######## design 1 ########
===== config.mk =====
export PLATFORM = sky130hd
export DESIGN_NAME = spi_ram
export DESIGN_NICKNAME = d
export VERILOG_FILES = /design/src/rtl/spi_ram.sv
export SDC_FILE = /design/constraint.sdc
export NUM_CORES = 2
export LEC_CHECK = 0
export CORE_UTILIZATION = 45
export DETAILED_ROUTE_END_ITERATION = 12
export RECOVER_POWER = 50
export SYNTH_ARGS = -nofsm -noshare
export SYNTH_HDL_FRONTEND = slang
export SYNTH_SLANG_ARGS = --single-unit

===== constraint.sdc =====
create_clock -name clk -period 8 [get_ports clk]
set_input_delay 2.4 -clock clk [delete_from_list [all_inputs] [get_ports clk]]
set_output_delay 2.4 -clock clk [all_outputs]
set_load 0.005 [all_outputs]

===== src/rtl/spi_ram.sv =====
// Command-driven RAM behind an SPI slave: 10-bit words carry a 2-bit opcode plus address/data.
// Define RAM_CLR_EN to add a post-reset sweep that zeroes every word before commands are accepted.
module spi_ram #(
  parameter int unsigned MEM_DEPTH = 256,
  parameter int unsigned ADDR_SIZE = 8
) (
  input  logic       clk,
  input  logic       rst_n,
  input  logic [9:0] rx_data,
  input  logic       rx_valid,
  output logic [7:0] tx_data,
  output logic       tx_valid,
  output logic       busy
);

  localparam int unsigned DATA_W = 8;

  typedef enum logic [1:0] {
    OP_WR_ADDR = 2'b00,
    OP_WR_DATA = 2'b01,
    OP_RD_ADDR = 2'b10,
    OP_RD_DATA = 2'b11
  } op_e;

  logic [DATA_W-1:0]    mem_q [MEM_DEPTH];
  logic [ADDR_SIZE-1:0] wr_addr_q, wr_addr_d;
  logic [ADDR_SIZE-1:0] rd_addr_q, rd_addr_d;
  logic [DATA_W-1:0]    tx_data_q, tx_data_d;
  logic                 tx_valid_q, tx_valid_d;

  logic                 busy_c;
  logic                 clr_we_c;
  logic [ADDR_SIZE-1:0] clr_addr_c;
  logic                 mem_we_c;
  logic [ADDR_SIZE-1:0] mem_waddr_c;
  logic [DATA_W-1:0]    mem_wdata_c;

`ifdef RAM_CLR_EN
  typedef enum logic {CLEAR, READY} state_e;

  localparam logic [ADDR_SIZE-1:0] CLR_LAST = ADDR_SIZE'(MEM_DEPTH - 1);

  state_e               state_q, state_d;
  logic [ADDR_SIZE-1:0] clr_cnt_q, clr_cnt_d;

  always_ff @(posedge clk) begin
    if (!rst_n) begin
      state_q   <= CLEAR;
      clr_cnt_q <= '0;
    end else begin
      state_q   <= state_d;
      clr_cnt_q <= clr_cnt_d;
    end
  end

  // Sweep one word per cycle; READY is terminal until the next reset.
  always_comb begin
    state_d   = state_q;
    clr_cnt_d = clr_cnt_q;
    clr_we_c  = 1'b0;
    case (state_q)
      CLEAR: begin
        clr_we_c = 1'b1;
        if (clr_cnt_q == CLR_LAST) begin
          state_d = READY;
        end else begin
          clr_cnt_d = clr_cnt_q + ADDR_SIZE'(1);
        end
      end
      READY: state_d = READY;
    endcase
  end

  assign busy_c     = (state_q == CLEAR);
  assign clr_addr_c = clr_cnt_q;
`else
  assign busy_c     = 1'b0;
  assign clr_we_c   = 1'b0;
  assign clr_addr_c = '0;
`endif

  always_ff @(posedge clk) begin
    if (!rst_n) begin
      wr_addr_q  <= '0;
      rd_addr_q  <= '0;
      tx_data_q  <= '0;
      tx_valid_q <= 1'b0;
    end else begin
      wr_addr_q  <= wr_addr_d;
      rd_addr_q  <= rd_addr_d;
      tx_data_q  <= tx_data_d;
      tx_valid_q <= tx_valid_d;
    end
  end

  // Command decode; commands arriving while busy are dropped outright.
  always_comb begin
    wr_addr_d   = wr_addr_q;
    rd_addr_d   = rd_addr_q;
    tx_data_d   = tx_data_q;
    tx_valid_d  = 1'b0;
    mem_we_c    = clr_we_c;
    mem_waddr_c = clr_addr_c;
    mem_wdata_c = '0;
    if (rx_valid && !busy_c) begin
      case (op_e'(rx_data[9:8]))
        OP_WR_ADDR: wr_addr_d = rx_data[ADDR_SIZE-1:0];
        OP_WR_DATA: begin
          mem_we_c    = 1'b1;
          mem_waddr_c = wr_addr_q;
          mem_wdata_c = rx_data[DATA_W-1:0];
        end
        OP_RD_ADDR: rd_addr_d = rx_data[ADDR_SIZE-1:0];
        OP_RD_DATA: begin
          tx_data_d  = mem_q[rd_addr_q];
          tx_valid_d = 1'b1;
        end
      endcase
    end
  end

  // Storage is never reset; reset only blocks writes on its edge.
  always_ff @(posedge clk) begin
    if (rst_n && mem_we_c) begin
      mem_q[mem_waddr_c] <= mem_wdata_c;
    end
  end

  assign tx_data  = tx_data_q;
  assign tx_valid = tx_valid_q;
  assign busy     = busy_c;

endmodule


==> out/README.md <==
| Item | Reported |
| --- | --- |
| Run status | complete, but fails checks |
| Violations in the final reports | capacitance limit, slew limit |
| Final wirelength | 208000 um |
| Layout cell share with drive strength beyond 1 | 19.7% |
| Predominant post-synthesis flop cell | sky130_fd_sc_hd__edfxtp_1 |
| Simple-Gate Area Share | 3.08% |
| Sequential element share of the synthesized area | 76.6% |
| Fraction of the mapped netlist area in adder cells | 0% |
| Top layer used by detailed routing | met4 |
| Post-synth top cells | sky130_fd_sc_hd__edfxtp_1, sky130_fd_sc_hd__mux4_2, sky130_fd_sc_hd__nor2_1 |
| Number of placement rows | 155 |
| Share of flip-flops with an asynchronous set or reset | 0% |
| # Cells Yosys | 3917 |
| Synth warnings | 0 |
| PnR worst setup slack | 1.00 ns |
| Worst Hold Slack | 0.572 ns |
| Number of flops mapped to enable cells by yosys | 2048 |
| Yosys cell types | 63 |
| Max-capacitance violation count | 13 |
| Static power due to leakage | 0.0252 uW |
| Most used cell along the critical path | sky130_fd_sc_hd__buf_4 |
| Min Tclk post-route | 7.00 ns |
| Multiplexer share of the synthesized area | 15.4% |
| Average vias per placed instance | 6.07 |
| Cell area power density | 247 mW/mm^2 |
| Mapped Avg Cell Area | 20.7 sq um |
| Worst hold path depth | 2 |
| Metal1 wirelength | 88400 um |
| Critical path's slowest cell | sky130_fd_sc_hd__and2_0 |
| Post-detailed-placement half-perimeter wirelength | 126000 um |
| Maximum number of buffers from clock root to sink | 3 |
| Number of H-tree branching levels | 4 |
| Area added between synthesis and finish | 11.6% |
| Length of routed met2 wiring | 97800 um |
| Total power consumption of the routed design | 22300 uW |
| Number of iterations in the first detailed-routing pass | 5 |
| Post-CTS repair timing setup buffer count | 0 |
| Syn Nets | 3930 |
| Number of warnings in the stage logs | 51 |
| Final Max Tran Viols | 980 |
| Biggest combinational cell group after synthesis | multiplexers |
| Share of the synthesized area in the top cell type | 76.0% |
| Worst slack, placed | 0.988 ns |
| Instance area after placement | 0.0835 sq mm |
| Cell count after synthesis | 3917 |
| Biggest area consumer among synthesized cells | sky130_fd_sc_hd__edfxtp_1 |
| Total vias in the final route | 39600 |
| Critical-path cell list | dlygate4sd3_1 > nand2_1 > nor2_1 > buf_4 > and2_0 > buf_4 |
| Final #Nets | 4013 |
| Reg2reg end | tx_data[0] |
| Via count of the first global-routing pass | 39900 |
| Design Area, Final | 0.0903 sq mm |
power by group:
part	total (uW)	internal, uW	switching (uW)
logic	572	199	374
clock network	9880	5720	4160
registers	11900	11800	19.6
total	22300	17800	4550
layout make-up:
cell class                 count  area (sq um)  share of cell area, %
antenna                        3          7.51                0.00831
timing repair buffer         117          1030                   1.14
clock inverter               132          1570                   1.74
clock buffer                 250          5350                   5.93
sequential                  2073         62000                   68.7
multi-input combinational   1600         17400                   19.2
inverter                       3          16.3                 0.0180
tap                         2355          2950                   3.26
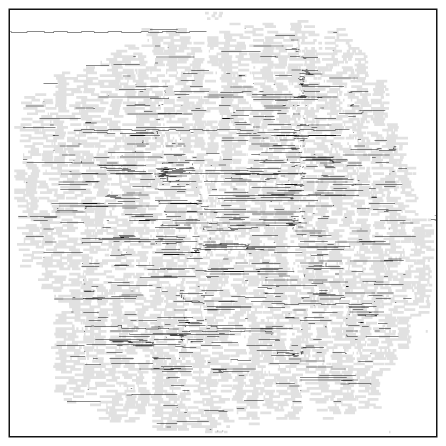
(design_1/layer_met3.png)
(1 px per um)
wire length on this layer = 14100 um
longest straight run = 150 um
share of all routed wire = 6.8%
nets with wire on the layer = 399
main direction = horizontal

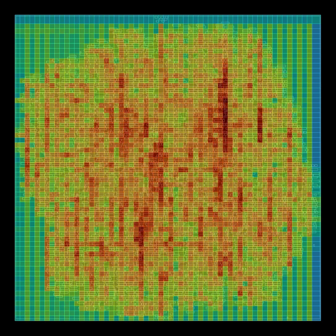
(design_1/congestion.png)
global routing met3 resource utilization: 3.68%
post-layout utilization of the core: 50.6%
met1 Resource Use GR: 33.5%

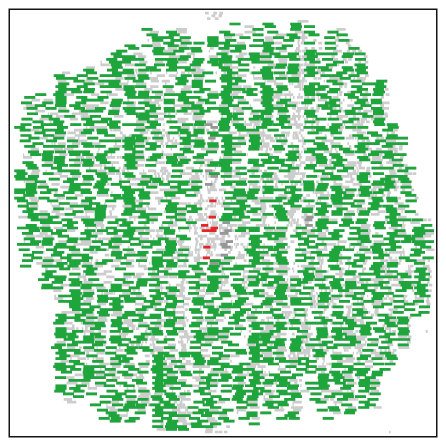
(design_1/flops_by_reg.png)
(1 px per um) Other sequential cells in the stronger gray, the rest of the logic in the fainter gray.
green -> mem_q  # sequential cells 2048, where spread over the die
red -> wr_addr_q  # sequential cells 8, where center
not colored = 17


######## design 2 ########
==> design_2/clk_routes.png <==
(3 px per um)
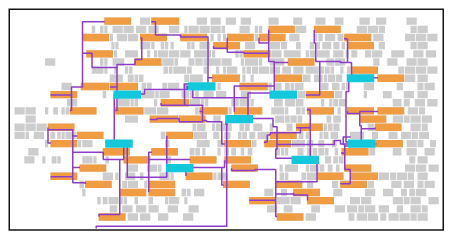
==> design_2/flops_by_reg.png <==
(2 px per um) Other sequential cells in the stronger gray, the rest of the logic in the fainter gray.
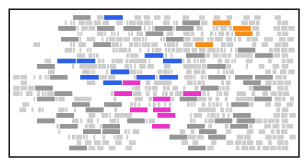
File: src/rtl/fitness_eval_ctrl.sv
// rtl/fitness_eval_ctrl.sv - sequencing controller for the fitness_eval pipeline
//
// Loads the self-energy vector and interaction matrix from a config memory
// (optional, per start), streams POP_SIZE individuals from the population
// memory into fitness_eval, writes every returned total energy into the
// fitness memory and tracks the minimum-energy individual of the pass.
//
// Ports:
//   clk_i, rst_n                       clock, asynchronous active-low reset
//   start_i, load_cfg_i                pass request (sampled in IDLE only)
//   busy_o, done_o                     pass status, done is a 1-cycle pulse
//   cfg_rd_en_o/cfg_addr_o/cfg_rdata_i config memory read port (1-cycle latency)
//   pop_rd_en_o/pop_addr_o/pop_rdata_i population memory read port (1-cycle latency)
//   self_energy_o, wr_self_valid_o     energy table writes into fitness_eval
//   interact_energy_o, wr_interact_valid_o
//   in_valid_o, individual_vec_o, ind_idx_o   individual stream into fitness_eval
//   out_valid_i, total_energy_i, ind_wb_idx_i results from fitness_eval
//   fit_we_o, fit_addr_o, fit_wdata_o  fitness memory write port
//   best_energy_o, best_idx_o          minimum energy of the pass and its index
module fitness_eval_ctrl #(
  parameter int NUM_PARTICLE_TYPE = 3,
  parameter int DATA_WIDTH        = 4,
  parameter int INDIVIDUAL_LENGTH = 22,
  parameter int SELF_FIT_LENGTH   = 10,
  parameter int POP_SIZE          = 50,
  parameter int IDX_WIDTH         = 8,
  parameter int CFG_ADDR_WIDTH    = 4
) (
  input  logic                         clk_i,
  input  logic                         rst_n,
  input  logic                         start_i,
  input  logic                         load_cfg_i,
  output logic                         busy_o,
  output logic                         done_o,
  output logic                         cfg_rd_en_o,
  output logic [CFG_ADDR_WIDTH-1:0]    cfg_addr_o,
  input  logic [DATA_WIDTH-1:0]        cfg_rdata_i,
  output logic                         pop_rd_en_o,
  output logic [IDX_WIDTH-1:0]         pop_addr_o,
  input  logic [INDIVIDUAL_LENGTH-1:0] pop_rdata_i,
  output logic [DATA_WIDTH-1:0]        self_energy_o,
  output logic [DATA_WIDTH-1:0]        interact_energy_o,
  output logic                         wr_self_valid_o,
  output logic                         wr_interact_valid_o,
  output logic                         in_valid_o,
  output logic [INDIVIDUAL_LENGTH-1:0] individual_vec_o,
  output logic [IDX_WIDTH-1:0]         ind_idx_o,
  input  logic                         out_valid_i,
  input  logic [SELF_FIT_LENGTH-1:0]   total_energy_i,
  input  logic [IDX_WIDTH-1:0]         ind_wb_idx_i,
  output logic                         fit_we_o,
  output logic [IDX_WIDTH-1:0]         fit_addr_o,
  output logic [SELF_FIT_LENGTH-1:0]   fit_wdata_o,
  output logic [SELF_FIT_LENGTH-1:0]   best_energy_o,
  output logic [IDX_WIDTH-1:0]         best_idx_o
);

  localparam logic [CFG_ADDR_WIDTH-1:0] SE_LAST  = CFG_ADDR_WIDTH'(NUM_PARTICLE_TYPE - 1);
  localparam logic [CFG_ADDR_WIDTH-1:0] CFG_LAST =
    CFG_ADDR_WIDTH'(NUM_PARTICLE_TYPE + NUM_PARTICLE_TYPE * NUM_PARTICLE_TYPE - 1);
  localparam logic [IDX_WIDTH-1:0] POP_LAST  = IDX_WIDTH'(POP_SIZE - 1);
  localparam logic [IDX_WIDTH-1:0] POP_COUNT = IDX_WIDTH'(POP_SIZE);

  typedef enum logic [2:0] {
    S_IDLE, S_LD_SE, S_LD_IE, S_STREAM, S_DRAIN, S_DONE
  } state_e;

  state_e state_q, state_d;

  logic [CFG_ADDR_WIDTH-1:0]  cfg_cnt_q, cfg_cnt_d;
  logic [IDX_WIDTH-1:0]       pop_cnt_q, pop_cnt_d;
  logic [IDX_WIDTH-1:0]       res_cnt_q, res_cnt_d;
  logic                       wr_self_q, wr_self_d;
  logic                       wr_ie_q, wr_ie_d;
  logic                       in_valid_q, in_valid_d;
  logic [IDX_WIDTH-1:0]       ind_idx_q, ind_idx_d;
  logic                       fit_we_q, fit_we_d;
  logic [IDX_WIDTH-1:0]       fit_addr_q, fit_addr_d;
  logic [SELF_FIT_LENGTH-1:0] fit_wdata_q, fit_wdata_d;
  logic [SELF_FIT_LENGTH-1:0] best_energy_q, best_energy_d;
  logic [IDX_WIDTH-1:0]       best_idx_q, best_idx_d;

  logic start_acc;
  logic res_acc;

  assign start_acc = (state_q == S_IDLE) && start_i;
  // Results arriving outside STREAM/DRAIN belong to an aborted or finished pass.
  assign res_acc   = out_valid_i && ((state_q == S_STREAM) || (state_q == S_DRAIN));

  // State register and datapath flops
  always_ff @(posedge clk_i or negedge rst_n) begin
    if (!rst_n) begin
      state_q       <= S_IDLE;
      cfg_cnt_q     <= '0;
      pop_cnt_q     <= '0;
      res_cnt_q     <= '0;
      wr_self_q     <= 1'b0;
      wr_ie_q       <= 1'b0;
      in_valid_q    <= 1'b0;
      ind_idx_q     <= '0;
      fit_we_q      <= 1'b0;
      fit_addr_q    <= '0;
      fit_wdata_q   <= '0;
      best_energy_q <= '1;
      best_idx_q    <= '0;
    end else begin
      state_q       <= state_d;
      cfg_cnt_q     <= cfg_cnt_d;
      pop_cnt_q     <= pop_cnt_d;
      res_cnt_q     <= res_cnt_d;
      wr_self_q     <= wr_self_d;
      wr_ie_q       <= wr_ie_d;
      in_valid_q    <= in_valid_d;
      ind_idx_q     <= ind_idx_d;
      fit_we_q      <= fit_we_d;
      fit_addr_q    <= fit_addr_d;
      fit_wdata_q   <= fit_wdata_d;
      best_energy_q <= best_energy_d;
      best_idx_q    <= best_idx_d;
    end
  end

  // Next-state logic
  always_comb begin
    state_d = state_q;
    case (state_q)
      S_IDLE:   if (start_i) state_d = load_cfg_i ? S_LD_SE : S_STREAM;
      S_LD_SE:  if (cfg_cnt_q == SE_LAST) state_d = S_LD_IE;
      S_LD_IE:  if (cfg_cnt_q == CFG_LAST) state_d = S_STREAM;
      S_STREAM: if (pop_cnt_q == POP_LAST) state_d = S_DRAIN;
      S_DRAIN:  if (res_cnt_q == POP_COUNT) state_d = S_DONE;
      S_DONE:   state_d = S_IDLE;
      default:  state_d = S_IDLE;
    endcase
  end

  // Counters, pipeline-side registers and result tracking
  always_comb begin
    cfg_cnt_d     = cfg_cnt_q;
    pop_cnt_d     = pop_cnt_q;
    res_cnt_d     = res_cnt_q;
    fit_addr_d    = fit_addr_q;
    fit_wdata_d   = fit_wdata_q;
    best_energy_d = best_energy_q;
    best_idx_d    = best_idx_q;

    // One config address space: self energies first, matrix row-major after.
    if (state_q == S_IDLE) begin
      cfg_cnt_d = '0;
      pop_cnt_d = '0;
    end
    if ((state_q == S_LD_SE) || (state_q == S_LD_IE)) cfg_cnt_d = cfg_cnt_q + 1'b1;
    if (state_q == S_STREAM) pop_cnt_d = pop_cnt_q + 1'b1;

    // Strobes follow the read by one cycle, aligned with the memory's rdata.
    wr_self_d  = (state_q == S_LD_SE);
    wr_ie_d    = (state_q == S_LD_IE);
    in_valid_d = (state_q == S_STREAM);
    ind_idx_d  = (state_q == S_STREAM) ? pop_cnt_q : '0;

    fit_we_d = res_acc;
    if (res_acc) begin
      res_cnt_d   = res_cnt_q + 1'b1;
      fit_addr_d  = ind_wb_idx_i;
      fit_wdata_d = total_energy_i;
      // Strict compare keeps the earliest index on ties.
      if (total_energy_i < best_energy_q) begin
        best_energy_d = total_energy_i;
        best_idx_d    = ind_wb_idx_i;
      end
    end

    if (start_acc) begin
      res_cnt_d     = '0;
      best_energy_d = '1;
      best_idx_d    = '0;
    end
  end

  // Output logic
  always_comb begin
    busy_o              = (state_q != S_IDLE);
    done_o              = (state_q == S_DONE);
    cfg_rd_en_o         = (state_q == S_LD_SE) || (state_q == S_LD_IE);
    cfg_addr_o          = cfg_rd_en_o ? cfg_cnt_q : '0;
    pop_rd_en_o         = (state_q == S_STREAM);
    pop_addr_o          = pop_rd_en_o ? pop_cnt_q : '0;
    wr_self_valid_o     = wr_self_q;
    wr_interact_valid_o = wr_ie_q;
    self_energy_o       = wr_self_q ? cfg_rdata_i : '0;
    interact_energy_o   = wr_ie_q ? cfg_rdata_i : '0;
    in_valid_o          = in_valid_q;
    individual_vec_o    = in_valid_q ? pop_rdata_i : '0;
    ind_idx_o           = ind_idx_q;
    fit_we_o            = fit_we_q;
    fit_addr_o          = fit_addr_q;
    fit_wdata_o         = fit_wdata_q;
    best_energy_o       = best_energy_q;
    best_idx_o          = best_idx_q;
  end

endmodule

File: config.mk
export PLATFORM = sky130hd
export DESIGN_NAME = fitness_eval_ctrl
export DESIGN_NICKNAME = d
export VERILOG_FILES = /design/src/rtl/fitness_eval_ctrl.sv
export SDC_FILE = /design/constraint.sdc
export NUM_CORES = 1
export LEC_CHECK = 0
export CORE_ASPECT_RATIO = 0.5
export CORE_UTILIZATION = 35
export DETAILED_ROUTE_END_ITERATION = 16
export HOLD_SLACK_MARGIN = 0.15
export PLACE_DENSITY = 0.75
export SETUP_SLACK_MARGIN = 0.4
export SLEW_MARGIN = 5
export SYNTH_ARGS = -nofsm -noshare
export SYNTH_HDL_FRONTEND = slang
export SYNTH_SLANG_ARGS = --single-unit
File: constraint.sdc
create_clock -name clk_i -period 3 [get_ports clk_i]
set_clock_uncertainty 0.1 [all_clocks]
set_input_delay 0.6 -clock clk_i [delete_from_list [all_inputs] [get_ports clk_i]]
set_output_delay 0.6 -clock clk_i [all_outputs]
set_load 0.02 [all_outputs]
==> out/README.md <==
| Item | Reported |
| --- | --- |
| Static power due to leakage | 0.00246 uW |
| Run status | finished, final reports clean |
| Crit Path Category | reg -> out |
| WP buf/inv | 1 |
| Post-synth top cells | sky130_fd_sc_hd__nand2_1, sky130_fd_sc_hd__dfrtp_1, sky130_fd_sc_hd__and2_1 |
| Kind of cell with the highest combined delay on the critical path | buffers and inverters |
| Min-delay worst type | in -> async |
| Clock insertion delay at the later pin of the skew report | 0.33 ns |
| Critical-path cell list | xnor2_2 > nor3_1 > clkdlybuf4s50_1 |
| Length of routed met3 wiring | 551 um |
| Biggest area consumer among synthesized cells | sky130_fd_sc_hd__dfrtp_1 |
| Tally of nets with antenna violations remaining after routing | 0 |
| Final wirelength | 8860 um |
| Register-to-Register Setup Slack | 0.72 ns |
| Worst-case reg-to-reg path depth | 8 |
About design_2/clk_routes.png:
orange -> flip-flops  # count 71
cyan -> clock drivers  # count 9
purple -> clock wires  # length 973 um
flops lie = spread over the die

About design_2/flops_by_reg.png:
magenta -> res_cnt_q  # sequential cells 8
blue -> best_energy_o  # sequential cells 10
orange -> cfg_cnt_q  # sequential cells 4, where north-east
not colored = 49
post-layout utilization of the core: 56.2%
Register Area: 0.00179 sq mm
share of the final layout cell area in sequential cells: 33.1%
Seq. pwr: 1330 uW

## flip-flops by register name, indices dropped and copies added (netlist names)
register,count
best_energy_o,10
fit_wdata_o,10
best_idx_o,8
fit_addr_o,8
ind_idx_o,8
pop_cnt_q,8
res_cnt_q,8
cfg_cnt_q,4
state_q,3
fit_we_o,1
in_valid_o,1
wr_interact_valid_o,1
wr_self_valid_o,1

######## design 3 ########
$ cat src/rtl/uart_tx_fifo_if.sv
// Byte-write bus and status/serial outputs of the UART transmitter.
// The CPU side drives wr_en_i/wr_data_i and polls the status flags.
interface uart_tx_fifo_if #(
  parameter int unsigned FIFO_AW = 4
);
  logic               wr_en_i;
  logic [7:0]         wr_data_i;
  logic               full_o;
  logic               empty_o;
  logic [FIFO_AW:0]   level_o;
  logic               busy_o;
  logic               ovf_o;
  logic               txd_o;

  modport master (
    output wr_en_i, wr_data_i,
    input  full_o, empty_o, level_o, busy_o, ovf_o, txd_o
  );

  modport slave (
    input  wr_en_i, wr_data_i,
    output full_o, empty_o, level_o, busy_o, ovf_o, txd_o
  );
endinterface

$ cat src/rtl/uart_tx_fifo.sv
// UART transmitter, 8N1, fed by a small byte FIFO. Each bit lasts
// CLK_FREQ_HZ / BAUD_RATE clocks; frames run back to back while data is queued.
module uart_tx_fifo #(
  parameter int unsigned CLK_FREQ_HZ = 50000000,
  parameter int unsigned BAUD_RATE   = 115200,
  parameter int unsigned FIFO_AW     = 4
) (
  input logic           clk_i,
  input logic           rst_n_i,
  uart_tx_fifo_if.slave bus
);

  localparam int unsigned      BitCycles = CLK_FREQ_HZ / BAUD_RATE;
  localparam int unsigned      Depth     = 2 ** FIFO_AW;
  localparam logic [31:0]      BitLast   = 32'(BitCycles - 1);
  localparam logic [FIFO_AW:0] LevelFull = (FIFO_AW + 1)'(Depth);

  typedef enum logic [1:0] {StIdle, StStart, StData, StStop} state_e;

  state_e               state_q;
  logic [31:0]          cnt_q;
  logic [2:0]           idx_q;
  logic [7:0]           shift_q;
  logic                 txd_q;
  logic [FIFO_AW-1:0]   wr_ptr_q;
  logic [FIFO_AW-1:0]   rd_ptr_q;
  logic [FIFO_AW:0]     level_q;
  logic                 ovf_q;
  logic [7:0]           mem [Depth];

  logic       bit_done;
  logic       not_empty;
  logic       push;
  logic       pop;
  logic [7:0] head;

  // Pop decisions mirror the FSM transitions that load the shifter.
  always_comb begin
    bit_done  = (cnt_q == BitLast);
    not_empty = (level_q != '0);
    push      = bus.wr_en_i && (level_q != LevelFull);
    pop       = not_empty && ((state_q == StIdle) || ((state_q == StStop) && bit_done));
    head      = mem[rd_ptr_q];
  end

  // FIFO storage, no reset needed: only read when level says an entry is valid.
  always_ff @(posedge clk_i) begin
    if (push) begin
      mem[wr_ptr_q] <= bus.wr_data_i;
    end
  end

  // FIFO pointers, occupancy and overflow pulse; full is judged on the registered level.
  always_ff @(posedge clk_i or negedge rst_n_i) begin
    if (!rst_n_i) begin
      wr_ptr_q <= '0;
      rd_ptr_q <= '0;
      level_q  <= '0;
      ovf_q    <= 1'b0;
    end else begin
      ovf_q <= bus.wr_en_i && (level_q == LevelFull);
      if (push) begin
        wr_ptr_q <= wr_ptr_q + 1'b1;
      end
      if (pop) begin
        rd_ptr_q <= rd_ptr_q + 1'b1;
      end
      unique case ({push, pop})
        2'b10:   level_q <= level_q + 1'b1;
        2'b01:   level_q <= level_q - 1'b1;
        default: level_q <= level_q;
      endcase
    end
  end

  // Frame sequencer with registered serial output.
  always_ff @(posedge clk_i or negedge rst_n_i) begin
    if (!rst_n_i) begin
      state_q <= StIdle;
      cnt_q   <= '0;
      idx_q   <= '0;
      shift_q <= '0;
      txd_q   <= 1'b1;
    end else begin
      unique case (state_q)
        StIdle: begin
          cnt_q <= '0;
          txd_q <= 1'b1;
          if (not_empty) begin
            shift_q <= head;
            idx_q   <= '0;
            txd_q   <= 1'b0;
            state_q <= StStart;
          end
        end
        StStart: begin
          if (bit_done) begin
            cnt_q   <= '0;
            txd_q   <= shift_q[0];
            state_q <= StData;
          end else begin
            cnt_q <= cnt_q + 32'd1;
          end
        end
        StData: begin
          if (bit_done) begin
            cnt_q <= '0;
            if (idx_q == 3'd7) begin
              txd_q   <= 1'b1;
              state_q <= StStop;
            end else begin
              shift_q <= shift_q >> 1;
              idx_q   <= idx_q + 3'd1;
              txd_q   <= shift_q[1];
            end
          end else begin
            cnt_q <= cnt_q + 32'd1;
          end
        end
        StStop: begin
          if (bit_done) begin
            cnt_q <= '0;
            // Chain straight into the next start bit when more data is queued.
            if (not_empty) begin
              shift_q <= head;
              idx_q   <= '0;
              txd_q   <= 1'b0;
              state_q <= StStart;
            end else begin
              txd_q   <= 1'b1;
              state_q <= StIdle;
            end
          end else begin
            cnt_q <= cnt_q + 32'd1;
          end
        end
        default: begin
          state_q <= StIdle;
          txd_q   <= 1'b1;
          cnt_q   <= '0;
        end
      endcase
    end
  end

  // Status outputs derive from registered state only.
  always_comb begin
    bus.full_o  = (level_q == LevelFull);
    bus.empty_o = (level_q == '0);
    bus.level_o = level_q;
    bus.busy_o  = (state_q != StIdle) || not_empty;
    bus.ovf_o   = ovf_q;
    bus.txd_o   = txd_q;
  end

endmodule

$ cat src/flat_wrapper.sv
// flat-port wrapper written by rule: the top's interface ports become plain ports
module uart_tx_fifo_flat 
#(
  parameter int unsigned CLK_FREQ_HZ = 50000000,
  parameter int unsigned BAUD_RATE   = 115200,
  parameter int unsigned FIFO_AW     = 4
)
  (clk_i, rst_n_i, bus_wr_en_i, bus_wr_data_i, bus_full_o, bus_empty_o, bus_level_o, bus_busy_o, bus_ovf_o, bus_txd_o);
  uart_tx_fifo_if #(.FIFO_AW(FIFO_AW)) bus_i ();
  input logic clk_i;
  input logic rst_n_i;
  input wire logic [$bits(bus_i.wr_en_i)-1:0] bus_wr_en_i;
  input wire logic [$bits(bus_i.wr_data_i)-1:0] bus_wr_data_i;
  output wire logic [$bits(bus_i.full_o)-1:0] bus_full_o;
  output wire logic [$bits(bus_i.empty_o)-1:0] bus_empty_o;
  output wire logic [$bits(bus_i.level_o)-1:0] bus_level_o;
  output wire logic [$bits(bus_i.busy_o)-1:0] bus_busy_o;
  output wire logic [$bits(bus_i.ovf_o)-1:0] bus_ovf_o;
  output wire logic [$bits(bus_i.txd_o)-1:0] bus_txd_o;
  assign bus_i.wr_en_i = bus_wr_en_i;
  assign bus_i.wr_data_i = bus_wr_data_i;
  assign bus_full_o = bus_i.full_o;
  assign bus_empty_o = bus_i.empty_o;
  assign bus_level_o = bus_i.level_o;
  assign bus_busy_o = bus_i.busy_o;
  assign bus_ovf_o = bus_i.ovf_o;
  assign bus_txd_o = bus_i.txd_o;
  uart_tx_fifo #(.CLK_FREQ_HZ(CLK_FREQ_HZ), .BAUD_RATE(BAUD_RATE), .FIFO_AW(FIFO_AW)) u_core (.clk_i(clk_i), .rst_n_i(rst_n_i), .bus(bus_i));
endmodule
$ cat config.mk
export PLATFORM = sky130hd
export DESIGN_NAME = uart_tx_fifo_flat
export DESIGN_NICKNAME = d
export VERILOG_FILES = /design/src/rtl/uart_tx_fifo_if.sv /design/src/rtl/uart_tx_fifo.sv /design/src/flat_wrapper.sv
export SDC_FILE = /design/constraint.sdc
export NUM_CORES = 1
export LEC_CHECK = 0
export CAP_MARGIN = 10
export CORE_MARGIN = 2
export CORE_UTILIZATION = 40
export CTS_CLUSTER_DIAMETER = 30
export DETAILED_ROUTE_END_ITERATION = 8
export PLACE_DENSITY = 0.59
export SYNTH_ARGS = -nofsm -noshare
export SYNTH_HDL_FRONTEND = slang
export SYNTH_SLANG_ARGS = --single-unit
$ cat constraint.sdc
create_clock -name clk_i -period 4.2 [get_ports clk_i]
set_clock_uncertainty 0.1 [all_clocks]
set_input_delay 0.63 -clock clk_i [delete_from_list [all_inputs] [get_ports clk_i]]
set_output_delay 0.63 -clock clk_i [all_outputs]
set_load 0.01 [all_outputs]
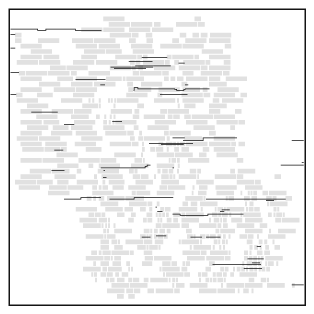
(design_3/layer_met3.png)
(2 px per um)
nets with wire on the layer = 38
wire length on this layer = 568 um
share of all routed wire = 3.4%

==> out/README.md <==
| Item | Reported |
| --- | --- |
| WP buf/inv | 3 |
| Starting Density | 40.7% |
| Via count of the first global-routing pass | 4784 |
| Post-synth top cells | sky130_fd_sc_hd__edfxtp_1, sky130_fd_sc_hd__dfrtp_1, sky130_fd_sc_hd__nor2_1 |
| Post-synthesis chip area from yosys | 0.00821 sq mm |
| Biggest area consumer among synthesized cells | sky130_fd_sc_hd__edfxtp_1 |
| Post-Syn Area | 0.00821 sq mm |
| Timing endpoint of the critical path | bus_busy_o |
| Design Area, Final | 0.00932 sq mm |
| Sequential cell count | 188 |
| Detailed-route DRC error count | 0 |
| Number of cells on the critical path | 6 |
| Number of placement rows | 52 |
| Layout cell share with drive strength beyond 1 | 12.3% |
| Commonest non-fill, non-tap cell in the layout | sky130_fd_sc_hd__edfxtp_1 |
| Most used cells in the layout excluding fill and tap cells | sky130_fd_sc_hd__edfxtp_1, sky130_fd_sc_hd__dfrtp_1, sky130_fd_sc_hd__nor2_1 |
| Post-layout utilization of the core | 46.2% |
| Run status | finished, final reports clean |
| Clock insertion delay at the later pin of the skew report | 0.43 ns |
| Final Hold Fails | 0 |
| PnR worst setup slack | 0.965 ns |
| Total die size | 0.0217 sq mm |
| Wire length per cell after detailed routing | 19.0 um |
| Instance area after placement | 0.00871 sq mm |
| Post-detailed-placement half-perimeter wirelength | 11200 um |
| Cell area power density | 633 mW/mm^2 |
| Multiplexer share of the synthesized area | 10.1% |
| Number of antenna violations at the first check in global routing | 0 |
| Number of flops mapped to enable cells by yosys | 128 |
| Syn Nets | 604 |
| Area of the multi-input gates | 0.00268 sq mm |
| Number of buffers inserted for hold repair after clock tree synthesis | 0 |
| Register-to-Register Setup Slack | 0.97 ns |
| Mapped Avg Cell Area | 14.3 sq um |
| Worst reg2reg startpoint | u_core.bus.level_o[0] |
| Sequential element share of the synthesized area | 65.1% |
| Most instantiated library cell after synthesis | sky130_fd_sc_hd__edfxtp_1 |
| Clock tree from TritonCTS | done |
| Aoi/oai-family share of the synthesized area | 5.00% |
| Number of top-level pins | 21 |
| Number of warnings in the stage logs | 35 |
| DP Cell Count | 848 |
| Part of the power in registers | 42.4% |
| Synth Register Bits | 188 |
| Register Area | 0.00535 sq mm |
| Combinational share of power | 30.5% |
| Clk pwr | 1600 uW |
| Data arrival time of the critical path | 2.50 ns |
| Synth warnings | 0 |
| Relative slew margins | 31.7% |
| Switching component of the power | 2010 uW |
| Logic share of the area | 28.7% |
| Predominant post-synthesis flop cell | sky130_fd_sc_hd__edfxtp_1 |
| Max Clk Rate | 309 MHz |
| GRT Total Usage | 16.1% |
| Critical-path maximum fanout | 5 |
| Xor/xnor share of the synthesized area | 4.16% |
| Worst-case reg-to-reg path depth | 12 |
| Most used cell along the critical path | sky130_fd_sc_hd__inv_1 |
| Yosys cell types | 49 |
| Non-Clock Buffer Count | 30 |
-- state kept, by name, indices dropped and copies added, names as in the netlist --
signal / cells
u_core.wr_ptr_q: 4
u_core.cnt_q: 32
u_core.idx_q: 3
u_core.bus.txd_o: 1
u_core.bus.ovf_o: 1
u_core.bus.level_o: 5
u_core.mem: 128
u_core.rd_ptr_q: 4
u_core.state_q: 2
u_core.shift_q: 8
-- routing by layer --
metal  GRT usage (%)  wire length [um]  vias up
met2            26.9              8330       89
li1                -                 -     2207
met4            4.47               201        0
met1            21.8              7610     2461
met3            3.01               567       13
met5               0                 0        -

######## design 4 ########
==> design_4/congestion.png <==
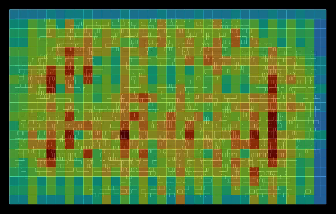
==> design_4/wires.png <==
(1.5 px per um)
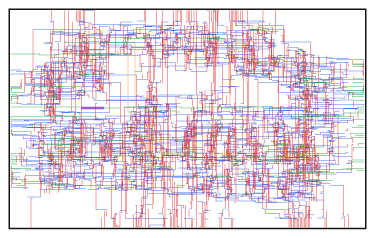
## src/rtl/ifetch_buf_if.sv

```systemverilog
// Fetch-buffer signal bundle: PC request, instruction-memory read port and decode-side handshake.
// The slave modport is the buffer itself; master is whoever surrounds it.
interface ifetch_buf_if;
    logic [31:0] pc;
    logic        pc_valid;
    logic        pc_ready;
    logic        imem_req;
    logic [31:0] imem_addr;
    logic        imem_rvalid;
    logic [31:0] imem_rdata;
    logic        flush;
    logic        instr_valid;
    logic        instr_ready;
    logic [31:0] instr;
    logic [31:0] instr_pc;
    logic        instr_exc;

    modport slave (
        input  pc, pc_valid, imem_rvalid, imem_rdata, flush, instr_ready,
        output pc_ready, imem_req, imem_addr, instr_valid, instr, instr_pc, instr_exc
    );

    modport master (
        output pc, pc_valid, imem_rvalid, imem_rdata, flush, instr_ready,
        input  pc_ready, imem_req, imem_addr, instr_valid, instr, instr_pc, instr_exc
    );
endinterface

```

## src/rtl/ifetch_buf.sv

```systemverilog
// Instruction fetch buffer: one outstanding memory read, 2-entry in-order queue toward decode,
// misaligned PCs become fault entries without touching memory.
module ifetch_buf (
    input logic         Clk,
    input logic         Reset,
    ifetch_buf_if.slave bus
);
    typedef enum logic [1:0] {StIdle, StWait, StDrop} state_e;

    typedef struct packed {
        logic [31:0] word;
        logic [31:0] addr;
        logic        exc;
    } entry_t;

    localparam logic [31:0] ResetPc    = 32'h0000_3000;
    localparam entry_t      ResetEntry = '{word: 32'h0, addr: ResetPc, exc: 1'b0};

    state_e      state_q, state_d;
    logic [1:0]  count_q, count_d;
    entry_t      ent0_q, ent0_d;
    entry_t      ent1_q, ent1_d;
    logic [31:0] pc_lat_q, pc_lat_d;

    logic   accept;
    logic   aligned;
    logic   push;
    logic   pop;
    entry_t push_ent;

    assign aligned = (bus.pc[1:0] == 2'b00);
    // Reset also gates acceptance so nothing is requested while the block is held in reset.
    assign bus.pc_ready = (state_q == StIdle) && (count_q < 2'd2) && !bus.flush && !Reset;
    assign accept       = bus.pc_valid && bus.pc_ready;
    assign bus.imem_req  = accept && aligned;
    assign bus.imem_addr = bus.pc;
    assign pop           = (count_q != 2'd0) && bus.instr_ready && !bus.flush;

    assign bus.instr_valid = (count_q != 2'd0);
    assign bus.instr       = ent0_q.word;
    assign bus.instr_pc    = ent0_q.addr;
    assign bus.instr_exc   = ent0_q.exc;

    always_comb begin
        state_d  = state_q;
        pc_lat_d = pc_lat_q;
        push     = 1'b0;
        push_ent = ResetEntry;

        unique case (state_q)
            StIdle: begin
                if (accept) begin
                    if (aligned) begin
                        state_d  = StWait;
                        pc_lat_d = bus.pc;
                    end else begin
                        push     = 1'b1;
                        push_ent = '{word: 32'h0, addr: bus.pc, exc: 1'b1};
                    end
                end
            end
            StWait: begin
                if (bus.flush) begin
                    state_d = bus.imem_rvalid ? StIdle : StDrop;
                end else if (bus.imem_rvalid) begin
                    push     = 1'b1;
                    push_ent = '{word: bus.imem_rdata, addr: pc_lat_q, exc: 1'b0};
                    state_d  = StIdle;
                end
            end
            StDrop: begin
                // Leaving on the stale response even under flush avoids waiting for a read
                // that will never come.
                if (bus.imem_rvalid) state_d = StIdle;
            end
            default: state_d = StIdle;
        endcase
    end

    always_comb begin
        count_d = count_q;
        ent0_d  = ent0_q;
        ent1_d  = ent1_q;

        if (bus.flush) begin
            count_d = 2'd0;
        end else begin
            case ({push, pop})
                2'b10: begin
                    if (count_q == 2'd0) ent0_d = push_ent;
                    else                 ent1_d = push_ent;
                    count_d = count_q + 2'd1;
                end
                2'b01: begin
                    ent0_d  = ent1_q;
                    count_d = count_q - 2'd1;
                end
                2'b11: begin
                    if (count_q == 2'd1) begin
                        ent0_d = push_ent;
                    end else begin
                        ent0_d = ent1_q;
                        ent1_d = push_ent;
                    end
                end
                default: ;
            endcase
        end
    end

    always_ff @(posedge Clk or posedge Reset) begin
        if (Reset) begin
            state_q  <= StIdle;
            count_q  <= 2'd0;
            ent0_q   <= ResetEntry;
            ent1_q   <= ResetEntry;
            pc_lat_q <= ResetPc;
        end else begin
            state_q  <= state_d;
            count_q  <= count_d;
            ent0_q   <= ent0_d;
            ent1_q   <= ent1_d;
            pc_lat_q <= pc_lat_d;
        end
    end
endmodule

```

## src/flat_wrapper.sv

```systemverilog
// flat-port wrapper written by rule: the top's interface ports become plain ports
module ifetch_buf_flat 
  (Clk, Reset, bus_pc, bus_pc_valid, bus_imem_rvalid, bus_imem_rdata, bus_flush, bus_instr_ready, bus_pc_ready, bus_imem_req, bus_imem_addr, bus_instr_valid, bus_instr, bus_instr_pc, bus_instr_exc);
  ifetch_buf_if bus_i ();
  input logic Clk;
  input logic Reset;
  input wire logic [$bits(bus_i.pc)-1:0] bus_pc;
  input wire logic [$bits(bus_i.pc_valid)-1:0] bus_pc_valid;
  input wire logic [$bits(bus_i.imem_rvalid)-1:0] bus_imem_rvalid;
  input wire logic [$bits(bus_i.imem_rdata)-1:0] bus_imem_rdata;
  input wire logic [$bits(bus_i.flush)-1:0] bus_flush;
  input wire logic [$bits(bus_i.instr_ready)-1:0] bus_instr_ready;
  output wire logic [$bits(bus_i.pc_ready)-1:0] bus_pc_ready;
  output wire logic [$bits(bus_i.imem_req)-1:0] bus_imem_req;
  output wire logic [$bits(bus_i.imem_addr)-1:0] bus_imem_addr;
  output wire logic [$bits(bus_i.instr_valid)-1:0] bus_instr_valid;
  output wire logic [$bits(bus_i.instr)-1:0] bus_instr;
  output wire logic [$bits(bus_i.instr_pc)-1:0] bus_instr_pc;
  output wire logic [$bits(bus_i.instr_exc)-1:0] bus_instr_exc;
  assign bus_i.pc = bus_pc;
  assign bus_i.pc_valid = bus_pc_valid;
  assign bus_i.imem_rvalid = bus_imem_rvalid;
  assign bus_i.imem_rdata = bus_imem_rdata;
  assign bus_i.flush = bus_flush;
  assign bus_i.instr_ready = bus_instr_ready;
  assign bus_pc_ready = bus_i.pc_ready;
  assign bus_imem_req = bus_i.imem_req;
  assign bus_imem_addr = bus_i.imem_addr;
  assign bus_instr_valid = bus_i.instr_valid;
  assign bus_instr = bus_i.instr;
  assign bus_instr_pc = bus_i.instr_pc;
  assign bus_instr_exc = bus_i.instr_exc;
  ifetch_buf u_core (.Clk(Clk), .Reset(Reset), .bus(bus_i));
endmodule
```

## config.mk

```make
export PLATFORM = sky130hd
export DESIGN_NAME = ifetch_buf_flat
export DESIGN_NICKNAME = d
export VERILOG_FILES = /design/src/rtl/ifetch_buf_if.sv /design/src/rtl/ifetch_buf.sv /design/src/flat_wrapper.sv
export SDC_FILE = /design/constraint.sdc
export NUM_CORES = 1
export LEC_CHECK = 0
export ABC_AREA = 1
export CORE_ASPECT_RATIO = 0.6
export CORE_MARGIN = 4
export CORE_UTILIZATION = 31
export DETAILED_ROUTE_END_ITERATION = 10
export SETUP_SLACK_MARGIN = 0.2
export SYNTH_ARGS = -nofsm -noshare
export SYNTH_HDL_FRONTEND = slang
export SYNTH_SLANG_ARGS = --single-unit
```

## constraint.sdc

```tcl
create_clock -name Clk -period 8.1 [get_ports Clk]
set_input_delay 1.62 -clock Clk [delete_from_list [all_inputs] [get_ports Clk]]
set_output_delay 1.62 -clock Clk [all_outputs]
set_load 0.02 [all_outputs]
```

==> out/README.md <==
| Item | Reported |
| --- | --- |
| Max Clk Rate | 169 MHz |
| Number of antenna violations at the first check in global routing | 1 |
| Simple-Gate Area Share | 38.2% |
| Biggest area consumer among synthesized cells | sky130_fd_sc_hd__dfrtp_1 |
| Part of the cycle the worst path needs | 73.0% |
| Run status | finished, final reports clean |
| Maximum vdd ir drop | 0.136 mV |
| Layer carrying the most global-route usage | met2 |
| Well Taps | 408 |
| Logic share of the area | 36.9% |
| Most used cells in the layout excluding fill and tap cells | sky130_fd_sc_hd__nand2_1, sky130_fd_sc_hd__clkdlybuf4s50_1, sky130_fd_sc_hd__dfrtp_1 |
| Inserted Clock Buffers | 17 |
| Commonest non-fill, non-tap cell in the layout | sky130_fd_sc_hd__nand2_1 |
| Largest clock skew in the final design | 0.00835 ns |
| Top cells by area, synth | sky130_fd_sc_hd__dfrtp_1, sky130_fd_sc_hd__nand2_1, sky130_fd_sc_hd__nand3_1 |
| Most used cell along the critical path | sky130_fd_sc_hd__clkdlybuf4s50_1 |
| Number of sinks driven by the clock tree | 166 |
| Fill count | 3182 |
About design_4/congestion.png:
global routing met3 resource utilization: 3.68%
GRT Total Usage: 17.4%
met2 usage in global routing: 27.9%
met1 Resource Use GR: 23.7%

About design_4/wires.png:
blue -> metal 1  # wire length 13900 um
green -> metal 3  # wire length 1510 um
purple -> metal 5  # wire length 13.8 um
red -> metal 2  # wire length 13200 um
orange -> metal 4  # wire length 355 um
total vias in the final route: 9227
wire length per cell after detailed routing: 14.8 um
final wirelength: 29000 um

==> tightest hold or removal path, cell delays in order (launching register included) <==
cell and delay, ns:
sky130_fd_sc_hd__dfrtp_1 0.34, sky130_fd_sc_hd__nand2_1 0.05, sky130_fd_sc_hd__nand2_1 0.04
==> stage by stage <==
| step | power [uW] | std cells |
|---|---|---|
| detailed placement | 1780 | 1925 |
| global placement | 1770 | 1925 |
| CTS | 2770 | 1957 |
| floorplan | 1500 | 1457 |
| finish | 2730 | 1957 |
| global route | 2900 | 1957 |

######## design 5 ########
<file path="src/rtl/seg_scan.sv">
// Four-digit multiplexed hex display scanner with frame-synchronous display
// updates, leading-zero suppression and per-digit forced blanking.
module seg_scan #(
    parameter int unsigned SCAN_DIV = 50000
) (
    input  logic        clk,
    input  logic        clr,
    input  logic [15:0] value,
    input  logic        load,
    input  logic        lz_en,
    input  logic [3:0]  blank,
    output logic [3:0]  num,
    output logic [3:0]  an,
    output logic        frame_start
);

    localparam int unsigned CW = (SCAN_DIV > 1) ? $clog2(SCAN_DIV) : 1;
    localparam logic [CW-1:0] CNT_LAST = CW'(SCAN_DIV - 1);

    logic [CW-1:0] cnt;
    logic          tick;
    logic [1:0]    sel;
    logic          wrap;
    logic [15:0]   pend;
    logic          pend_vld;
    logic [15:0]   disp;

    logic [3:0]    nz;
    logic [3:0]    supp;
    logic          off;

    assign tick = (cnt == CNT_LAST);
    assign wrap = tick && (sel == 2'd3);

    always_ff @(posedge clk) begin
        if (clr) begin
            cnt         <= '0;
            sel         <= 2'd0;
            pend        <= '0;
            pend_vld    <= 1'b0;
            disp        <= '0;
            frame_start <= 1'b0;
        end else begin
            cnt         <= tick ? '0 : cnt + CW'(1);
            frame_start <= wrap;
            if (tick)
                sel <= sel + 2'd1;

            // disp samples the old pend, so a load landing on the wrap edge
            // is kept pending for the following frame.
            if (wrap && pend_vld)
                disp <= pend;

            if (load) begin
                pend     <= value;
                pend_vld <= 1'b1;
            end else if (wrap && pend_vld) begin
                pend_vld <= 1'b0;
            end
        end
    end

    always_comb begin
        nz[0] = |disp[3:0];
        nz[1] = |disp[7:4];
        nz[2] = |disp[11:8];
        nz[3] = |disp[15:12];

        // Digit i is a leading zero when it and every more significant
        // nibble are zero; the rightmost digit is always shown.
        supp    = 4'b0000;
        supp[3] = lz_en & ~nz[3];
        supp[2] = lz_en & ~nz[3] & ~nz[2];
        supp[1] = lz_en & ~nz[3] & ~nz[2] & ~nz[1];

        case (sel)
            2'd0:    num = disp[3:0];
            2'd1:    num = disp[7:4];
            2'd2:    num = disp[11:8];
            default: num = disp[15:12];
        endcase

        off = supp[sel] | blank[sel];
        an  = off ? 4'b1111 : ~(4'b0001 << sel);
    end

endmodule

</file>
<file path="config.mk">
export PLATFORM = sky130hd
export DESIGN_NAME = seg_scan
export DESIGN_NICKNAME = d
export VERILOG_FILES = /design/src/rtl/seg_scan.sv
export SDC_FILE = /design/constraint.sdc
export NUM_CORES = 1
export LEC_CHECK = 0
export CAP_MARGIN = 10
export CORE_ASPECT_RATIO = 0.75
export CORE_MARGIN = 2
export CORE_UTILIZATION = 31
export CTS_CLUSTER_SIZE = 8
export DETAILED_ROUTE_END_ITERATION = 7
export HOLD_SLACK_MARGIN = 0.06
export SYNTH_ARGS = -nofsm -noshare
export SYNTH_HDL_FRONTEND = slang
export SYNTH_SLANG_ARGS = --single-unit
</file>
<file path="constraint.sdc">
create_clock -name clk -period 3 [get_ports clk]
set_input_delay 0.3 -clock clk [delete_from_list [all_inputs] [get_ports clk]]
set_output_delay 0.3 -clock clk [all_outputs]
set_load 0.1 [all_outputs]
</file>
==> out/README.md <==
| Item | Reported |
| --- | --- |
| Number of endpoints failing setup at the final stage | 0 |
| Clock tree from TritonCTS | done |
| Setup TNS after final layout | 0 ns |
| Total vias in the final route | 1744 |
| Starting Density | 32.5% |
| Final Max Tran Viols | 0 |
| Min-delay worst type | reg -> reg |
| Maximum vdd ir drop | 0.178 mV |
| Max-capacitance violation count | 0 |
| # Cells Yosys | 248 |
| Resized Gates After CTS | 0 |
| Biggest registers after layout | cnt x16, disp x16, pend x16 |
| Instance area after placement | 0.00285 sq mm |
| Run status | finished, final reports clean |
| Inserted Clock Buffers | 5 |
| Maximum number of buffers from clock root to sink | 2 |
| Worst reg2reg startpoint | cnt[0] |
| Cell area power density | 438 mW/mm^2 |
## cell type report
type	instances	share of cell area, %
clock inverter	3	1.43
tap	101	4.26
inverter	10	1.27
timing repair buffer	34	12.3
sequential	52	35.1
clock buffer	5	2.32
multi-input combinational	175	43.3
## where the power goes
part | total, uW | leakage (uW) | internal, uW | switching (uW)
Clock | 483 | 0.0000541 | 247 | 236
Combinational | 97.1 | 0.000608 | 56.0 | 41.1
Sequential | 717 | 0.000423 | 707 | 10.3
Total | 1300 | 0.00108 | 1010 | 287
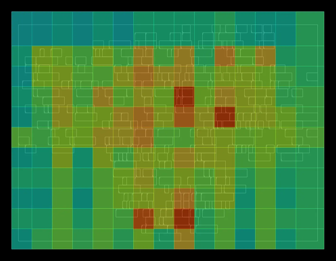
(design_5/congestion.png)
layer carrying the most global-route usage: met1
wire length per cell after detailed routing: 12.5 um
met2 usage in global routing: 16.1%

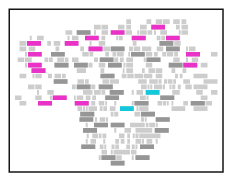
(design_5/flops_by_reg.png)
(2 px per um) Other sequential cells in the stronger gray, the rest of the logic in the fainter gray.
magenta -> pend  # sequential cells 16
cyan -> sel  # sequential cells 2
not colored = 34
Seq. pwr: 717 uW
Register Area: 0.00104 sq mm


######## design 6 ########
### config.mk
export PLATFORM = sky130hd
export DESIGN_NAME = neg_stream
export DESIGN_NICKNAME = d
export VERILOG_FILES = /design/src/rtl/neg_stream.sv
export SDC_FILE = /design/constraint.sdc
export NUM_CORES = 1
export LEC_CHECK = 0
export CORE_UTILIZATION = 44
export CTS_CLUSTER_SIZE = 10
export DETAILED_ROUTE_END_ITERATION = 8
export PLACE_DENSITY = 0.81
export SLEW_MARGIN = 20
export SYNTH_ARGS = -nofsm -noshare
export SYNTH_HDL_FRONTEND = slang
export SYNTH_SLANG_ARGS = --single-unit
### constraint.sdc
create_clock -name clk_i -period 3 [get_ports clk_i]
set_clock_uncertainty 0.1 [all_clocks]
set_input_delay 0.6 -clock clk_i [delete_from_list [all_inputs] [get_ports clk_i]]
set_output_delay 0.6 -clock clk_i [all_outputs]
set_load 0.05 [all_outputs]
### src/rtl/neg_stream.sv
// Streaming multi-precision two's complement negator.
// Operands arrive LSW first. The per-word core computes ~W + c, where c is a carry
// held across beats. The result leaves through a single registered output stage.
module neg_stream #(
  parameter int unsigned width = 8,
  parameter int unsigned speed = 0
) (
  input  logic             clk_i,
  input  logic             rst_ni,
  input  logic             in_valid_i,
  output logic             in_ready_o,
  input  logic [width-1:0] in_data_i,
  input  logic             in_last_i,
  output logic             out_valid_o,
  input  logic             out_ready_i,
  output logic [width-1:0] out_data_o,
  output logic             out_last_o,
  output logic             out_zero_o,
  output logic             out_ovf_o
);

  localparam int W = int'(width);
  localparam int Levels = (width > 1) ? $clog2(width) : 1;
  localparam logic [width-1:0] MsbOnly = {1'b1, {(width-1){1'b0}}};

  logic             carry_q, carry_d;
  logic             out_valid_q, out_valid_d;
  logic [width-1:0] out_data_q, out_data_d;
  logic             out_last_q, out_last_d;
  logic             out_zero_q, out_zero_d;
  logic             out_ovf_q, out_ovf_d;

  logic [width-1:0] zpre;    // zpre[i]: in_data_i[i:0] is all zero
  logic [width-1:0] cin;     // carry into each bit of ~W + carry_q
  logic [width-1:0] word_res;
  logic             word_zero;
  logic             word_msb;
  logic             accept;

  // Prefix AND over the inverted word; the structure only changes timing.
  always_comb begin
    zpre = ~in_data_i;
    case (speed)
      1: begin
        // Brent-Kung: up-sweep, then down-sweep fills the gaps.
        for (int l = 0; l < Levels; l++) begin
          for (int i = (2 << l) - 1; i < W; i += (2 << l)) begin
            zpre[i] = zpre[i] & zpre[i - (1 << l)];
          end
        end
        for (int l = Levels - 2; l >= 0; l--) begin
          for (int i = 3 * (1 << l) - 1; i < W; i += (2 << l)) begin
            zpre[i] = zpre[i] & zpre[i - (1 << l)];
          end
        end
      end
      2: begin
        // Sklansky: at level l, every bit with bit l of its index set takes the
        // prefix that ends just below its 2^l-aligned block.
        for (int l = 0; l < Levels; l++) begin
          for (int i = 0; i < W; i++) begin
            if (((i >> l) & 1) == 1) begin
              zpre[i] = zpre[i] & zpre[((i >> l) << l) - 1];
            end
          end
        end
      end
      default: begin
        for (int i = 1; i < W; i++) begin
          zpre[i] = zpre[i] & zpre[i - 1];
        end
      end
    endcase
  end

  // Word negate: bit i flips relative to ~W iff carry_q and all lower bits of W are zero.
  always_comb begin
    cin       = {zpre[width-2:0], 1'b1} & {width{carry_q}};
    word_res  = ~in_data_i ^ cin;
    word_zero = zpre[width-1];
    word_msb  = (in_data_i == MsbOnly);
  end

  assign in_ready_o = ~out_valid_q | out_ready_i;
  assign accept     = in_valid_i & in_ready_o;

  // Next-state for the output stage and the cross-beat carry.
  always_comb begin
    carry_d     = carry_q;
    out_valid_d = out_valid_q;
    out_data_d  = out_data_q;
    out_last_d  = out_last_q;
    out_zero_d  = out_zero_q;
    out_ovf_d   = out_ovf_q;
    if (accept) begin
      out_valid_d = 1'b1;
      out_data_d  = word_res;
      out_last_d  = in_last_i;
      out_zero_d  = in_last_i & carry_q & word_zero;
      out_ovf_d   = in_last_i & carry_q & word_msb;
      // Re-arm on the MSW so the next word starts a fresh operand.
      carry_d     = in_last_i ? 1'b1 : (carry_q & word_zero);
    end else if (out_ready_i) begin
      out_valid_d = 1'b0;
    end
  end

  // State registers.
  always_ff @(posedge clk_i or negedge rst_ni) begin
    if (!rst_ni) begin
      carry_q     <= 1'b1;
      out_valid_q <= 1'b0;
      out_data_q  <= '0;
      out_last_q  <= 1'b0;
      out_zero_q  <= 1'b0;
      out_ovf_q   <= 1'b0;
    end else begin
      carry_q     <= carry_d;
      out_valid_q <= out_valid_d;
      out_data_q  <= out_data_d;
      out_last_q  <= out_last_d;
      out_zero_q  <= out_zero_d;
      out_ovf_q   <= out_ovf_d;
    end
  end

  assign out_valid_o = out_valid_q;
  assign out_data_o  = out_data_q;
  assign out_last_o  = out_last_q;
  assign out_zero_o  = out_zero_q;
  assign out_ovf_o   = out_ovf_q;

endmodule

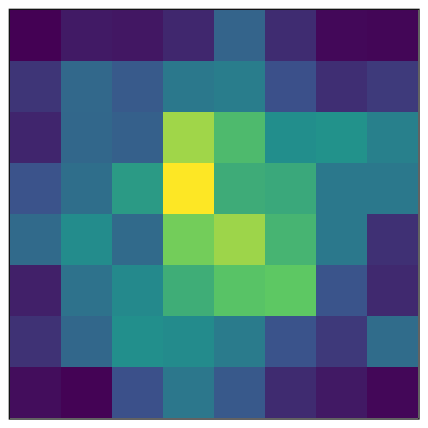
(design_6/metal_density.png)
(10 px per um) The die is cut into 8 by 8 equal tiles; dark purple is low, yellow is high, scaled to the fullest tile. Values are wire area over tile area, all layers added.
mean over tiles = 0.14
emptiest ninth of the die = north-west
densest ninth of the die = center
fullest tile = 0.41
tiles over half the peak = 20%
nearly empty tiles = 6.2%

==> out/README.md <==
| Item | Reported |
| --- | --- |
| Clock tree from TritonCTS | done |
| Total die size | 0.00167 sq mm |
| Run status | finished, final reports clean |
| Total vias in the final route | 594 |
| Yosys cell types | 26 |
| Register Area | 327 sq um |
| Non-clock buffer share | 26.7% |
| PnR worst setup slack | 0.675 ns |
| Total power consumption of the routed design | 513 uW |
| Sequential cell count | 13 |
| Relative slew margins | 62.5% |
| Critical-path cell list | clkdlybuf4s50_1 > nor2b_1 > buf_4 > inv_1 > buf_4 |
| Number of flops mapped to enable cells by yosys | 0 |
| Sequential element share of the synthesized area | 49.2% |
| Static power due to leakage | 0.000389 uW |
| Proportion of cell area spent on the clock network | 2.75% |
| Number of top-level pins | 26 |
| Reg2reg end | out_data_o[6] |
| Number of iterations in the first detailed-routing pass | 4 |
| Biggest area consumer among synthesized cells | sky130_fd_sc_hd__dfrtp_1 |
| Slew at the pin closest to its max-slew limit | 0.561 ns |
| Worst-case reg-to-reg path depth | 3 |
| Post-synth top cells | sky130_fd_sc_hd__dfrtp_1, sky130_fd_sc_hd__o21ai_0, sky130_fd_sc_hd__nand2_1 |
| Logic share of the area | 32.9% |
| Die extent in y | 40.8 um |
| Timing endpoint of the critical path | in_ready_o |
| Most used cells in the layout excluding fill and tap cells | sky130_fd_sc_hd__clkdlybuf4s50_1, sky130_fd_sc_hd__dfrtp_1, sky130_fd_sc_hd__o21ai_0 |
| Clock transition at the register clock pins on the worst setup and hold paths after CTS | 0.07 ns |
| Resized Gates After CTS | 0 |
| Synth Register Bits | 13 |
| Placer Congestion | 0.793 |
| Switching component of the power | 189 uW |
| Post-detailed-placement half-perimeter wirelength | 1230 um |
| Wire length of the first global-routing pass | 2340 um |
| Post-layout utilization of the core | 70.8% |
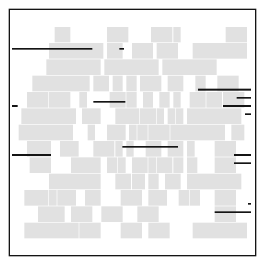
(design_6/layer_met3.png)
(6 px per um)
wire length on this layer = 61.0 um
longest straight run = 13.1 um
share of all routed wire = 4.1%
nets with wire on the layer = 13
main direction = horizontal

==> per-layer routing <==
metal	share of wire [%]	GRT usage [%]	up-vias
li1	-	-	298
met1	43	24.1	279
met2	52	40.6	15
met3	4.0	6.52	2
met4	1.1	5.00	0
met5	0	0	-
==> cells by family (layout without fill, tap and decap cells) <==
family	count (synthesis)	in the layout	share of synthesized area [%]
AND-OR/OR-AND	22	22	22.6
XOR/XNOR	2	2	2.64
adder cells (fa/ha/maj)	1	1	1.89
buffers and inverters	6	34	3.40
flip-flops	13	13	49.2
multiplexers	2	2	3.40
AND/OR/NAND/NOR	18	18	16.8

######## design 7 ########
==> design_7/flops_by_reg.png <==
(1 px per um) Other sequential cells in the stronger gray, the rest of the logic in the fainter gray.
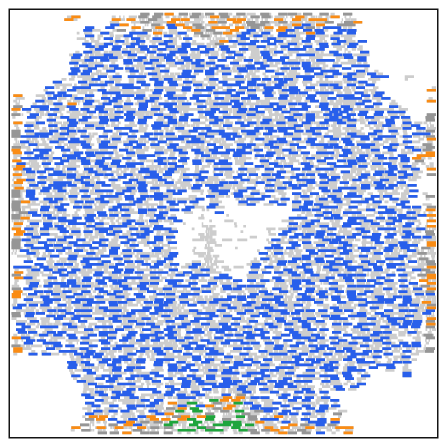
==> design_7/layer_met3.png <==
(1 px per um)
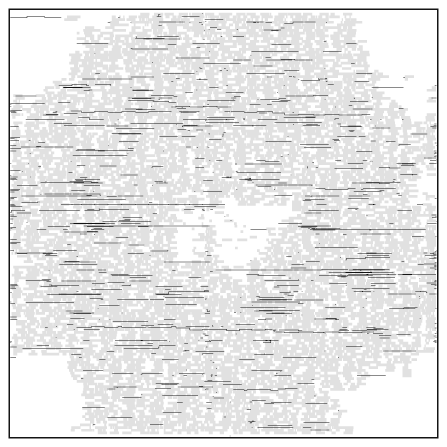
[config.mk]
export PLATFORM = sky130hd
export DESIGN_NAME = param_block_memory
export DESIGN_NICKNAME = d
export VERILOG_FILES = /design/src/rtl/mem_pkg.sv /design/src/rtl/mem_latency_timer.sv /design/src/rtl/param_block_memory.sv
export SDC_FILE = /design/constraint.sdc
export NUM_CORES = 2
export LEC_CHECK = 0
export CAP_MARGIN = 40
export CORE_UTILIZATION = 58
export DETAILED_ROUTE_END_ITERATION = 10
export DONT_BUFFER_PORTS = 1
export PLACE_DENSITY = 0.76
export SYNTH_ARGS = -nofsm -noshare
export SYNTH_HDL_FRONTEND = slang
export SYNTH_HIERARCHICAL = 1
export SYNTH_SLANG_ARGS = --single-unit
[constraint.sdc]
create_clock -name clock -period 91.2 [get_ports clock]
set_input_delay 22.8 -clock clock [delete_from_list [all_inputs] [get_ports clock]]
set_output_delay 22.8 -clock clock [all_outputs]
set_load 0.03 [all_outputs]
[src/rtl/mem_pkg.sv]
// Shared types, default parameters and address helper for the block memory.
package mem_pkg;

  typedef enum logic [1:0] {
    IDLE,
    BUSY,
    ACK
  } mem_state_t;

  localparam int MEM_BLOCK_BYTES  = 16;
  localparam int MEM_ADDR_W       = 28;
  localparam int MEM_DEPTH_BLOCKS = 16;
  localparam int MEM_LATENCY      = 5;

  // Byte k of block A lives at A*block_bytes + k in the flat byte array.
  function automatic int unsigned byte_index(input int unsigned block,
                                             input int unsigned offset,
                                             input int unsigned block_bytes);
    return block * block_bytes + offset;
  endfunction

endpackage

[src/rtl/mem_latency_timer.sv]
// Down-counter that measures access latency; done is high while the count is zero.
module mem_latency_timer
  import mem_pkg::*;
#(
  parameter int LATENCY = MEM_LATENCY
) (
  input  logic clock,
  input  logic reset,
  input  logic load,
  input  logic enable,
  output logic done
);

  localparam int CNT_W = (LATENCY > 1) ? $clog2(LATENCY) : 1;
  localparam logic [CNT_W-1:0] LOAD_VAL = CNT_W'(LATENCY - 1);

  logic [CNT_W-1:0] count;

  // NOTE: sequential state is assigned with <= so every flop samples pre-edge values.
  always_ff @(posedge clock or posedge reset) begin
    if (reset) begin
      count <= '0;
    end else if (load) begin
      count <= LOAD_VAL;
    end else if (enable && count != '0) begin
      count <= count - 1'b1;
    end
  end

  assign done = (count == '0);

endmodule

[src/rtl/param_block_memory.sv]
// Block-granular main-memory model behind the data cache: read/write/busywait
// handshake with a fixed access latency, an ACK cycle and out-of-range errors.
module param_block_memory
  import mem_pkg::*;
#(
  parameter int BLOCK_BYTES  = MEM_BLOCK_BYTES,
  parameter int ADDR_W       = MEM_ADDR_W,
  parameter int DEPTH_BLOCKS = MEM_DEPTH_BLOCKS,
  parameter int LATENCY      = MEM_LATENCY
) (
  input  logic                     clock,
  input  logic                     reset,
  input  logic                     read,
  input  logic                     write,
  input  logic [ADDR_W-1:0]        address,
  input  logic [8*BLOCK_BYTES-1:0] writedata,
  output logic [8*BLOCK_BYTES-1:0] readdata,
  output logic                     busywait,
  output logic                     error
);

  localparam int IDX_W     = (DEPTH_BLOCKS > 1) ? $clog2(DEPTH_BLOCKS) : 1;
  localparam int ARR_BYTES = DEPTH_BLOCKS * BLOCK_BYTES;
  localparam int ARR_W     = $clog2(ARR_BYTES);

  logic [7:0] mem_array [ARR_BYTES];

  mem_state_t state, state_next;

  logic                     valid_req;
  logic                     accept;
  logic                     access;
  logic                     timer_done;
  logic                     lat_write;
  logic [ADDR_W-1:0]        lat_addr;
  logic [8*BLOCK_BYTES-1:0] lat_wdata;
  logic                     in_range;
  logic [IDX_W-1:0]         lat_idx;

  // Read and write together is an illegal request and is simply not seen.
  assign valid_req = read ^ write;
  assign in_range  = (lat_addr < ADDR_W'(DEPTH_BLOCKS));
  assign lat_idx   = lat_addr[IDX_W-1:0];

  function automatic logic [ARR_W-1:0] arr_addr(input logic [IDX_W-1:0] idx, input int k);
    return ARR_W'(byte_index(32'(idx), k, BLOCK_BYTES));
  endfunction

  always_ff @(posedge clock or posedge reset) begin
    if (reset) begin
      state <= IDLE;
    end else begin
      state <= state_next;
    end
  end

  // NOTE: every output of this block gets a default first, so no path can infer a latch.
  always_comb begin
    state_next = state;
    busywait   = 1'b0;
    accept     = 1'b0;
    access     = 1'b0;
    unique case (state)
      IDLE: begin
        // Held low while reset is asserted so an aborted requester sees no stall.
        if (valid_req && !reset) begin
          busywait   = 1'b1;
          accept     = 1'b1;
          state_next = BUSY;
        end
      end
      BUSY: begin
        busywait = 1'b1;
        if (timer_done) begin
          access     = 1'b1;
          state_next = ACK;
        end
      end
      ACK: begin
        state_next = IDLE;
      end
      default: state_next = IDLE;
    endcase
  end

  mem_latency_timer #(
    .LATENCY(LATENCY)
  ) u_timer (
    .clock (clock),
    .reset (reset),
    .load  (accept),
    .enable(state == BUSY),
    .done  (timer_done)
  );

  // NOTE: the byte array is cleared by reset too, so it must stay in flops rather than a RAM macro.
  always_ff @(posedge clock or posedge reset) begin
    if (reset) begin
      lat_write <= 1'b0;
      lat_addr  <= '0;
      lat_wdata <= '0;
      readdata  <= '0;
      error     <= 1'b0;
      for (int i = 0; i < ARR_BYTES; i++) begin
        mem_array[i] <= 8'h00;
      end
    end else begin
      error <= 1'b0;
      if (accept) begin
        lat_write <= write;
        lat_addr  <= address;
        lat_wdata <= writedata;
      end
      if (access) begin
        if (!in_range) begin
          error <= 1'b1;
          if (!lat_write) begin
            readdata <= '0;
          end
        end else if (lat_write) begin
          for (int k = 0; k < BLOCK_BYTES; k++) begin
            mem_array[arr_addr(lat_idx, k)] <= lat_wdata[8*k +: 8];
          end
        end else begin
          for (int k = 0; k < BLOCK_BYTES; k++) begin
            readdata[8*k +: 8] <= mem_array[arr_addr(lat_idx, k)];
          end
        end
      end
    end
  end

endmodule
==> out/README.md <==
| Item | Reported |
| --- | --- |
| Run status | finished, final reports clean |
| Clock tree from TritonCTS | done |
| Static power due to leakage | 0.0572 uW |
| GRT Total Usage | 27.3% |
| Number of H-tree branching levels | 4 |
| Cell internal pwr | 1810 uW |
| Tally of nets with antenna violations remaining after routing | 0 |
| Data arrival time of the critical path | 23.56 ns |
| Part of the power in registers | 47.0% |
| Layout clock buffers | 336 |
| Launching element of the worst setup path | read |
| Relative slew margins | 24.7% |
| Number of placement rows | 155 |
| Logic share of the area | 37.4% |
| Length of routed met2 wiring | 120000 um |
| Number of antenna violations at the first check in global routing | 6 |
| WHS Endpoint | mem_array[941] |
| Sequential cell count | 2339 |
| Xor/xnor share of the synthesized area | 0.00836% |
| Clock transition at the register clock pins on the worst setup and hold paths after CTS | 0.06 ns |
| Maximum number of buffers from clock root to sink | 3 |
| Instance area after placement | 0.107 sq mm |
| Final Max Tran Viols | 0 |
| Syn Nets | 6389 |
| Aoi/oai-family share of the synthesized area | 2.79% |
| Register Area | 0.0585 sq mm |
| Share of flip-flops with an asynchronous set or reset | 100% |
| Simple-Gate Area Share | 0.960% |
| Diode insertion count for antenna repair | 1 |
| Starting Density | 58.5% |
| Commonest non-fill, non-tap cell in the layout | sky130_fd_sc_hd__dfrtp_1 |
| Number of iterations in the first detailed-routing pass | 5 |
| Non-CTS inverters | 7 |
| Register-to-Register Setup Slack | 86.05 ns |
| Resized Gates After CTS | 0 |
| Worst slack, placed | 44.83 ns |
| Detailed-route DRC error count | 0 |
| Wire length per cell after detailed routing | 28.4 um |
| Design Area, Final | 0.115 sq mm |
| Net Sw Frac | 31.2% |
| Number of top-level pins | 290 |
| Post-layout utilization of the core | 64.2% |
| RSZ-0062 raised after global routing | false |
| Timing endpoint of the critical path | busywait |
| Biggest combinational cell group after synthesis | multiplexers |
| Combinational share of power | 15.2% |
| Cell count after synthesis | 6227 |
| Worst-case reg-to-reg path depth | 9 |
## Picture notes: design_7/flops_by_reg.png
orange -> lat_wdata  # sequential cells 128, where spread over the die
green -> lat_addr  # sequential cells 28, where south
blue -> mem_array  # sequential cells 2048, where spread over the die
not colored = 135

## Picture notes: design_7/layer_met3.png
main direction = horizontal
nets with wire on the layer = 322
share of all routed wire = 4.4%
wire length on this layer = 10600 um
longest straight run = 126 um
global routing met3 resource utilization: 3.79%
final wirelength: 244000 um

[worst max-delay path, cell delays in order]
cell,delay [ns]
sky130_fd_sc_hd__xnor2_1,0.16
sky130_fd_sc_hd__nor2_1,0.12
sky130_fd_sc_hd__nor2_1,0.05
sky130_fd_sc_hd__nor2_1,0.43
[flip-flops by register name (all words and copies together) (netlist names)]
signal	cells
state	2
u_timer/count	3
error	1
readdata	128
lat_addr	28
lat_wdata	128
mem_array	2048
lat_write	1
[per-layer routing]
layer	global-route usage [%]	up-vias
met5	0	-
met4	8.48	2
met3	3.79	436
met2	44.6	1303
met1	38.4	30600
li1	-	22900

######## design 8 ########
==> design_8/detail.png <==
Region (55, 14) to (85, 44) um. Cells in gray, sequential cells in the stronger gray; small squares are vias.
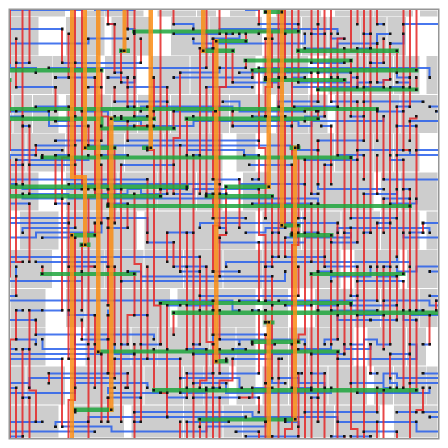
--- src/rtl/execute_stage_if.sv ---
// execute_stage_if: operand, control and result bundle of the execute stage.
// Signals: flag_src, data1, data2, imm, ALUsrc1/2, ALUoperation, mem_flags,
// input_flags, imm_val, data1_val, data2_val, prev_ALU, prev_mem (to stage);
// ALU_out, output_flags (from stage). master = driver side, slave = stage.
interface execute_stage_if;
    logic        flag_src;
    logic        data1;
    logic        data2;
    logic        imm;
    logic [1:0]  ALUsrc1;
    logic [1:0]  ALUsrc2;
    logic [2:0]  ALUoperation;
    logic [3:0]  mem_flags;
    logic [3:0]  input_flags;
    logic [15:0] imm_val;
    logic [15:0] data1_val;
    logic [15:0] data2_val;
    logic [15:0] prev_ALU;
    logic [15:0] prev_mem;
    logic [15:0] ALU_out;
    logic [3:0]  output_flags;

    modport master (
        output flag_src, data1, data2, imm,
        output ALUsrc1, ALUsrc2, ALUoperation,
        output mem_flags, input_flags,
        output imm_val, data1_val, data2_val,
        output prev_ALU, prev_mem,
        input  ALU_out, output_flags
    );

    modport slave (
        input  flag_src, data1, data2, imm,
        input  ALUsrc1, ALUsrc2, ALUoperation,
        input  mem_flags, input_flags,
        input  imm_val, data1_val, data2_val,
        input  prev_ALU, prev_mem,
        output ALU_out, output_flags
    );
endinterface

--- src/rtl/execute_stage.sv ---
// execute_stage: operand select + 8-op 16-bit ALU with Z/N/C/V flags.
// Ports: clk, rst (sync, active-high), bus (execute_stage_if.slave).
// Output flags: [0] Z, [1] N, [2] C, [3] V.
// Macro EXEC_OUT_REG_EN: register ALU_out/output_flags (1-cycle latency).
// Without it the stage is purely combinational and clk/rst are unused.
module execute_stage (
    input  logic            clk,
    input  logic            rst,
    execute_stage_if.slave  bus
);
    localparam logic [2:0] OP_ADD  = 3'b000;
    localparam logic [2:0] OP_SUB  = 3'b001;
    localparam logic [2:0] OP_AND  = 3'b010;
    localparam logic [2:0] OP_OR   = 3'b011;
    localparam logic [2:0] OP_NOT  = 3'b100;
    localparam logic [2:0] OP_INC  = 3'b101;
    localparam logic [2:0] OP_MOV  = 3'b110;
    localparam logic [2:0] OP_PASS = 3'b111;

    logic [15:0] w_srcA;
    logic [15:0] w_srcB;
    logic [15:0] w_a;
    logic [15:0] w_b;
    logic [3:0]  w_f;
    logic [16:0] w_sum;
    logic [16:0] w_diff;
    logic [16:0] w_inc;
    logic [15:0] w_res;
    logic [3:0]  w_flags;

    always_comb begin
        unique case (bus.ALUsrc1)
            2'b01:   w_srcA = bus.prev_ALU;
            2'b10:   w_srcA = bus.prev_mem;
            default: w_srcA = bus.data1_val;
        endcase
        unique case (bus.ALUsrc2)
            2'b01:   w_srcB = bus.prev_ALU;
            2'b10:   w_srcB = bus.prev_mem;
            default: w_srcB = bus.data2_val;
        endcase
    end

    assign w_a = bus.data1 ? w_srcA : 16'h0000;
    assign w_b = bus.imm   ? bus.imm_val :
                 bus.data2 ? w_srcB : 16'h0000;
    assign w_f = bus.flag_src ? bus.mem_flags : bus.input_flags;

    // Bit 16 of the difference is the borrow (A < B unsigned).
    assign w_sum  = {1'b0, w_a} + {1'b0, w_b};
    assign w_diff = {1'b0, w_a} - {1'b0, w_b};
    assign w_inc  = {1'b0, w_a} + 17'd1;

    always_comb begin
        w_res   = 16'h0000;
        w_flags = w_f;
        unique case (bus.ALUoperation)
            OP_ADD: begin
                w_res      = w_sum[15:0];
                w_flags[2] = w_sum[16];
                w_flags[3] = (w_a[15] == w_b[15]) &&
                             (w_res[15] != w_a[15]);
            end
            OP_SUB: begin
                w_res      = w_diff[15:0];
                w_flags[2] = w_diff[16];
                w_flags[3] = (w_a[15] != w_b[15]) &&
                             (w_res[15] != w_a[15]);
            end
            OP_AND: w_res = w_a & w_b;
            OP_OR:  w_res = w_a | w_b;
            OP_NOT: w_res = ~w_a;
            OP_INC: begin
                w_res      = w_inc[15:0];
                w_flags[2] = w_inc[16];
                w_flags[3] = ~w_a[15] && w_res[15];
            end
            OP_MOV:  w_res = w_a;
            OP_PASS: w_res = w_b;
            default: w_res = 16'h0000;
        endcase
        // MOV and PASSB leave all flags as selected.
        if (bus.ALUoperation != OP_MOV &&
            bus.ALUoperation != OP_PASS) begin
            w_flags[0] = (w_res == 16'h0000);
            w_flags[1] = w_res[15];
        end
    end

`ifdef EXEC_OUT_REG_EN
    logic [15:0] r_alu_out;
    logic [3:0]  r_flags;

    always_ff @(posedge clk) begin
        if (rst) begin
            r_alu_out <= 16'h0000;
            r_flags   <= 4'b0000;
        end else begin
            r_alu_out <= w_res;
            r_flags   <= w_flags;
        end
    end

    assign bus.ALU_out      = r_alu_out;
    assign bus.output_flags = r_flags;
`else
    logic w_unused;
    assign w_unused = &{1'b0, clk, rst};

    assign bus.ALU_out      = w_res;
    assign bus.output_flags = w_flags;
`endif
endmodule

--- src/flat_wrapper.sv ---
// flat-port wrapper written by rule: the top's interface ports become plain ports
module execute_stage_flat 
  (clk, rst, bus_flag_src, bus_data1, bus_data2, bus_imm, bus_ALUsrc1, bus_ALUsrc2, bus_ALUoperation, bus_mem_flags, bus_input_flags, bus_imm_val, bus_data1_val, bus_data2_val, bus_prev_ALU, bus_prev_mem, bus_ALU_out, bus_output_flags);
  execute_stage_if bus_i ();
  input  logic clk;
  input  logic rst;
  input wire logic [$bits(bus_i.flag_src)-1:0] bus_flag_src;
  input wire logic [$bits(bus_i.data1)-1:0] bus_data1;
  input wire logic [$bits(bus_i.data2)-1:0] bus_data2;
  input wire logic [$bits(bus_i.imm)-1:0] bus_imm;
  input wire logic [$bits(bus_i.ALUsrc1)-1:0] bus_ALUsrc1;
  input wire logic [$bits(bus_i.ALUsrc2)-1:0] bus_ALUsrc2;
  input wire logic [$bits(bus_i.ALUoperation)-1:0] bus_ALUoperation;
  input wire logic [$bits(bus_i.mem_flags)-1:0] bus_mem_flags;
  input wire logic [$bits(bus_i.input_flags)-1:0] bus_input_flags;
  input wire logic [$bits(bus_i.imm_val)-1:0] bus_imm_val;
  input wire logic [$bits(bus_i.data1_val)-1:0] bus_data1_val;
  input wire logic [$bits(bus_i.data2_val)-1:0] bus_data2_val;
  input wire logic [$bits(bus_i.prev_ALU)-1:0] bus_prev_ALU;
  input wire logic [$bits(bus_i.prev_mem)-1:0] bus_prev_mem;
  output wire logic [$bits(bus_i.ALU_out)-1:0] bus_ALU_out;
  output wire logic [$bits(bus_i.output_flags)-1:0] bus_output_flags;
  assign bus_i.flag_src = bus_flag_src;
  assign bus_i.data1 = bus_data1;
  assign bus_i.data2 = bus_data2;
  assign bus_i.imm = bus_imm;
  assign bus_i.ALUsrc1 = bus_ALUsrc1;
  assign bus_i.ALUsrc2 = bus_ALUsrc2;
  assign bus_i.ALUoperation = bus_ALUoperation;
  assign bus_i.mem_flags = bus_mem_flags;
  assign bus_i.input_flags = bus_input_flags;
  assign bus_i.imm_val = bus_imm_val;
  assign bus_i.data1_val = bus_data1_val;
  assign bus_i.data2_val = bus_data2_val;
  assign bus_i.prev_ALU = bus_prev_ALU;
  assign bus_i.prev_mem = bus_prev_mem;
  assign bus_ALU_out = bus_i.ALU_out;
  assign bus_output_flags = bus_i.output_flags;
  execute_stage u_core (.clk(clk), .rst(rst), .bus(bus_i));
endmodule
--- config.mk ---
export PLATFORM = sky130hd
export DESIGN_NAME = execute_stage_flat
export DESIGN_NICKNAME = d
export VERILOG_FILES = /design/src/rtl/execute_stage_if.sv /design/src/rtl/execute_stage.sv /design/src/flat_wrapper.sv
export SDC_FILE = /design/constraint.sdc
export NUM_CORES = 1
export LEC_CHECK = 0
export CORE_ASPECT_RATIO = 1.25
export CORE_MARGIN = 3
export CORE_UTILIZATION = 50
export DETAILED_ROUTE_END_ITERATION = 6
export PLACE_DENSITY = 0.81
export SLEW_MARGIN = 5
export SYNTH_ARGS = -nofsm -noshare
export SYNTH_HDL_FRONTEND = slang
export SYNTH_SLANG_ARGS = --single-unit
--- constraint.sdc ---
create_clock -name vclk -period 5.75
set_input_delay 0.8625 -clock vclk [all_inputs]
set_output_delay 0.8625 -clock vclk [all_outputs]
set_load 0.01 [all_outputs]
==> out/README.md <==
| Item | Reported |
| --- | --- |
| Post-Layout Cell Count | 1107 |
| Final global-route overflow total | 0 |
| Area added between synthesis and finish | 69.0% |
| Synth warnings | 0 |
| Number of iterations in the first detailed-routing pass | 7 |
| Starting DRC count in detailed routing | 1117 |
| Cell count after synthesis | 700 |
| Post-layout utilization of the core | 86.8% |
| Number of endpoints failing setup at the final stage | 1 |
| Number of top-level pins | 121 |
| Wire length per cell after detailed routing | 22.8 um |
| Wire length of the first global-routing pass | 35800 um |
| Part of the cycle the worst path needs | 101% |
| Post-synthesis chip area from yosys | 0.00471 sq mm |
| Register Area | 0 sq um |
| Combinational share of power | 100.0% |
| Min-delay worst type | in -> out |
| Switching component of the power | 532 uW |
| Floorplan die width | 92.8 um |
| Met1 Resource Use GR | 51.8% |
| Top layer used by detailed routing | met4 |
| Instance area after placement | 0.00730 sq mm |
| Most used cells in the layout excluding fill and tap cells | sky130_fd_sc_hd__buf_4, sky130_fd_sc_hd__clkdlybuf4s50_1, sky130_fd_sc_hd__nand2_1 |
| DP Cell Count | 1090 |
| Mapped Avg Cell Area | 6.73 sq um |
| Setup TNS after final layout | -0.0338 ns |
| Global routing met3 resource utilization | 7.30% |
| Worst slack, placed | -0.914 ns |
| Worst Hold Slack | 2.45 ns |
| Average vias per placed instance | 6.76 |
| Data arrival time of the critical path | 4.92 ns |
| Clock share of power | 0% |
| Layout cell share with drive strength beyond 1 | 34.5% |
| Critical-path maximum fanout | 5 |
| Metal1 wirelength | 8980 um |
| Min Tclk post-route | 5.78 ns |
| Max-capacitance violation count | 0 |
| PnR worst setup slack | -0.0338 ns |
| Fraction of the mapped netlist area in adder cells | 15.2% |
| Kind of cell with the highest combined delay on the critical path | AND-OR/OR-AND gates |
| Run status | complete, but fails checks |
| GRT Total Usage | 41.5% |
| Slew at the pin closest to its max-slew limit | 0.643 ns |
| Violations in the final reports | DRC, setup timing |
| Final #Nets | 1142 |
| Detailed-route DRC error count | 12 |
Notes on design_8/detail.png above:
green -> metal 3
orange -> metal 4
red -> metal 2
blue -> metal 1
most frequent = buf_4 (25)
cells with their middle in the window = 106
sequential cells in the window = 0

repair_timing:
| action | CTS | global route |
|---|---|---|
| endpoints found under the setup margin | 14 | 14 |
| resized | 89 | 52 |
| cloned | 0 | 1 |
| pin swaps | 25 | 19 |
| setup buffers | 8 | 7 |
worst paths after layout:
kind                           start                  end  slack [ns]  cells after the start
hold / removal    bus_input_flags[1]  bus_output_flags[1]        2.45                      4
setup / recovery      bus_ALUsrc2[0]  bus_output_flags[0]       -0.03                     19
layout make-up:
type	instances	area (sq um)
antenna	1	2.50
tap	123	154
multi-input combinational	587	4730
fill	536	1210
timing repair buffer	334	2850
inverter	62	233

######## design 9 ########
--- config.mk ---
export PLATFORM = sky130hd
export DESIGN_NAME = serial_link
export DESIGN_NICKNAME = d
export VERILOG_FILES = /design/src/rtl/link_pkg.sv /design/src/rtl/link_fifo.sv /design/src/rtl/serial_link.sv
export SDC_FILE = /design/constraint.sdc
export NUM_CORES = 1
export LEC_CHECK = 0
export ABC_CLOCK_PERIOD_IN_PS = 2600
export CELL_PAD_IN_SITES_DETAIL_PLACEMENT = 1
export CELL_PAD_IN_SITES_GLOBAL_PLACEMENT = 1
export CORE_UTILIZATION = 43
export CTS_CLUSTER_SIZE = 30
export DETAILED_ROUTE_END_ITERATION = 8
export MAX_ROUTING_LAYER = met4
export PLACE_DENSITY_LB_ADDON = 0.1
export SLEW_MARGIN = 20
export SYNTH_ARGS = -nofsm -noshare
export SYNTH_HDL_FRONTEND = slang
export SYNTH_HIERARCHICAL = 1
export SYNTH_SLANG_ARGS = --single-unit
--- constraint.sdc ---
create_clock -name clock -period 2.6 [get_ports clock]
set_clock_uncertainty 0.05 [all_clocks]
set_input_delay 0.39 -clock clock [delete_from_list [all_inputs] [get_ports clock]]
set_output_delay 0.39 -clock clock [all_outputs]
set_load 0.05 [all_outputs]
--- src/rtl/link_pkg.sv ---
// rtl/link_pkg.sv - frame layout helpers and sender state encoding for serial_link
package link_pkg;

  typedef enum logic {
    IDLE = 1'b0,
    SEND = 1'b1
  } send_state_e;

  function automatic int frame_w(input int addr_w, input int data_w);
    return 1 + addr_w + data_w;
  endfunction

  // Rounds up, so a link at least as wide as the frame needs a single beat.
  function automatic int beats(input int frame_bits, input int bus_w);
    return (frame_bits + bus_w - 1) / bus_w;
  endfunction

  function automatic int data_lsb();
    return 0;
  endfunction

  function automatic int addr_lsb(input int data_w);
    return data_w;
  endfunction

  function automatic int write_bit(input int addr_w, input int data_w);
    return addr_w + data_w;
  endfunction

endpackage

--- src/rtl/link_fifo.sv ---
// rtl/link_fifo.sv - request FIFO with occupancy count and wrap-around pointers
module link_fifo #(
  parameter int WIDTH = 43,
  parameter int DEPTH = 4
) (
  input  logic                         clock,
  input  logic                         reset,
  input  logic                         push,
  input  logic                         pop,
  input  logic [WIDTH-1:0]             wdata,
  output logic [WIDTH-1:0]             rdata,
  output logic                         full,
  output logic                         empty,
  output logic [$clog2(DEPTH+1)-1:0]   count
);

  localparam int PTR_W = $clog2(DEPTH);
  localparam int CNT_W = $clog2(DEPTH + 1);

  logic [WIDTH-1:0] mem_q [DEPTH];
  logic [PTR_W-1:0] wr_ptr_q, wr_ptr_d;
  logic [PTR_W-1:0] rd_ptr_q, rd_ptr_d;
  logic [CNT_W-1:0] count_q, count_d;
  logic             do_push;
  logic             do_pop;

  // A full FIFO refuses pushes even when a pop frees a slot in the same cycle.
  assign full    = (count_q == CNT_W'(DEPTH));
  assign empty   = (count_q == '0);
  assign do_push = push && !full;
  assign do_pop  = pop && !empty;
  assign rdata   = mem_q[rd_ptr_q];
  assign count   = count_q;

  always_comb begin
    wr_ptr_d = do_push ? wr_ptr_q + PTR_W'(1) : wr_ptr_q;
    rd_ptr_d = do_pop  ? rd_ptr_q + PTR_W'(1) : rd_ptr_q;
    count_d  = count_q + CNT_W'(do_push) - CNT_W'(do_pop);
  end

  always_ff @(posedge clock) begin
    if (reset) begin
      wr_ptr_q <= '0;
      rd_ptr_q <= '0;
      count_q  <= '0;
    end else begin
      wr_ptr_q <= wr_ptr_d;
      rd_ptr_q <= rd_ptr_d;
      count_q  <= count_d;
    end
  end

  always_ff @(posedge clock) begin
    if (do_push) begin
      mem_q[wr_ptr_q] <= wdata;
    end
  end

endmodule

--- src/rtl/serial_link.sv ---
// rtl/serial_link.sv - queues requests, serializes them over a narrow link and deserializes them back
module serial_link
  import link_pkg::*;
#(
  parameter int DATA_W = 32,
  parameter int ADDR_W = 10,
  parameter int BUS_W  = 8,
  parameter int DEPTH  = 4
) (
  input  logic                         clock,
  input  logic                         reset,
  input  logic                         in_valid,
  output logic                         in_ready,
  input  logic                         in_write,
  input  logic [ADDR_W-1:0]            in_addr,
  input  logic [DATA_W-1:0]            in_data,
  output logic                         out_valid,
  output logic                         out_write,
  output logic [ADDR_W-1:0]            out_addr,
  output logic [DATA_W-1:0]            out_data,
  output logic                         done,
  output logic [BUS_W-1:0]             link_bus,
  output logic                         link_valid,
  output logic [$clog2(DEPTH+1)-1:0]   fifo_count
);

  localparam int FRAME_W   = frame_w(ADDR_W, DATA_W);
  localparam int BEATS     = beats(FRAME_W, BUS_W);
  localparam int PAD_W     = BEATS * BUS_W;
  localparam int BCNT_W    = (BEATS > 1) ? $clog2(BEATS) : 1;
  localparam int DATA_LSB  = data_lsb();
  localparam int ADDR_LSB  = addr_lsb(DATA_W);
  localparam int WRITE_BIT = write_bit(ADDR_W, DATA_W);
  localparam logic [BCNT_W-1:0] LAST_BEAT = BCNT_W'(BEATS - 1);

  logic [FRAME_W-1:0] head;
  logic               fifo_full, fifo_empty, fifo_pop;

  send_state_e        state_q, state_d;
  logic [PAD_W-1:0]   shift_q, shift_d;
  logic [BCNT_W-1:0]  beat_q, beat_d;
  logic               send_valid;
  logic [BUS_W-1:0]   send_bus;

  logic [PAD_W-1:0]   rx_q, rx_d;
  logic [BCNT_W-1:0]  rbeat_q, rbeat_d;
  logic               out_valid_q, out_valid_d;
  logic               out_write_q, out_write_d;
  logic [ADDR_W-1:0]  out_addr_q, out_addr_d;
  logic [DATA_W-1:0]  out_data_q, out_data_d;

  assign in_ready = !fifo_full;

  link_fifo #(
    .WIDTH (FRAME_W),
    .DEPTH (DEPTH)
  ) u_fifo (
    .clock (clock),
    .reset (reset),
    .push  (in_valid && in_ready),
    .pop   (fifo_pop),
    .wdata ({in_write, in_addr, in_data}),
    .rdata (head),
    .full  (fifo_full),
    .empty (fifo_empty),
    .count (fifo_count)
  );

  assign send_valid = (state_q == SEND);
  assign send_bus   = send_valid ? shift_q[BUS_W-1:0] : '0;

  // On the last beat the next frame is loaded directly so consecutive frames leave no gap.
  always_comb begin
    state_d  = state_q;
    shift_d  = shift_q;
    beat_d   = beat_q;
    fifo_pop = 1'b0;
    case (state_q)
      IDLE: begin
        if (!fifo_empty) begin
          fifo_pop = 1'b1;
          shift_d  = PAD_W'(head);
          beat_d   = '0;
          state_d  = SEND;
        end
      end
      SEND: begin
        if (beat_q == LAST_BEAT) begin
          if (!fifo_empty) begin
            fifo_pop = 1'b1;
            shift_d  = PAD_W'(head);
            beat_d   = '0;
          end else begin
            state_d = IDLE;
          end
        end else begin
          shift_d = shift_q >> BUS_W;
          beat_d  = beat_q + BCNT_W'(1);
        end
      end
      default: state_d = IDLE;
    endcase
  end

  // Beats enter at the top and slide down, so the first (LSB) beat ends at bit 0.
  always_comb begin
    rx_d        = rx_q;
    rbeat_d     = rbeat_q;
    out_valid_d = 1'b0;
    out_write_d = out_write_q;
    out_addr_d  = out_addr_q;
    out_data_d  = out_data_q;
    if (send_valid) begin
      rx_d = rx_q >> BUS_W;
      rx_d[PAD_W-1 -: BUS_W] = send_bus;
      if (rbeat_q == LAST_BEAT) begin
        rbeat_d     = '0;
        out_valid_d = 1'b1;
        out_write_d = rx_d[WRITE_BIT];
        out_addr_d  = rx_d[ADDR_LSB +: ADDR_W];
        out_data_d  = rx_d[DATA_LSB +: DATA_W];
      end else begin
        rbeat_d = rbeat_q + BCNT_W'(1);
      end
    end
  end

  always_ff @(posedge clock) begin
    if (reset) begin
      state_q     <= IDLE;
      shift_q     <= '0;
      beat_q      <= '0;
      rx_q        <= '0;
      rbeat_q     <= '0;
      out_valid_q <= 1'b0;
      out_write_q <= 1'b0;
      out_addr_q  <= '0;
      out_data_q  <= '0;
    end else begin
      state_q     <= state_d;
      shift_q     <= shift_d;
      beat_q      <= beat_d;
      rx_q        <= rx_d;
      rbeat_q     <= rbeat_d;
      out_valid_q <= out_valid_d;
      out_write_q <= out_write_d;
      out_addr_q  <= out_addr_d;
      out_data_q  <= out_data_d;
    end
  end

  assign link_valid = send_valid;
  assign link_bus   = send_bus;
  assign out_valid  = out_valid_q;
  assign done       = out_valid_q;
  assign out_write  = out_write_q;
  assign out_addr   = out_addr_q;
  assign out_data   = out_data_q;

endmodule

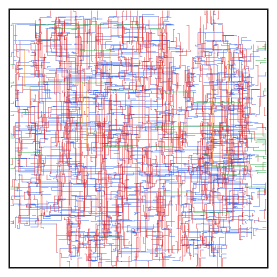
(design_9/wires.png)
(1.5 px per um)
orange -> metal 4  # wire length 566 um
red -> metal 2  # wire length 13900 um
green -> metal 3  # wire length 878 um
blue -> metal 1  # wire length 11300 um

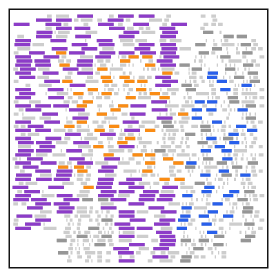
(design_9/flops_by_reg.png)
(1.5 px per um) Other sequential cells in the stronger gray, the rest of the logic in the fainter gray.
purple -> u_fifo/mem_q  # sequential cells 172
orange -> shift_q  # sequential cells 48
blue -> rx_q  # sequential cells 40

==> out/README.md <==
| Item | Reported |
| --- | --- |
| Length of routed met2 wiring | 13900 um |
| Biggest area consumer among synthesized cells | sky130_fd_sc_hd__edfxtp_1 |
| Final #Nets | 1009 |
| Area added between synthesis and finish | 20.4% |
| Detailed-route DRC error count | 0 |
| Reg2reg end | u_fifo/count[2] |
| Fill count | 2751 |
| Launching element of the worst setup path | link_valid |
| Number of sinks driven by the clock tree | 320 |
| # Cells Yosys | 842 |
| Critical Path RT | 2.16 ns |
| Post-synth top cells | sky130_fd_sc_hd__edfxtp_1, sky130_fd_sc_hd__dfxtp_1, sky130_fd_sc_hd__nor2_1 |
| Inserted Clock Buffers | 36 |
| Power in combinational cells | 3880 uW |
| Top layer used by detailed routing | met4 |
| Multiplexer share of the synthesized area | 14.2% |
| Kind of cell with the highest combined delay on the critical path | buffers and inverters |
| Seq. pwr | 6450 uW |
| Maximum number of buffers from clock root to sink | 3 |
| Design Area, Final | 0.0149 sq mm |
| Part of the cycle the worst path needs | 95.2% |
| Simple-Gate Area Share | 7.54% |
| Cell internal pwr | 10800 uW |
| Final global-route overflow total | 0 |
| Number of placement rows | 61 |
| Share of flip-flops with an asynchronous set or reset | 0% |
| Number of endpoints failing setup at the final stage | 0 |
| Diode insertion count for antenna repair | 0 |
| Starting DRC count in detailed routing | 308 |
| Synth warnings | 6 |
| Met1 Resource Use GR | 22.8% |
| Clock insertion delay at the later pin of the skew report | 0.52 ns |
| Number of flops mapped to enable cells by yosys | 172 |
| Maximum number of pins on one net before global-route repair | 96 |
| Total power consumption of the routed design | 15300 uW |
| Non-CTS inverters | 11 |
| Well Taps | 378 |
| Input/output buffers | 103 |
| Layout clock buffers | 57 |
| Run status | finished, final reports clean |
| Xor/xnor share of the synthesized area | 0.284% |
| Placer Congestion | 0.760 |
| Share of the final layout cell area in sequential cells | 54.8% |
| Logic share of the area | 25.1% |
| Number of top-level pins | 104 |
| Final Max Tran Viols | 0 |
| Crit Path Category | reg -> out |
| Startpoint of the most critical hold path | reset |
| DP Cell Count | 1292 |
| Setup TNS after final layout | 0 ns |
| Tally of nets with antenna violations remaining after routing | 0 |
| Maximum vdd ir drop | 0.601 mV |
| Layer carrying the most global-route usage | met2 |
| Predominant post-synthesis flop cell | sky130_fd_sc_hd__edfxtp_1 |
| Combinational gate count | 455 |
| Max-capacitance violation count | 0 |
| Part of the power in registers | 42.2% |
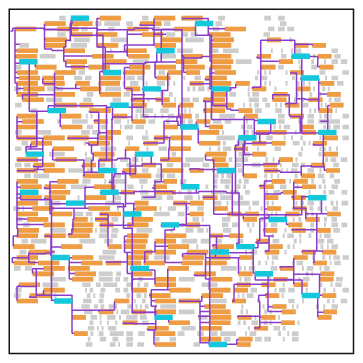
(design_9/clk_routes.png)
(2 px per um)
purple -> clock wires  # length 3930 um
cyan -> clock drivers  # count 36
orange -> flip-flops  # count 320
flops lie = spread over the die
routed clock nets = 37

[flip-flops by register name, summed over array words and instances, names as in the netlist, named ones only]
register	count
u_fifo/mem_q	172
shift_q	48
rx_q	40
out_data	32
out_addr	10
beat_q	3
rbeat_q	3
u_fifo/count	3
u_fifo/rd_ptr_q	2
u_fifo/wr_ptr_q	2
done	1
link_valid	1
out_write	1
[repair_timing]
| item | CTS | global route |
|---|---|---|
| buffers inserted | 0 | 2 |
| pin swaps | 0 | 3 |
| endpoints found under the hold margin | 0 | 0 |
| endpoints found under the setup margin | 9 | 1 |
| hold buffers | 0 | 0 |
| gates resized | 9 | 3 |

######## design 10 ########
==> design_10/layer_met3.png <==
(2 px per um)
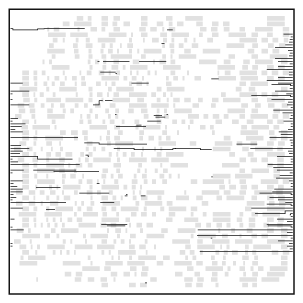
==> design_10/flops_by_reg.png <==
(2 px per um) Other sequential cells in the stronger gray, the rest of the logic in the fainter gray.
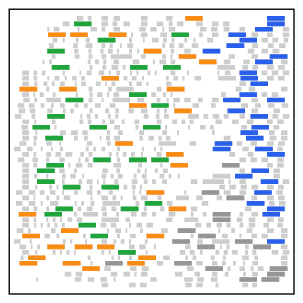
===== src/rtl/mips_pkg.sv =====
// Shared fetch-stage constants, RUN/HALT state encoding and PC helpers.
// No logic of its own; imported by the fetch control and its IF/ID register.
package mips_pkg;

  localparam logic [31:0] NOP_INSTR = 32'h0000_0000;
  localparam logic [31:0] RESET_PC  = 32'h0000_0000;
  localparam logic [31:0] PC_INC    = 32'd4;
  localparam logic [31:0] PC_ALIGN  = 32'hFFFF_FFFC;

  typedef enum logic {
    RUN  = 1'b0,
    HALT = 1'b1
  } state_t;

  typedef struct packed {
    logic [31:0] instr;
    logic [31:0] pc4;
    logic        valid;
  } if_id_t;

  // Branch targets are forced onto a word boundary before reaching the PC.
  function automatic logic [31:0] align_pc(input logic [31:0] addr);
    return addr & PC_ALIGN;
  endfunction

endpackage


===== src/rtl/if_id_reg.sv =====
// IF/ID pipeline register: bubble beats load, otherwise holds; one-cycle latency.
// No backpressure of its own; the enables come from the fetch control.
module if_id_reg
  import mips_pkg::*;
(
  input  logic        clk,
  input  logic        rst_n,
  input  logic        load,
  input  logic        bubble,
  input  logic [31:0] load_instr,
  input  logic [31:0] load_pc4,
  output logic [31:0] instr,
  output logic [31:0] pc4,
  output logic        valid
);

  if_id_t cur_q;
  if_id_t nxt;

  always_comb begin
    nxt = cur_q;
    if (bubble) begin
      nxt.instr = NOP_INSTR;
      nxt.pc4   = 32'h0;
      nxt.valid = 1'b0;
    end else if (load) begin
      nxt.instr = load_instr;
      nxt.pc4   = load_pc4;
      nxt.valid = 1'b1;
    end
  end

  always_ff @(posedge clk or negedge rst_n) begin
    if (!rst_n) begin
      cur_q <= '{instr: NOP_INSTR, pc4: 32'h0, valid: 1'b0};
    end else begin
      cur_q <= nxt;
    end
  end

  assign instr = cur_q.instr;
  assign pc4   = cur_q.pc4;
  assign valid = cur_q.valid;

endmodule


===== src/rtl/fetch_stage_ctrl.sv =====
// Fetch-stage PC, RUN/HALT debug FSM and stall counter; all updates land one cycle later.
// Hazard enables hold PC / IF/ID; resolved branches override them; HALT freezes everything.
module fetch_stage_ctrl
  import mips_pkg::*;
(
  input  logic        clk,
  input  logic        rst_n,
  input  logic        pc_write,
  input  logic        if_id_write,
  input  logic        flush,
  input  logic        branch_resolved,
  input  logic        branch_taken,
  input  logic [31:0] branch_target,
  input  logic        brk,
  input  logic        resume,
  input  logic [31:0] imem_instr,
  output logic [31:0] pc,
  output logic [31:0] if_id_instr,
  output logic [31:0] if_id_pc4,
  output logic        if_id_valid,
  output logic        halted,
  output logic [15:0] stall_count
);

  state_t      state;
  state_t      state_next;
  logic [31:0] pc_next;
  logic [31:0] pc_plus4;
  logic [15:0] stall_next;
  logic        ifid_load;
  logic        ifid_bubble;

  assign pc_plus4 = pc + PC_INC;
  assign halted   = (state == HALT);

  always_comb begin
    state_next  = state;
    pc_next     = pc;
    stall_next  = stall_count;
    ifid_load   = 1'b0;
    ifid_bubble = 1'b0;
    unique case (state)
      RUN: begin
        // brk still lets this cycle's fetch/redirect complete; resume is ignored here.
        if (brk) state_next = HALT;
        if (branch_resolved) begin
          if (branch_taken) begin
            pc_next     = align_pc(branch_target);
            ifid_bubble = 1'b1;
          end else begin
            pc_next   = pc_plus4;
            ifid_load = 1'b1;
          end
        end else begin
          if (pc_write) begin
            pc_next = pc_plus4;
          end else if (stall_count != 16'hFFFF) begin
            stall_next = stall_count + 16'd1;
          end
          if (flush) begin
            ifid_bubble = 1'b1;
          end else if (if_id_write) begin
            ifid_load = 1'b1;
          end
        end
      end
      HALT: begin
        if (resume) state_next = RUN;
      end
      default: state_next = RUN;
    endcase
  end

  always_ff @(posedge clk or negedge rst_n) begin
    if (!rst_n) begin
      state       <= RUN;
      pc          <= RESET_PC;
      stall_count <= 16'h0;
    end else begin
      state       <= state_next;
      pc          <= pc_next;
      stall_count <= stall_next;
    end
  end

  if_id_reg u_if_id_reg (
    .clk        (clk),
    .rst_n      (rst_n),
    .load       (ifid_load),
    .bubble     (ifid_bubble),
    .load_instr (imem_instr),
    .load_pc4   (pc_plus4),
    .instr      (if_id_instr),
    .pc4        (if_id_pc4),
    .valid      (if_id_valid)
  );

endmodule


===== config.mk =====
export PLATFORM = sky130hd
export DESIGN_NAME = fetch_stage_ctrl
export DESIGN_NICKNAME = d
export VERILOG_FILES = /design/src/rtl/mips_pkg.sv /design/src/rtl/if_id_reg.sv /design/src/rtl/fetch_stage_ctrl.sv
export SDC_FILE = /design/constraint.sdc
export NUM_CORES = 1
export LEC_CHECK = 0
export CELL_PAD_IN_SITES_DETAIL_PLACEMENT = 2
export CELL_PAD_IN_SITES_GLOBAL_PLACEMENT = 2
export CORE_MARGIN = 1.5
export CORE_UTILIZATION = 30
export DETAILED_ROUTE_END_ITERATION = 10
export GPL_ROUTABILITY_DRIVEN = 0
export HOLD_SLACK_MARGIN = 0.05
export PLACE_DENSITY_LB_ADDON = 0.3
export SETUP_SLACK_MARGIN = 0.1
export SLEW_MARGIN = 15
export SYNTH_ARGS = -nofsm -noshare
export SYNTH_HDL_FRONTEND = slang
export SYNTH_SLANG_ARGS = --single-unit

===== constraint.sdc =====
create_clock -name clk -period 3.74 [get_ports clk]
set_clock_uncertainty 0.05 [all_clocks]
set_input_delay 0.748 -clock clk [delete_from_list [all_inputs] [get_ports clk]]
set_output_delay 0.748 -clock clk [all_outputs]
set_load 0.05 [all_outputs]

==> out/README.md <==
| Item | Reported |
| --- | --- |
| Wire length per cell after detailed routing | 21.8 um |
| Critical Path RT | 3.98 ns |
| Length of routed met3 wiring | 1180 um |
| Tally of nets with antenna violations remaining after routing | 0 |
| Most used cells in the layout excluding fill and tap cells | sky130_fd_sc_hd__clkdlybuf4s50_1, sky130_fd_sc_hd__dfrtp_1, sky130_fd_sc_hd__nand2_1 |
| Resized Gates After CTS | 0 |
| Mapped Avg Cell Area | 9.54 sq um |
| Number of warnings in the stage logs | 28 |
| Clock root buffer | sky130_fd_sc_hd__clkbuf_16 |
| Diode insertion count for antenna repair | 0 |
| Run status | finished, final reports clean |
| Starting Density | 30.7% |
| Relative slew margins | 45.8% |
| Most instantiated library cell after synthesis | sky130_fd_sc_hd__dfrtp_1 |
| Biggest area consumer among synthesized cells | sky130_fd_sc_hd__dfrtp_1 |
| Yosys cell types | 58 |
| Net Sw Frac | 44.4% |
| Met1 Resource Use GR | 28.7% |
| Top cells by area, synth | sky130_fd_sc_hd__dfrtp_1, sky130_fd_sc_hd__a22o_1, sky130_fd_sc_hd__nand2_1 |
| Starting DRC count in detailed routing | 278 |
| Simple-Gate Area Share | 22.5% |
| Setup TNS after final layout | 0 ns |
| Static power due to leakage | 0.00317 uW |
| Number of endpoints failing setup at the final stage | 0 |
| Floorplan die width | 142 um |
| Post-layout utilization of the core | 43.1% |
| Clock share of power | 22.1% |
| Top layer used by detailed routing | met4 |
| Number of iterations in the first detailed-routing pass | 4 |
Notes on design_10/layer_met3.png above:
main direction = horizontal
share of all routed wire = 5.4%
longest straight run = 47.6 um
wire length on this layer = 1180 um
total vias in the final route: 5598
global routing met3 resource utilization: 3.98%
final wirelength: 21700 um

Notes on design_10/flops_by_reg.png above:
orange -> u_if_id_reg.pc4  # sequential cells 31
blue -> u_if_id_reg.instr  # sequential cells 32
green -> pc  # sequential cells 30
share of the final layout cell area in sequential cells: 34.3%
Seq. pwr: 1740 uW

-- area by class of cell --
class	count	area, sq um	share of cell area [%]
sequential	111	2780	34.3
multi-input combinational	432	2730	33.8
timing repair buffer	198	1950	24.1
tap	234	293	3.62
clock buffer	10	229	2.83
clock inverter	6	92.6	1.14
inverter	5	18.8	0.232
-- power groups by stage --
stage	clock network (uW)	logic, uW	registers, uW
2_1_floorplan	0	639	2380
3_3_place_gp	0	2030	1750
3_5_place_dp	0	2080	1770
4_1_cts	1110	2090	1740
5_1_grt	1150	2190	1790
6_report	1080	2070	1740

######## design 11 ########
===== config.mk =====
export PLATFORM = sky130hd
export DESIGN_NAME = ram_port_arbiter
export DESIGN_NICKNAME = d
export VERILOG_FILES = /design/src/rtl/ram_port_arbiter_pkg.sv /design/src/rtl/ram_port_arbiter.sv
export SDC_FILE = /design/constraint.sdc
export NUM_CORES = 1
export LEC_CHECK = 0
export ABC_AREA = 1
export ABC_CLOCK_PERIOD_IN_PS = 2100
export CORE_ASPECT_RATIO = 0.7
export CORE_MARGIN = 1.5
export CORE_UTILIZATION = 32
export CTS_BUF_LIST = sky130_fd_sc_hd__clkbuf_8 sky130_fd_sc_hd__clkbuf_16
export CTS_CLUSTER_DIAMETER = 150
export CTS_CLUSTER_SIZE = 20
export DETAILED_ROUTE_END_ITERATION = 8
export GPL_TIMING_DRIVEN = 0
export PLACE_DENSITY = 0.83
export SLEW_MARGIN = 20
export SYNTH_ARGS = -nofsm -noshare
export SYNTH_HDL_FRONTEND = slang
export SYNTH_SLANG_ARGS = --single-unit

===== constraint.sdc =====
create_clock -name clk -period 2.1 [get_ports clk]
set_input_delay 0.42 -clock clk [delete_from_list [all_inputs] [get_ports clk]]
set_output_delay 0.42 -clock clk [all_outputs]
set_load 0.01 [all_outputs]

===== src/rtl/ram_port_arbiter_pkg.sv =====
// ram_port_arbiter_pkg
// Types and constants shared by the RAM port arbiter.
//   state_e     : arbiter mode. CLEAR zero-fills the RAM and RUN arbitrates the two ports.
//   STARVE_W    : width of the anti-starvation counter. It holds values up to 255.
//   byte_lanes(): number of byte write-enable lanes in a data word.
package ram_port_arbiter_pkg;

   typedef enum logic {
      CLEAR = 1'b0,
      RUN   = 1'b1
   } state_e;

   localparam int STARVE_W = 8;

   function automatic int byte_lanes(input int data_width);
      return data_width / 8;
   endfunction

endpackage


===== src/rtl/ram_port_arbiter.sv =====
// ram_port_arbiter
// Connects an instruction-fetch port (I) and a load/store port (D) to one
// single-port, byte-enabled RAM. The RAM has registered read data.
// After reset the arbiter can zero-fill the whole RAM. It then arbitrates
// every cycle. D has priority. After MAX_DATA_BURST back-to-back D grants
// while I waits, I is forced through.
// Ports:
//   clk, reset                 : clock, synchronous active-high reset
//   init_done                  : high in the RUN state
//   i_req/i_addr               : fetch read request
//   i_gnt/i_rvalid/i_rdata     : fetch grant, read-data valid, read data
//   d_req/d_addr/d_we/d_wdata  : data request (d_we all-zero means read)
//   d_gnt/d_rvalid/d_rdata     : data grant, read-data valid, read data
//   ram_addr/ram_din/ram_write_en/ram_dout : RAM macro interface
module ram_port_arbiter
   import ram_port_arbiter_pkg::*;
#(
   parameter int ADDR_WIDTH     = 14,
   parameter int DATA_WIDTH     = 32,
   parameter int MAX_DATA_BURST = 4,
   parameter int INIT_CLEAR     = 1
) (
   input  logic                    clk,
   input  logic                    reset,
   output logic                    init_done,
   input  logic                    i_req,
   input  logic [ADDR_WIDTH-1:0]   i_addr,
   output logic                    i_gnt,
   output logic                    i_rvalid,
   output logic [DATA_WIDTH-1:0]   i_rdata,
   input  logic                    d_req,
   input  logic [ADDR_WIDTH-1:0]   d_addr,
   input  logic [DATA_WIDTH/8-1:0] d_we,
   input  logic [DATA_WIDTH-1:0]   d_wdata,
   output logic                    d_gnt,
   output logic                    d_rvalid,
   output logic [DATA_WIDTH-1:0]   d_rdata,
   output logic [ADDR_WIDTH-1:0]   ram_addr,
   output logic [DATA_WIDTH-1:0]   ram_din,
   output logic [DATA_WIDTH/8-1:0] ram_write_en,
   input  logic [DATA_WIDTH-1:0]   ram_dout
);

   localparam int LANES = byte_lanes(DATA_WIDTH);
   localparam logic [STARVE_W-1:0] STARVE_MAX = STARVE_W'(MAX_DATA_BURST);
   localparam state_e RESET_STATE = (INIT_CLEAR != 0) ? CLEAR : RUN;

   state_e                  state_q, state_d;
   logic [ADDR_WIDTH-1:0]   clr_cnt_q, clr_cnt_d;
   logic [STARVE_W-1:0]     starve_q, starve_d;
   logic                    i_rvalid_q, i_rvalid_d;
   logic                    d_rvalid_q, d_rvalid_d;

   // Mode sequencing, arbitration and RAM drive.
   // The RAM returns data one cycle after the address. Both read-data outputs
   // therefore come straight from ram_dout, and the valids are registered grants.
   // Reset masks every grant and write enable in the same cycle. A RAM write
   // can never slip through while reset is being applied.
   always_comb begin
      state_d      = state_q;
      clr_cnt_d    = clr_cnt_q;
      starve_d     = starve_q;
      i_gnt        = 1'b0;
      d_gnt        = 1'b0;
      init_done    = 1'b0;
      ram_addr     = i_addr;
      ram_din      = d_wdata;
      ram_write_en = '0;

      case (state_q)
         CLEAR: begin
            ram_addr     = clr_cnt_q;
            ram_din      = '0;
            ram_write_en = {LANES{1'b1}};
            clr_cnt_d    = clr_cnt_q + 1'b1;
            starve_d     = '0;
            if (clr_cnt_q == {ADDR_WIDTH{1'b1}}) begin
               state_d = RUN;
            end
         end
         RUN: begin
            init_done = 1'b1;
            // D wins a tie unless I has already waited out a full data burst.
            if (d_req && !(i_req && (starve_q == STARVE_MAX))) begin
               d_gnt = 1'b1;
            end else if (i_req) begin
               i_gnt = 1'b1;
            end
            if (d_gnt) begin
               ram_addr     = d_addr;
               ram_write_en = d_we;
            end
            // The counter measures only an unbroken wait by I. A cycle without
            // an I request, or an I grant, ends the wait.
            if (!i_req || i_gnt) begin
               starve_d = '0;
            end else if (d_gnt && (starve_q != STARVE_MAX)) begin
               starve_d = starve_q + 1'b1;
            end
         end
         default: begin
            state_d = RESET_STATE;
         end
      endcase

      if (reset) begin
         i_gnt        = 1'b0;
         d_gnt        = 1'b0;
         init_done    = 1'b0;
         ram_write_en = '0;
      end

      i_rvalid_d = i_gnt;
      d_rvalid_d = d_gnt && (d_we == '0);
   end

   // State registers. Reset drops any read in flight so no stale rvalid appears.
   always_ff @(posedge clk) begin
      if (reset) begin
         state_q    <= RESET_STATE;
         clr_cnt_q  <= '0;
         starve_q   <= '0;
         i_rvalid_q <= 1'b0;
         d_rvalid_q <= 1'b0;
      end else begin
         state_q    <= state_d;
         clr_cnt_q  <= clr_cnt_d;
         starve_q   <= starve_d;
         i_rvalid_q <= i_rvalid_d;
         d_rvalid_q <= d_rvalid_d;
      end
   end

   assign i_rvalid = i_rvalid_q && !reset;
   assign d_rvalid = d_rvalid_q && !reset;
   assign i_rdata  = ram_dout;
   assign d_rdata  = ram_dout;

endmodule


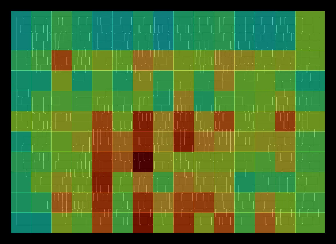
(design_11/congestion.png)
GRT Total Usage: 19.5%
global routing met3 resource utilization: 2.74%

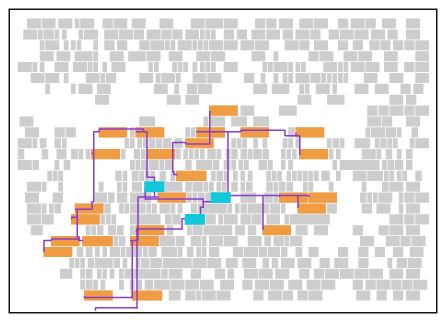
(design_11/clk_routes.png)
(4 px per um)
cyan -> clock drivers  # count 3
purple -> clock wires  # length 310 um
orange -> flip-flops  # count 25
routed clock nets = 4

==> out/README.md <==
| Item | Reported |
| --- | --- |
| Synth warnings | 0 |
| Number of cells on the critical path | 12 |
| Post-layout utilization of the core | 64.1% |
| Critical-path maximum fanout | 5 |
| Mapped Avg Cell Area | 5.90 sq um |
| Kind of cell with the highest combined delay on the critical path | buffers and inverters |
| Number of flops mapped to enable cells by yosys | 0 |
| Post-synthesis chip area from yosys | 0.00240 sq mm |
| Post-CTS repair timing setup buffer count | 9 |
| Violations in the final reports | setup timing |
| Worst reg2reg startpoint | clr_cnt_q[1] |
| WHS Endpoint | starve_q[0] |
| Worst-case reg-to-reg path depth | 8 |
| Final wirelength | 8870 um |
| Min-delay worst type | reg -> reg |
| Biggest register | clr_cnt_q |
| Max-capacitance violation count | 0 |
| Detailed-route DRC error count | 0 |
| Combinational gate count | 231 |
| Wire length per cell after detailed routing | 12.5 um |
| Input/output buffers | 186 |
| Cell area power density | 271 mW/mm^2 |
| Setup TNS after final layout | -0.306 ns |
| Number of sinks driven by the clock tree | 25 |
| Final #Nets | 715 |
| PnR worst setup slack | -0.0529 ns |
| Total die size | 0.00804 sq mm |
| Die extent in y | 75.5 um |
| Post-detailed-placement half-perimeter wirelength | 7080 um |
| Metal1 wirelength | 3620 um |
| Post-synth top cells | sky130_fd_sc_hd__nand2_1, sky130_fd_sc_hd__inv_1, sky130_fd_sc_hd__buf_4 |
| Met1 Resource Use GR | 24.9% |
| Non-clock buffer share | 55.3% |
| Inserted Clock Buffers | 3 |
| Top layer used by detailed routing | met4 |
| Clock transition at the register clock pins on the worst setup and hold paths after CTS | 0.09 ns |
| Run status | complete, but fails checks |
| Layer carrying the most global-route usage | met2 |
| RSZ-0062 raised after global routing | true |
| # Cells Yosys | 407 |
| Sequential element share of the synthesized area | 20.8% |
| Share of the final layout cell area in sequential cells | 10.8% |
| Worst Hold Slack | 0.524 ns |
| Share of flip-flops with an asynchronous set or reset | 0% |
| Proportion of cell area spent on the clock network | 0.991% |
| Non-Clock Buffer Count | 278 |
| Yosys cell types | 25 |
| Cell count after synthesis | 407 |
| Average vias per placed instance | 4.36 |
| Clock root buffer | sky130_fd_sc_hd__clkbuf_8 |
| Timing endpoint of the critical path | ram_addr[8] |
| Crit Path Category | reg -> out |
| Sequential cell count | 25 |
| Data arrival time of the critical path | 1.73 ns |
| Number of iterations in the first detailed-routing pass | 5 |
| Simple-Gate Area Share | 37.7% |
| Maximum number of buffers from clock root to sink | 2 |
| Max Clk Rate | 464 MHz |
| Floorplan core area | 0.00729 sq mm |
| Number of endpoints failing setup at the final stage | 9 |
| Most used cell along the critical path | sky130_fd_sc_hd__nand2_2 |
| Part of the cycle the worst path needs | 103% |
| Register Area | 504 sq um |
| Final Hold Fails | 0 |
| Starting Density | 32.9% |
| Xor/xnor share of the synthesized area | 0.730% |
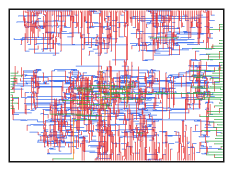
(design_11/wires.png)
(2 px per um)
red -> metal 2  # wire length 4550 um
orange -> metal 4  # wire length 87.0 um
blue -> metal 1  # wire length 3620 um
green -> metal 3  # wire length 614 um

==> report_power, final <==
| group | total [uW] | switching, uW | internal [uW] |
|---|---|---|---|
| sequential | 485 | 6.44 | 479 |
| clock | 286 | 154 | 133 |
| combinational | 494 | 155 | 339 |
==> worst min-delay path: stages (launching register included) <==
cell	delay, ns
sky130_fd_sc_hd__dfxtp_2	0.34
sky130_fd_sc_hd__buf_4	0.11
sky130_fd_sc_hd__nor2_1	0.04

######## design 12 ########
==> config.mk <==
export PLATFORM = sky130hd
export DESIGN_NAME = botoes_debouncer
export DESIGN_NICKNAME = d
export VERILOG_FILES = /design/src/rtl/botoes_pkg.sv /design/src/rtl/debounce_canal.sv /design/src/rtl/botoes_debouncer.sv
export SDC_FILE = /design/constraint.sdc
export NUM_CORES = 1
export LEC_CHECK = 0
export CORE_ASPECT_RATIO = 1.25
export CORE_MARGIN = 5
export CORE_UTILIZATION = 55
export CTS_CLUSTER_DIAMETER = 50
export DETAILED_ROUTE_END_ITERATION = 6
export HOLD_SLACK_MARGIN = 0.05
export PLACE_DENSITY = 0.83
export SLEW_MARGIN = 20
export SYNTH_ARGS = -nofsm -noshare
export SYNTH_HDL_FRONTEND = slang
export SYNTH_SLANG_ARGS = --single-unit
==> constraint.sdc <==
create_clock -name clk -period 2.8 [get_ports clk]
set_clock_uncertainty 0.1 [all_clocks]
set_input_delay 0.7 -clock clk [delete_from_list [all_inputs] [get_ports clk]]
set_output_delay 0.7 -clock clk [all_outputs]
set_load 0.02 [all_outputs]
==> src/rtl/botoes_pkg.sv <==
// rtl/botoes_pkg.sv - shared constants and lowest-set-bit helper for the button front-end
package botoes_pkg;

    localparam int N_BOTOES              = 8;
    localparam int DEBOUNCE_CICLOS_50MHZ = 500000;
    localparam int CNT_W                 = 20;

    // One-hot of the lowest set bit; two's-complement trick keeps it a single adder.
    function automatic logic [N_BOTOES-1:0] menor_bit(input logic [N_BOTOES-1:0] v);
        return v & (~v + {{(N_BOTOES-1){1'b0}}, 1'b1});
    endfunction

endpackage

==> src/rtl/debounce_canal.sv <==
// rtl/debounce_canal.sv - one button channel: 2-flop synchroniser, debounce counter, press flag
module debounce_canal #(
    parameter int DEBOUNCE_CICLOS = 4,
    parameter int CNT_W           = 3
) (
    input  logic clk,
    input  logic rst,
    input  logic b,
    output logic estavel,
    output logic sobe
);

    localparam logic [CNT_W-1:0] CNT_MAX = CNT_W'(DEBOUNCE_CICLOS - 1);

    logic             sync1;
    logic             sync2;
    logic [CNT_W-1:0] cnt;

    always_ff @(posedge clk or negedge rst) begin
        if (!rst) begin
            sync1   <= 1'b0;
            sync2   <= 1'b0;
            cnt     <= '0;
            estavel <= 1'b0;
            sobe    <= 1'b0;
        end else begin
            sync1 <= b;
            sync2 <= sync1;
            sobe  <= 1'b0;
            if (sync2 == estavel) begin
                cnt <= '0;
            end else if (cnt == CNT_MAX) begin
                estavel <= sync2;
                cnt     <= '0;
                // only the 0->1 transition counts as a press
                sobe    <= sync2;
            end else begin
                cnt <= cnt + 1'b1;
            end
        end
    end

endmodule

==> src/rtl/botoes_debouncer.sv <==
// rtl/botoes_debouncer.sv - debounced buttons serialised into one-hot toggle pulses plus move counter
module botoes_debouncer #(
    parameter int N_BOTOES        = botoes_pkg::N_BOTOES,
    parameter int DEBOUNCE_CICLOS = botoes_pkg::DEBOUNCE_CICLOS_50MHZ,
    parameter int CNT_W           = botoes_pkg::CNT_W,
    parameter bit ATIVO_BAIXO     = 1'b1,
    parameter int JOG_W           = 8
) (
    input  logic                clk,
    input  logic                rst,
    input  logic                rst_niv,
    input  logic [N_BOTOES-1:0] botoes_in,
    output logic [N_BOTOES-1:0] botoes,
    output logic                pulso_valido,
    output logic [N_BOTOES-1:0] estavel,
    output logic [JOG_W-1:0]    jogadas
);

    import botoes_pkg::*;

    logic [N_BOTOES-1:0] b;
    logic [N_BOTOES-1:0] sobe;
    logic [N_BOTOES-1:0] pendente;
    logic [N_BOTOES-1:0] proximo;

    assign b = ATIVO_BAIXO ? ~botoes_in : botoes_in;

    for (genvar i = 0; i < N_BOTOES; i++) begin : g_canal
        debounce_canal #(
            .DEBOUNCE_CICLOS(DEBOUNCE_CICLOS),
            .CNT_W          (CNT_W)
        ) u_canal (
            .clk    (clk),
            .rst    (rst),
            .b      (b[i]),
            .estavel(estavel[i]),
            .sobe   (sobe[i])
        );
    end

    assign proximo = menor_bit(pendente);

    // Level restart only flushes the event path; debouncers keep their view of held buttons.
    always_ff @(posedge clk or negedge rst) begin
        if (!rst) begin
            pendente     <= '0;
            botoes       <= '0;
            pulso_valido <= 1'b0;
            jogadas      <= '0;
        end else if (!rst_niv) begin
            pendente     <= '0;
            botoes       <= '0;
            pulso_valido <= 1'b0;
            jogadas      <= '0;
        end else begin
            pendente     <= (pendente & ~proximo) | sobe;
            botoes       <= proximo;
            pulso_valido <= |pendente;
            if ((|pendente) && (jogadas != {JOG_W{1'b1}}))
                jogadas <= jogadas + 1'b1;
        end
    end

endmodule

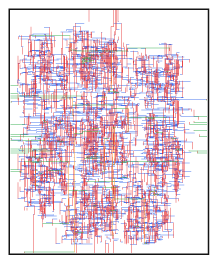
(design_12/wires.png)
(1.5 px per um)
red -> metal 2  # wire length 10200 um
blue -> metal 1  # wire length 8950 um
orange -> metal 4  # wire length 359 um
green -> metal 3  # wire length 806 um

==> out/README.md <==
| Item | Reported |
| --- | --- |
| Run status | finished, final reports clean |
| Final Hold Fails | 0 |
| Critical-path maximum fanout | 7 |
| Floorplan die width | 132 um |
| Combinational share of power | 2.9% |
| Min Tclk post-route | 2.47 ns |
| Final Max Tran Viols | 0 |
| Die extent in y | 162 um |
| Clock root buffer | sky130_fd_sc_hd__clkbuf_16 |
| Biggest area consumer among synthesized cells | sky130_fd_sc_hd__dfrtp_1 |
| Clock tree from TritonCTS | done |
| Well Taps | 228 |
| Relative slew margins | 55.9% |
| Starting Density | 56.2% |
| Final wirelength | 20300 um |
| Register-to-Register Setup Slack | 0.37 ns |
| Number of H-tree branching levels | 1 |
| WP buf/inv | 1 |
| Worst setup EP type | output port |
| Average vias per placed instance | 5.98 |
| Number of antenna violations at the first check in global routing | 0 |
| Number of placement rows | 55 |
| Power group with the highest consumption | registers |
| Part of the power in registers | 48.7% |
| Global routing met3 resource utilization | 3.06% |
| Seq. pwr | 3220 uW |
| Maximum number of pins on one net before global-route repair | 71 |
| Launching element of the worst setup path | jogadas[4] |
| Synth Register Bits | 217 |
| Post-synth top cells | sky130_fd_sc_hd__dfrtp_1, sky130_fd_sc_hd__nor2_1, sky130_fd_sc_hd__a21oi_1 |
## metrics by stage
step	std cells	setup WS [ns]	utilization (%)	cell area [sq um]
floorplan	1010	0.657	-	10200
global placement	1249	0.518	59.4	10800
detailed placement	1249	0.411	59.4	10800
CTS	1290	0.307	63.8	11600
global route	1290	0.252	63.8	11600
finish	1290	0.327	63.8	11600
## flip-flops by register name, summed over array words and instances, names as in the netlist
register,count
g_canal.u_canal.sync2,8
g_canal.u_canal.estavel,8
botoes,8
jogadas,8
g_canal.u_canal.sobe,8
g_canal.u_canal.cnt,160
pendente,8
g_canal.u_canal.sync1,8
pulso_valido,1


==> gallery <==
Congestion heat map.
picture 1
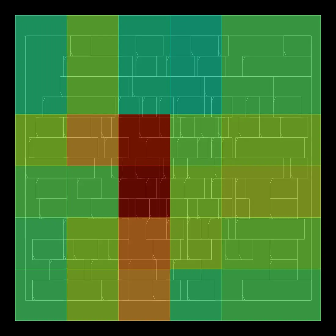
picture 2
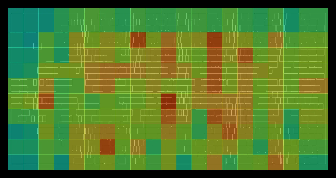
picture 3
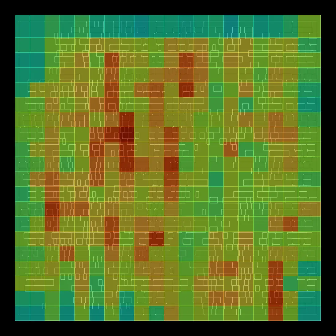
picture 4
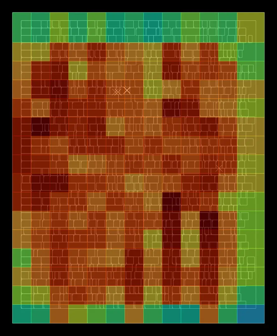
picture 5
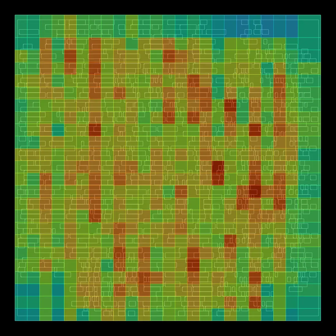
picture 6
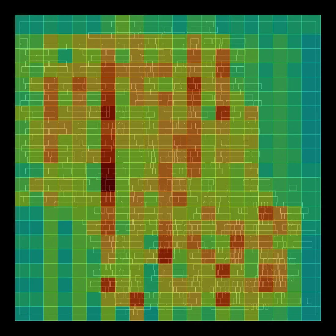
The one with the highest track usage is picture 4.
Design 2 is picture 2.
Design 6 is picture 1.
Design 9 is picture 5.
Design 8 is picture 4.
Design 10 is picture 3.
Design 3 is picture 6.


==> layout pictures side by side <==
Sequential cells grouped by signal name.
image #1
(1.5 px per um) Other sequential cells in the stronger gray, the rest of the logic in the fainter gray.
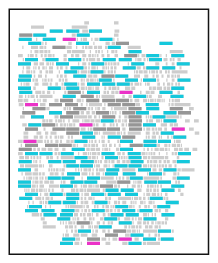
image #2
(2 px per um) Other sequential cells in the stronger gray, the rest of the logic in the fainter gray.
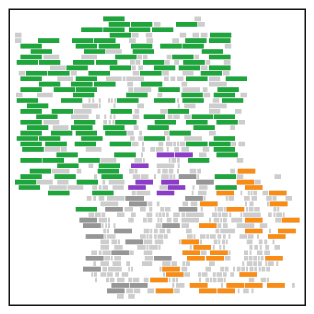
image #3
(2 px per um) Other sequential cells in the stronger gray, the rest of the logic in the fainter gray.
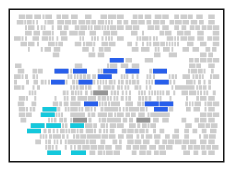
image #4
(1.5 px per um) Other sequential cells in the stronger gray, the rest of the logic in the fainter gray.
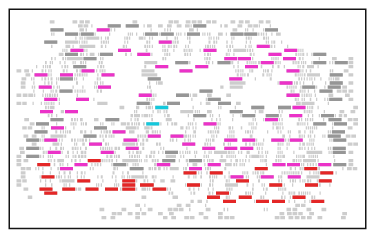
design 3: image #2
design 12: image #1
design 11: image #3
design 4: image #4
Of these, fewest sequential cells: image #3
Of these, most cells: image #4

Key to image #3:
cyan -> starve_q  # sequential cells 8, where south-west
blue -> clr_cnt_q  # sequential cells 14, where center

Power figures rest on the tool's default switching activity, not on a simulated workload.
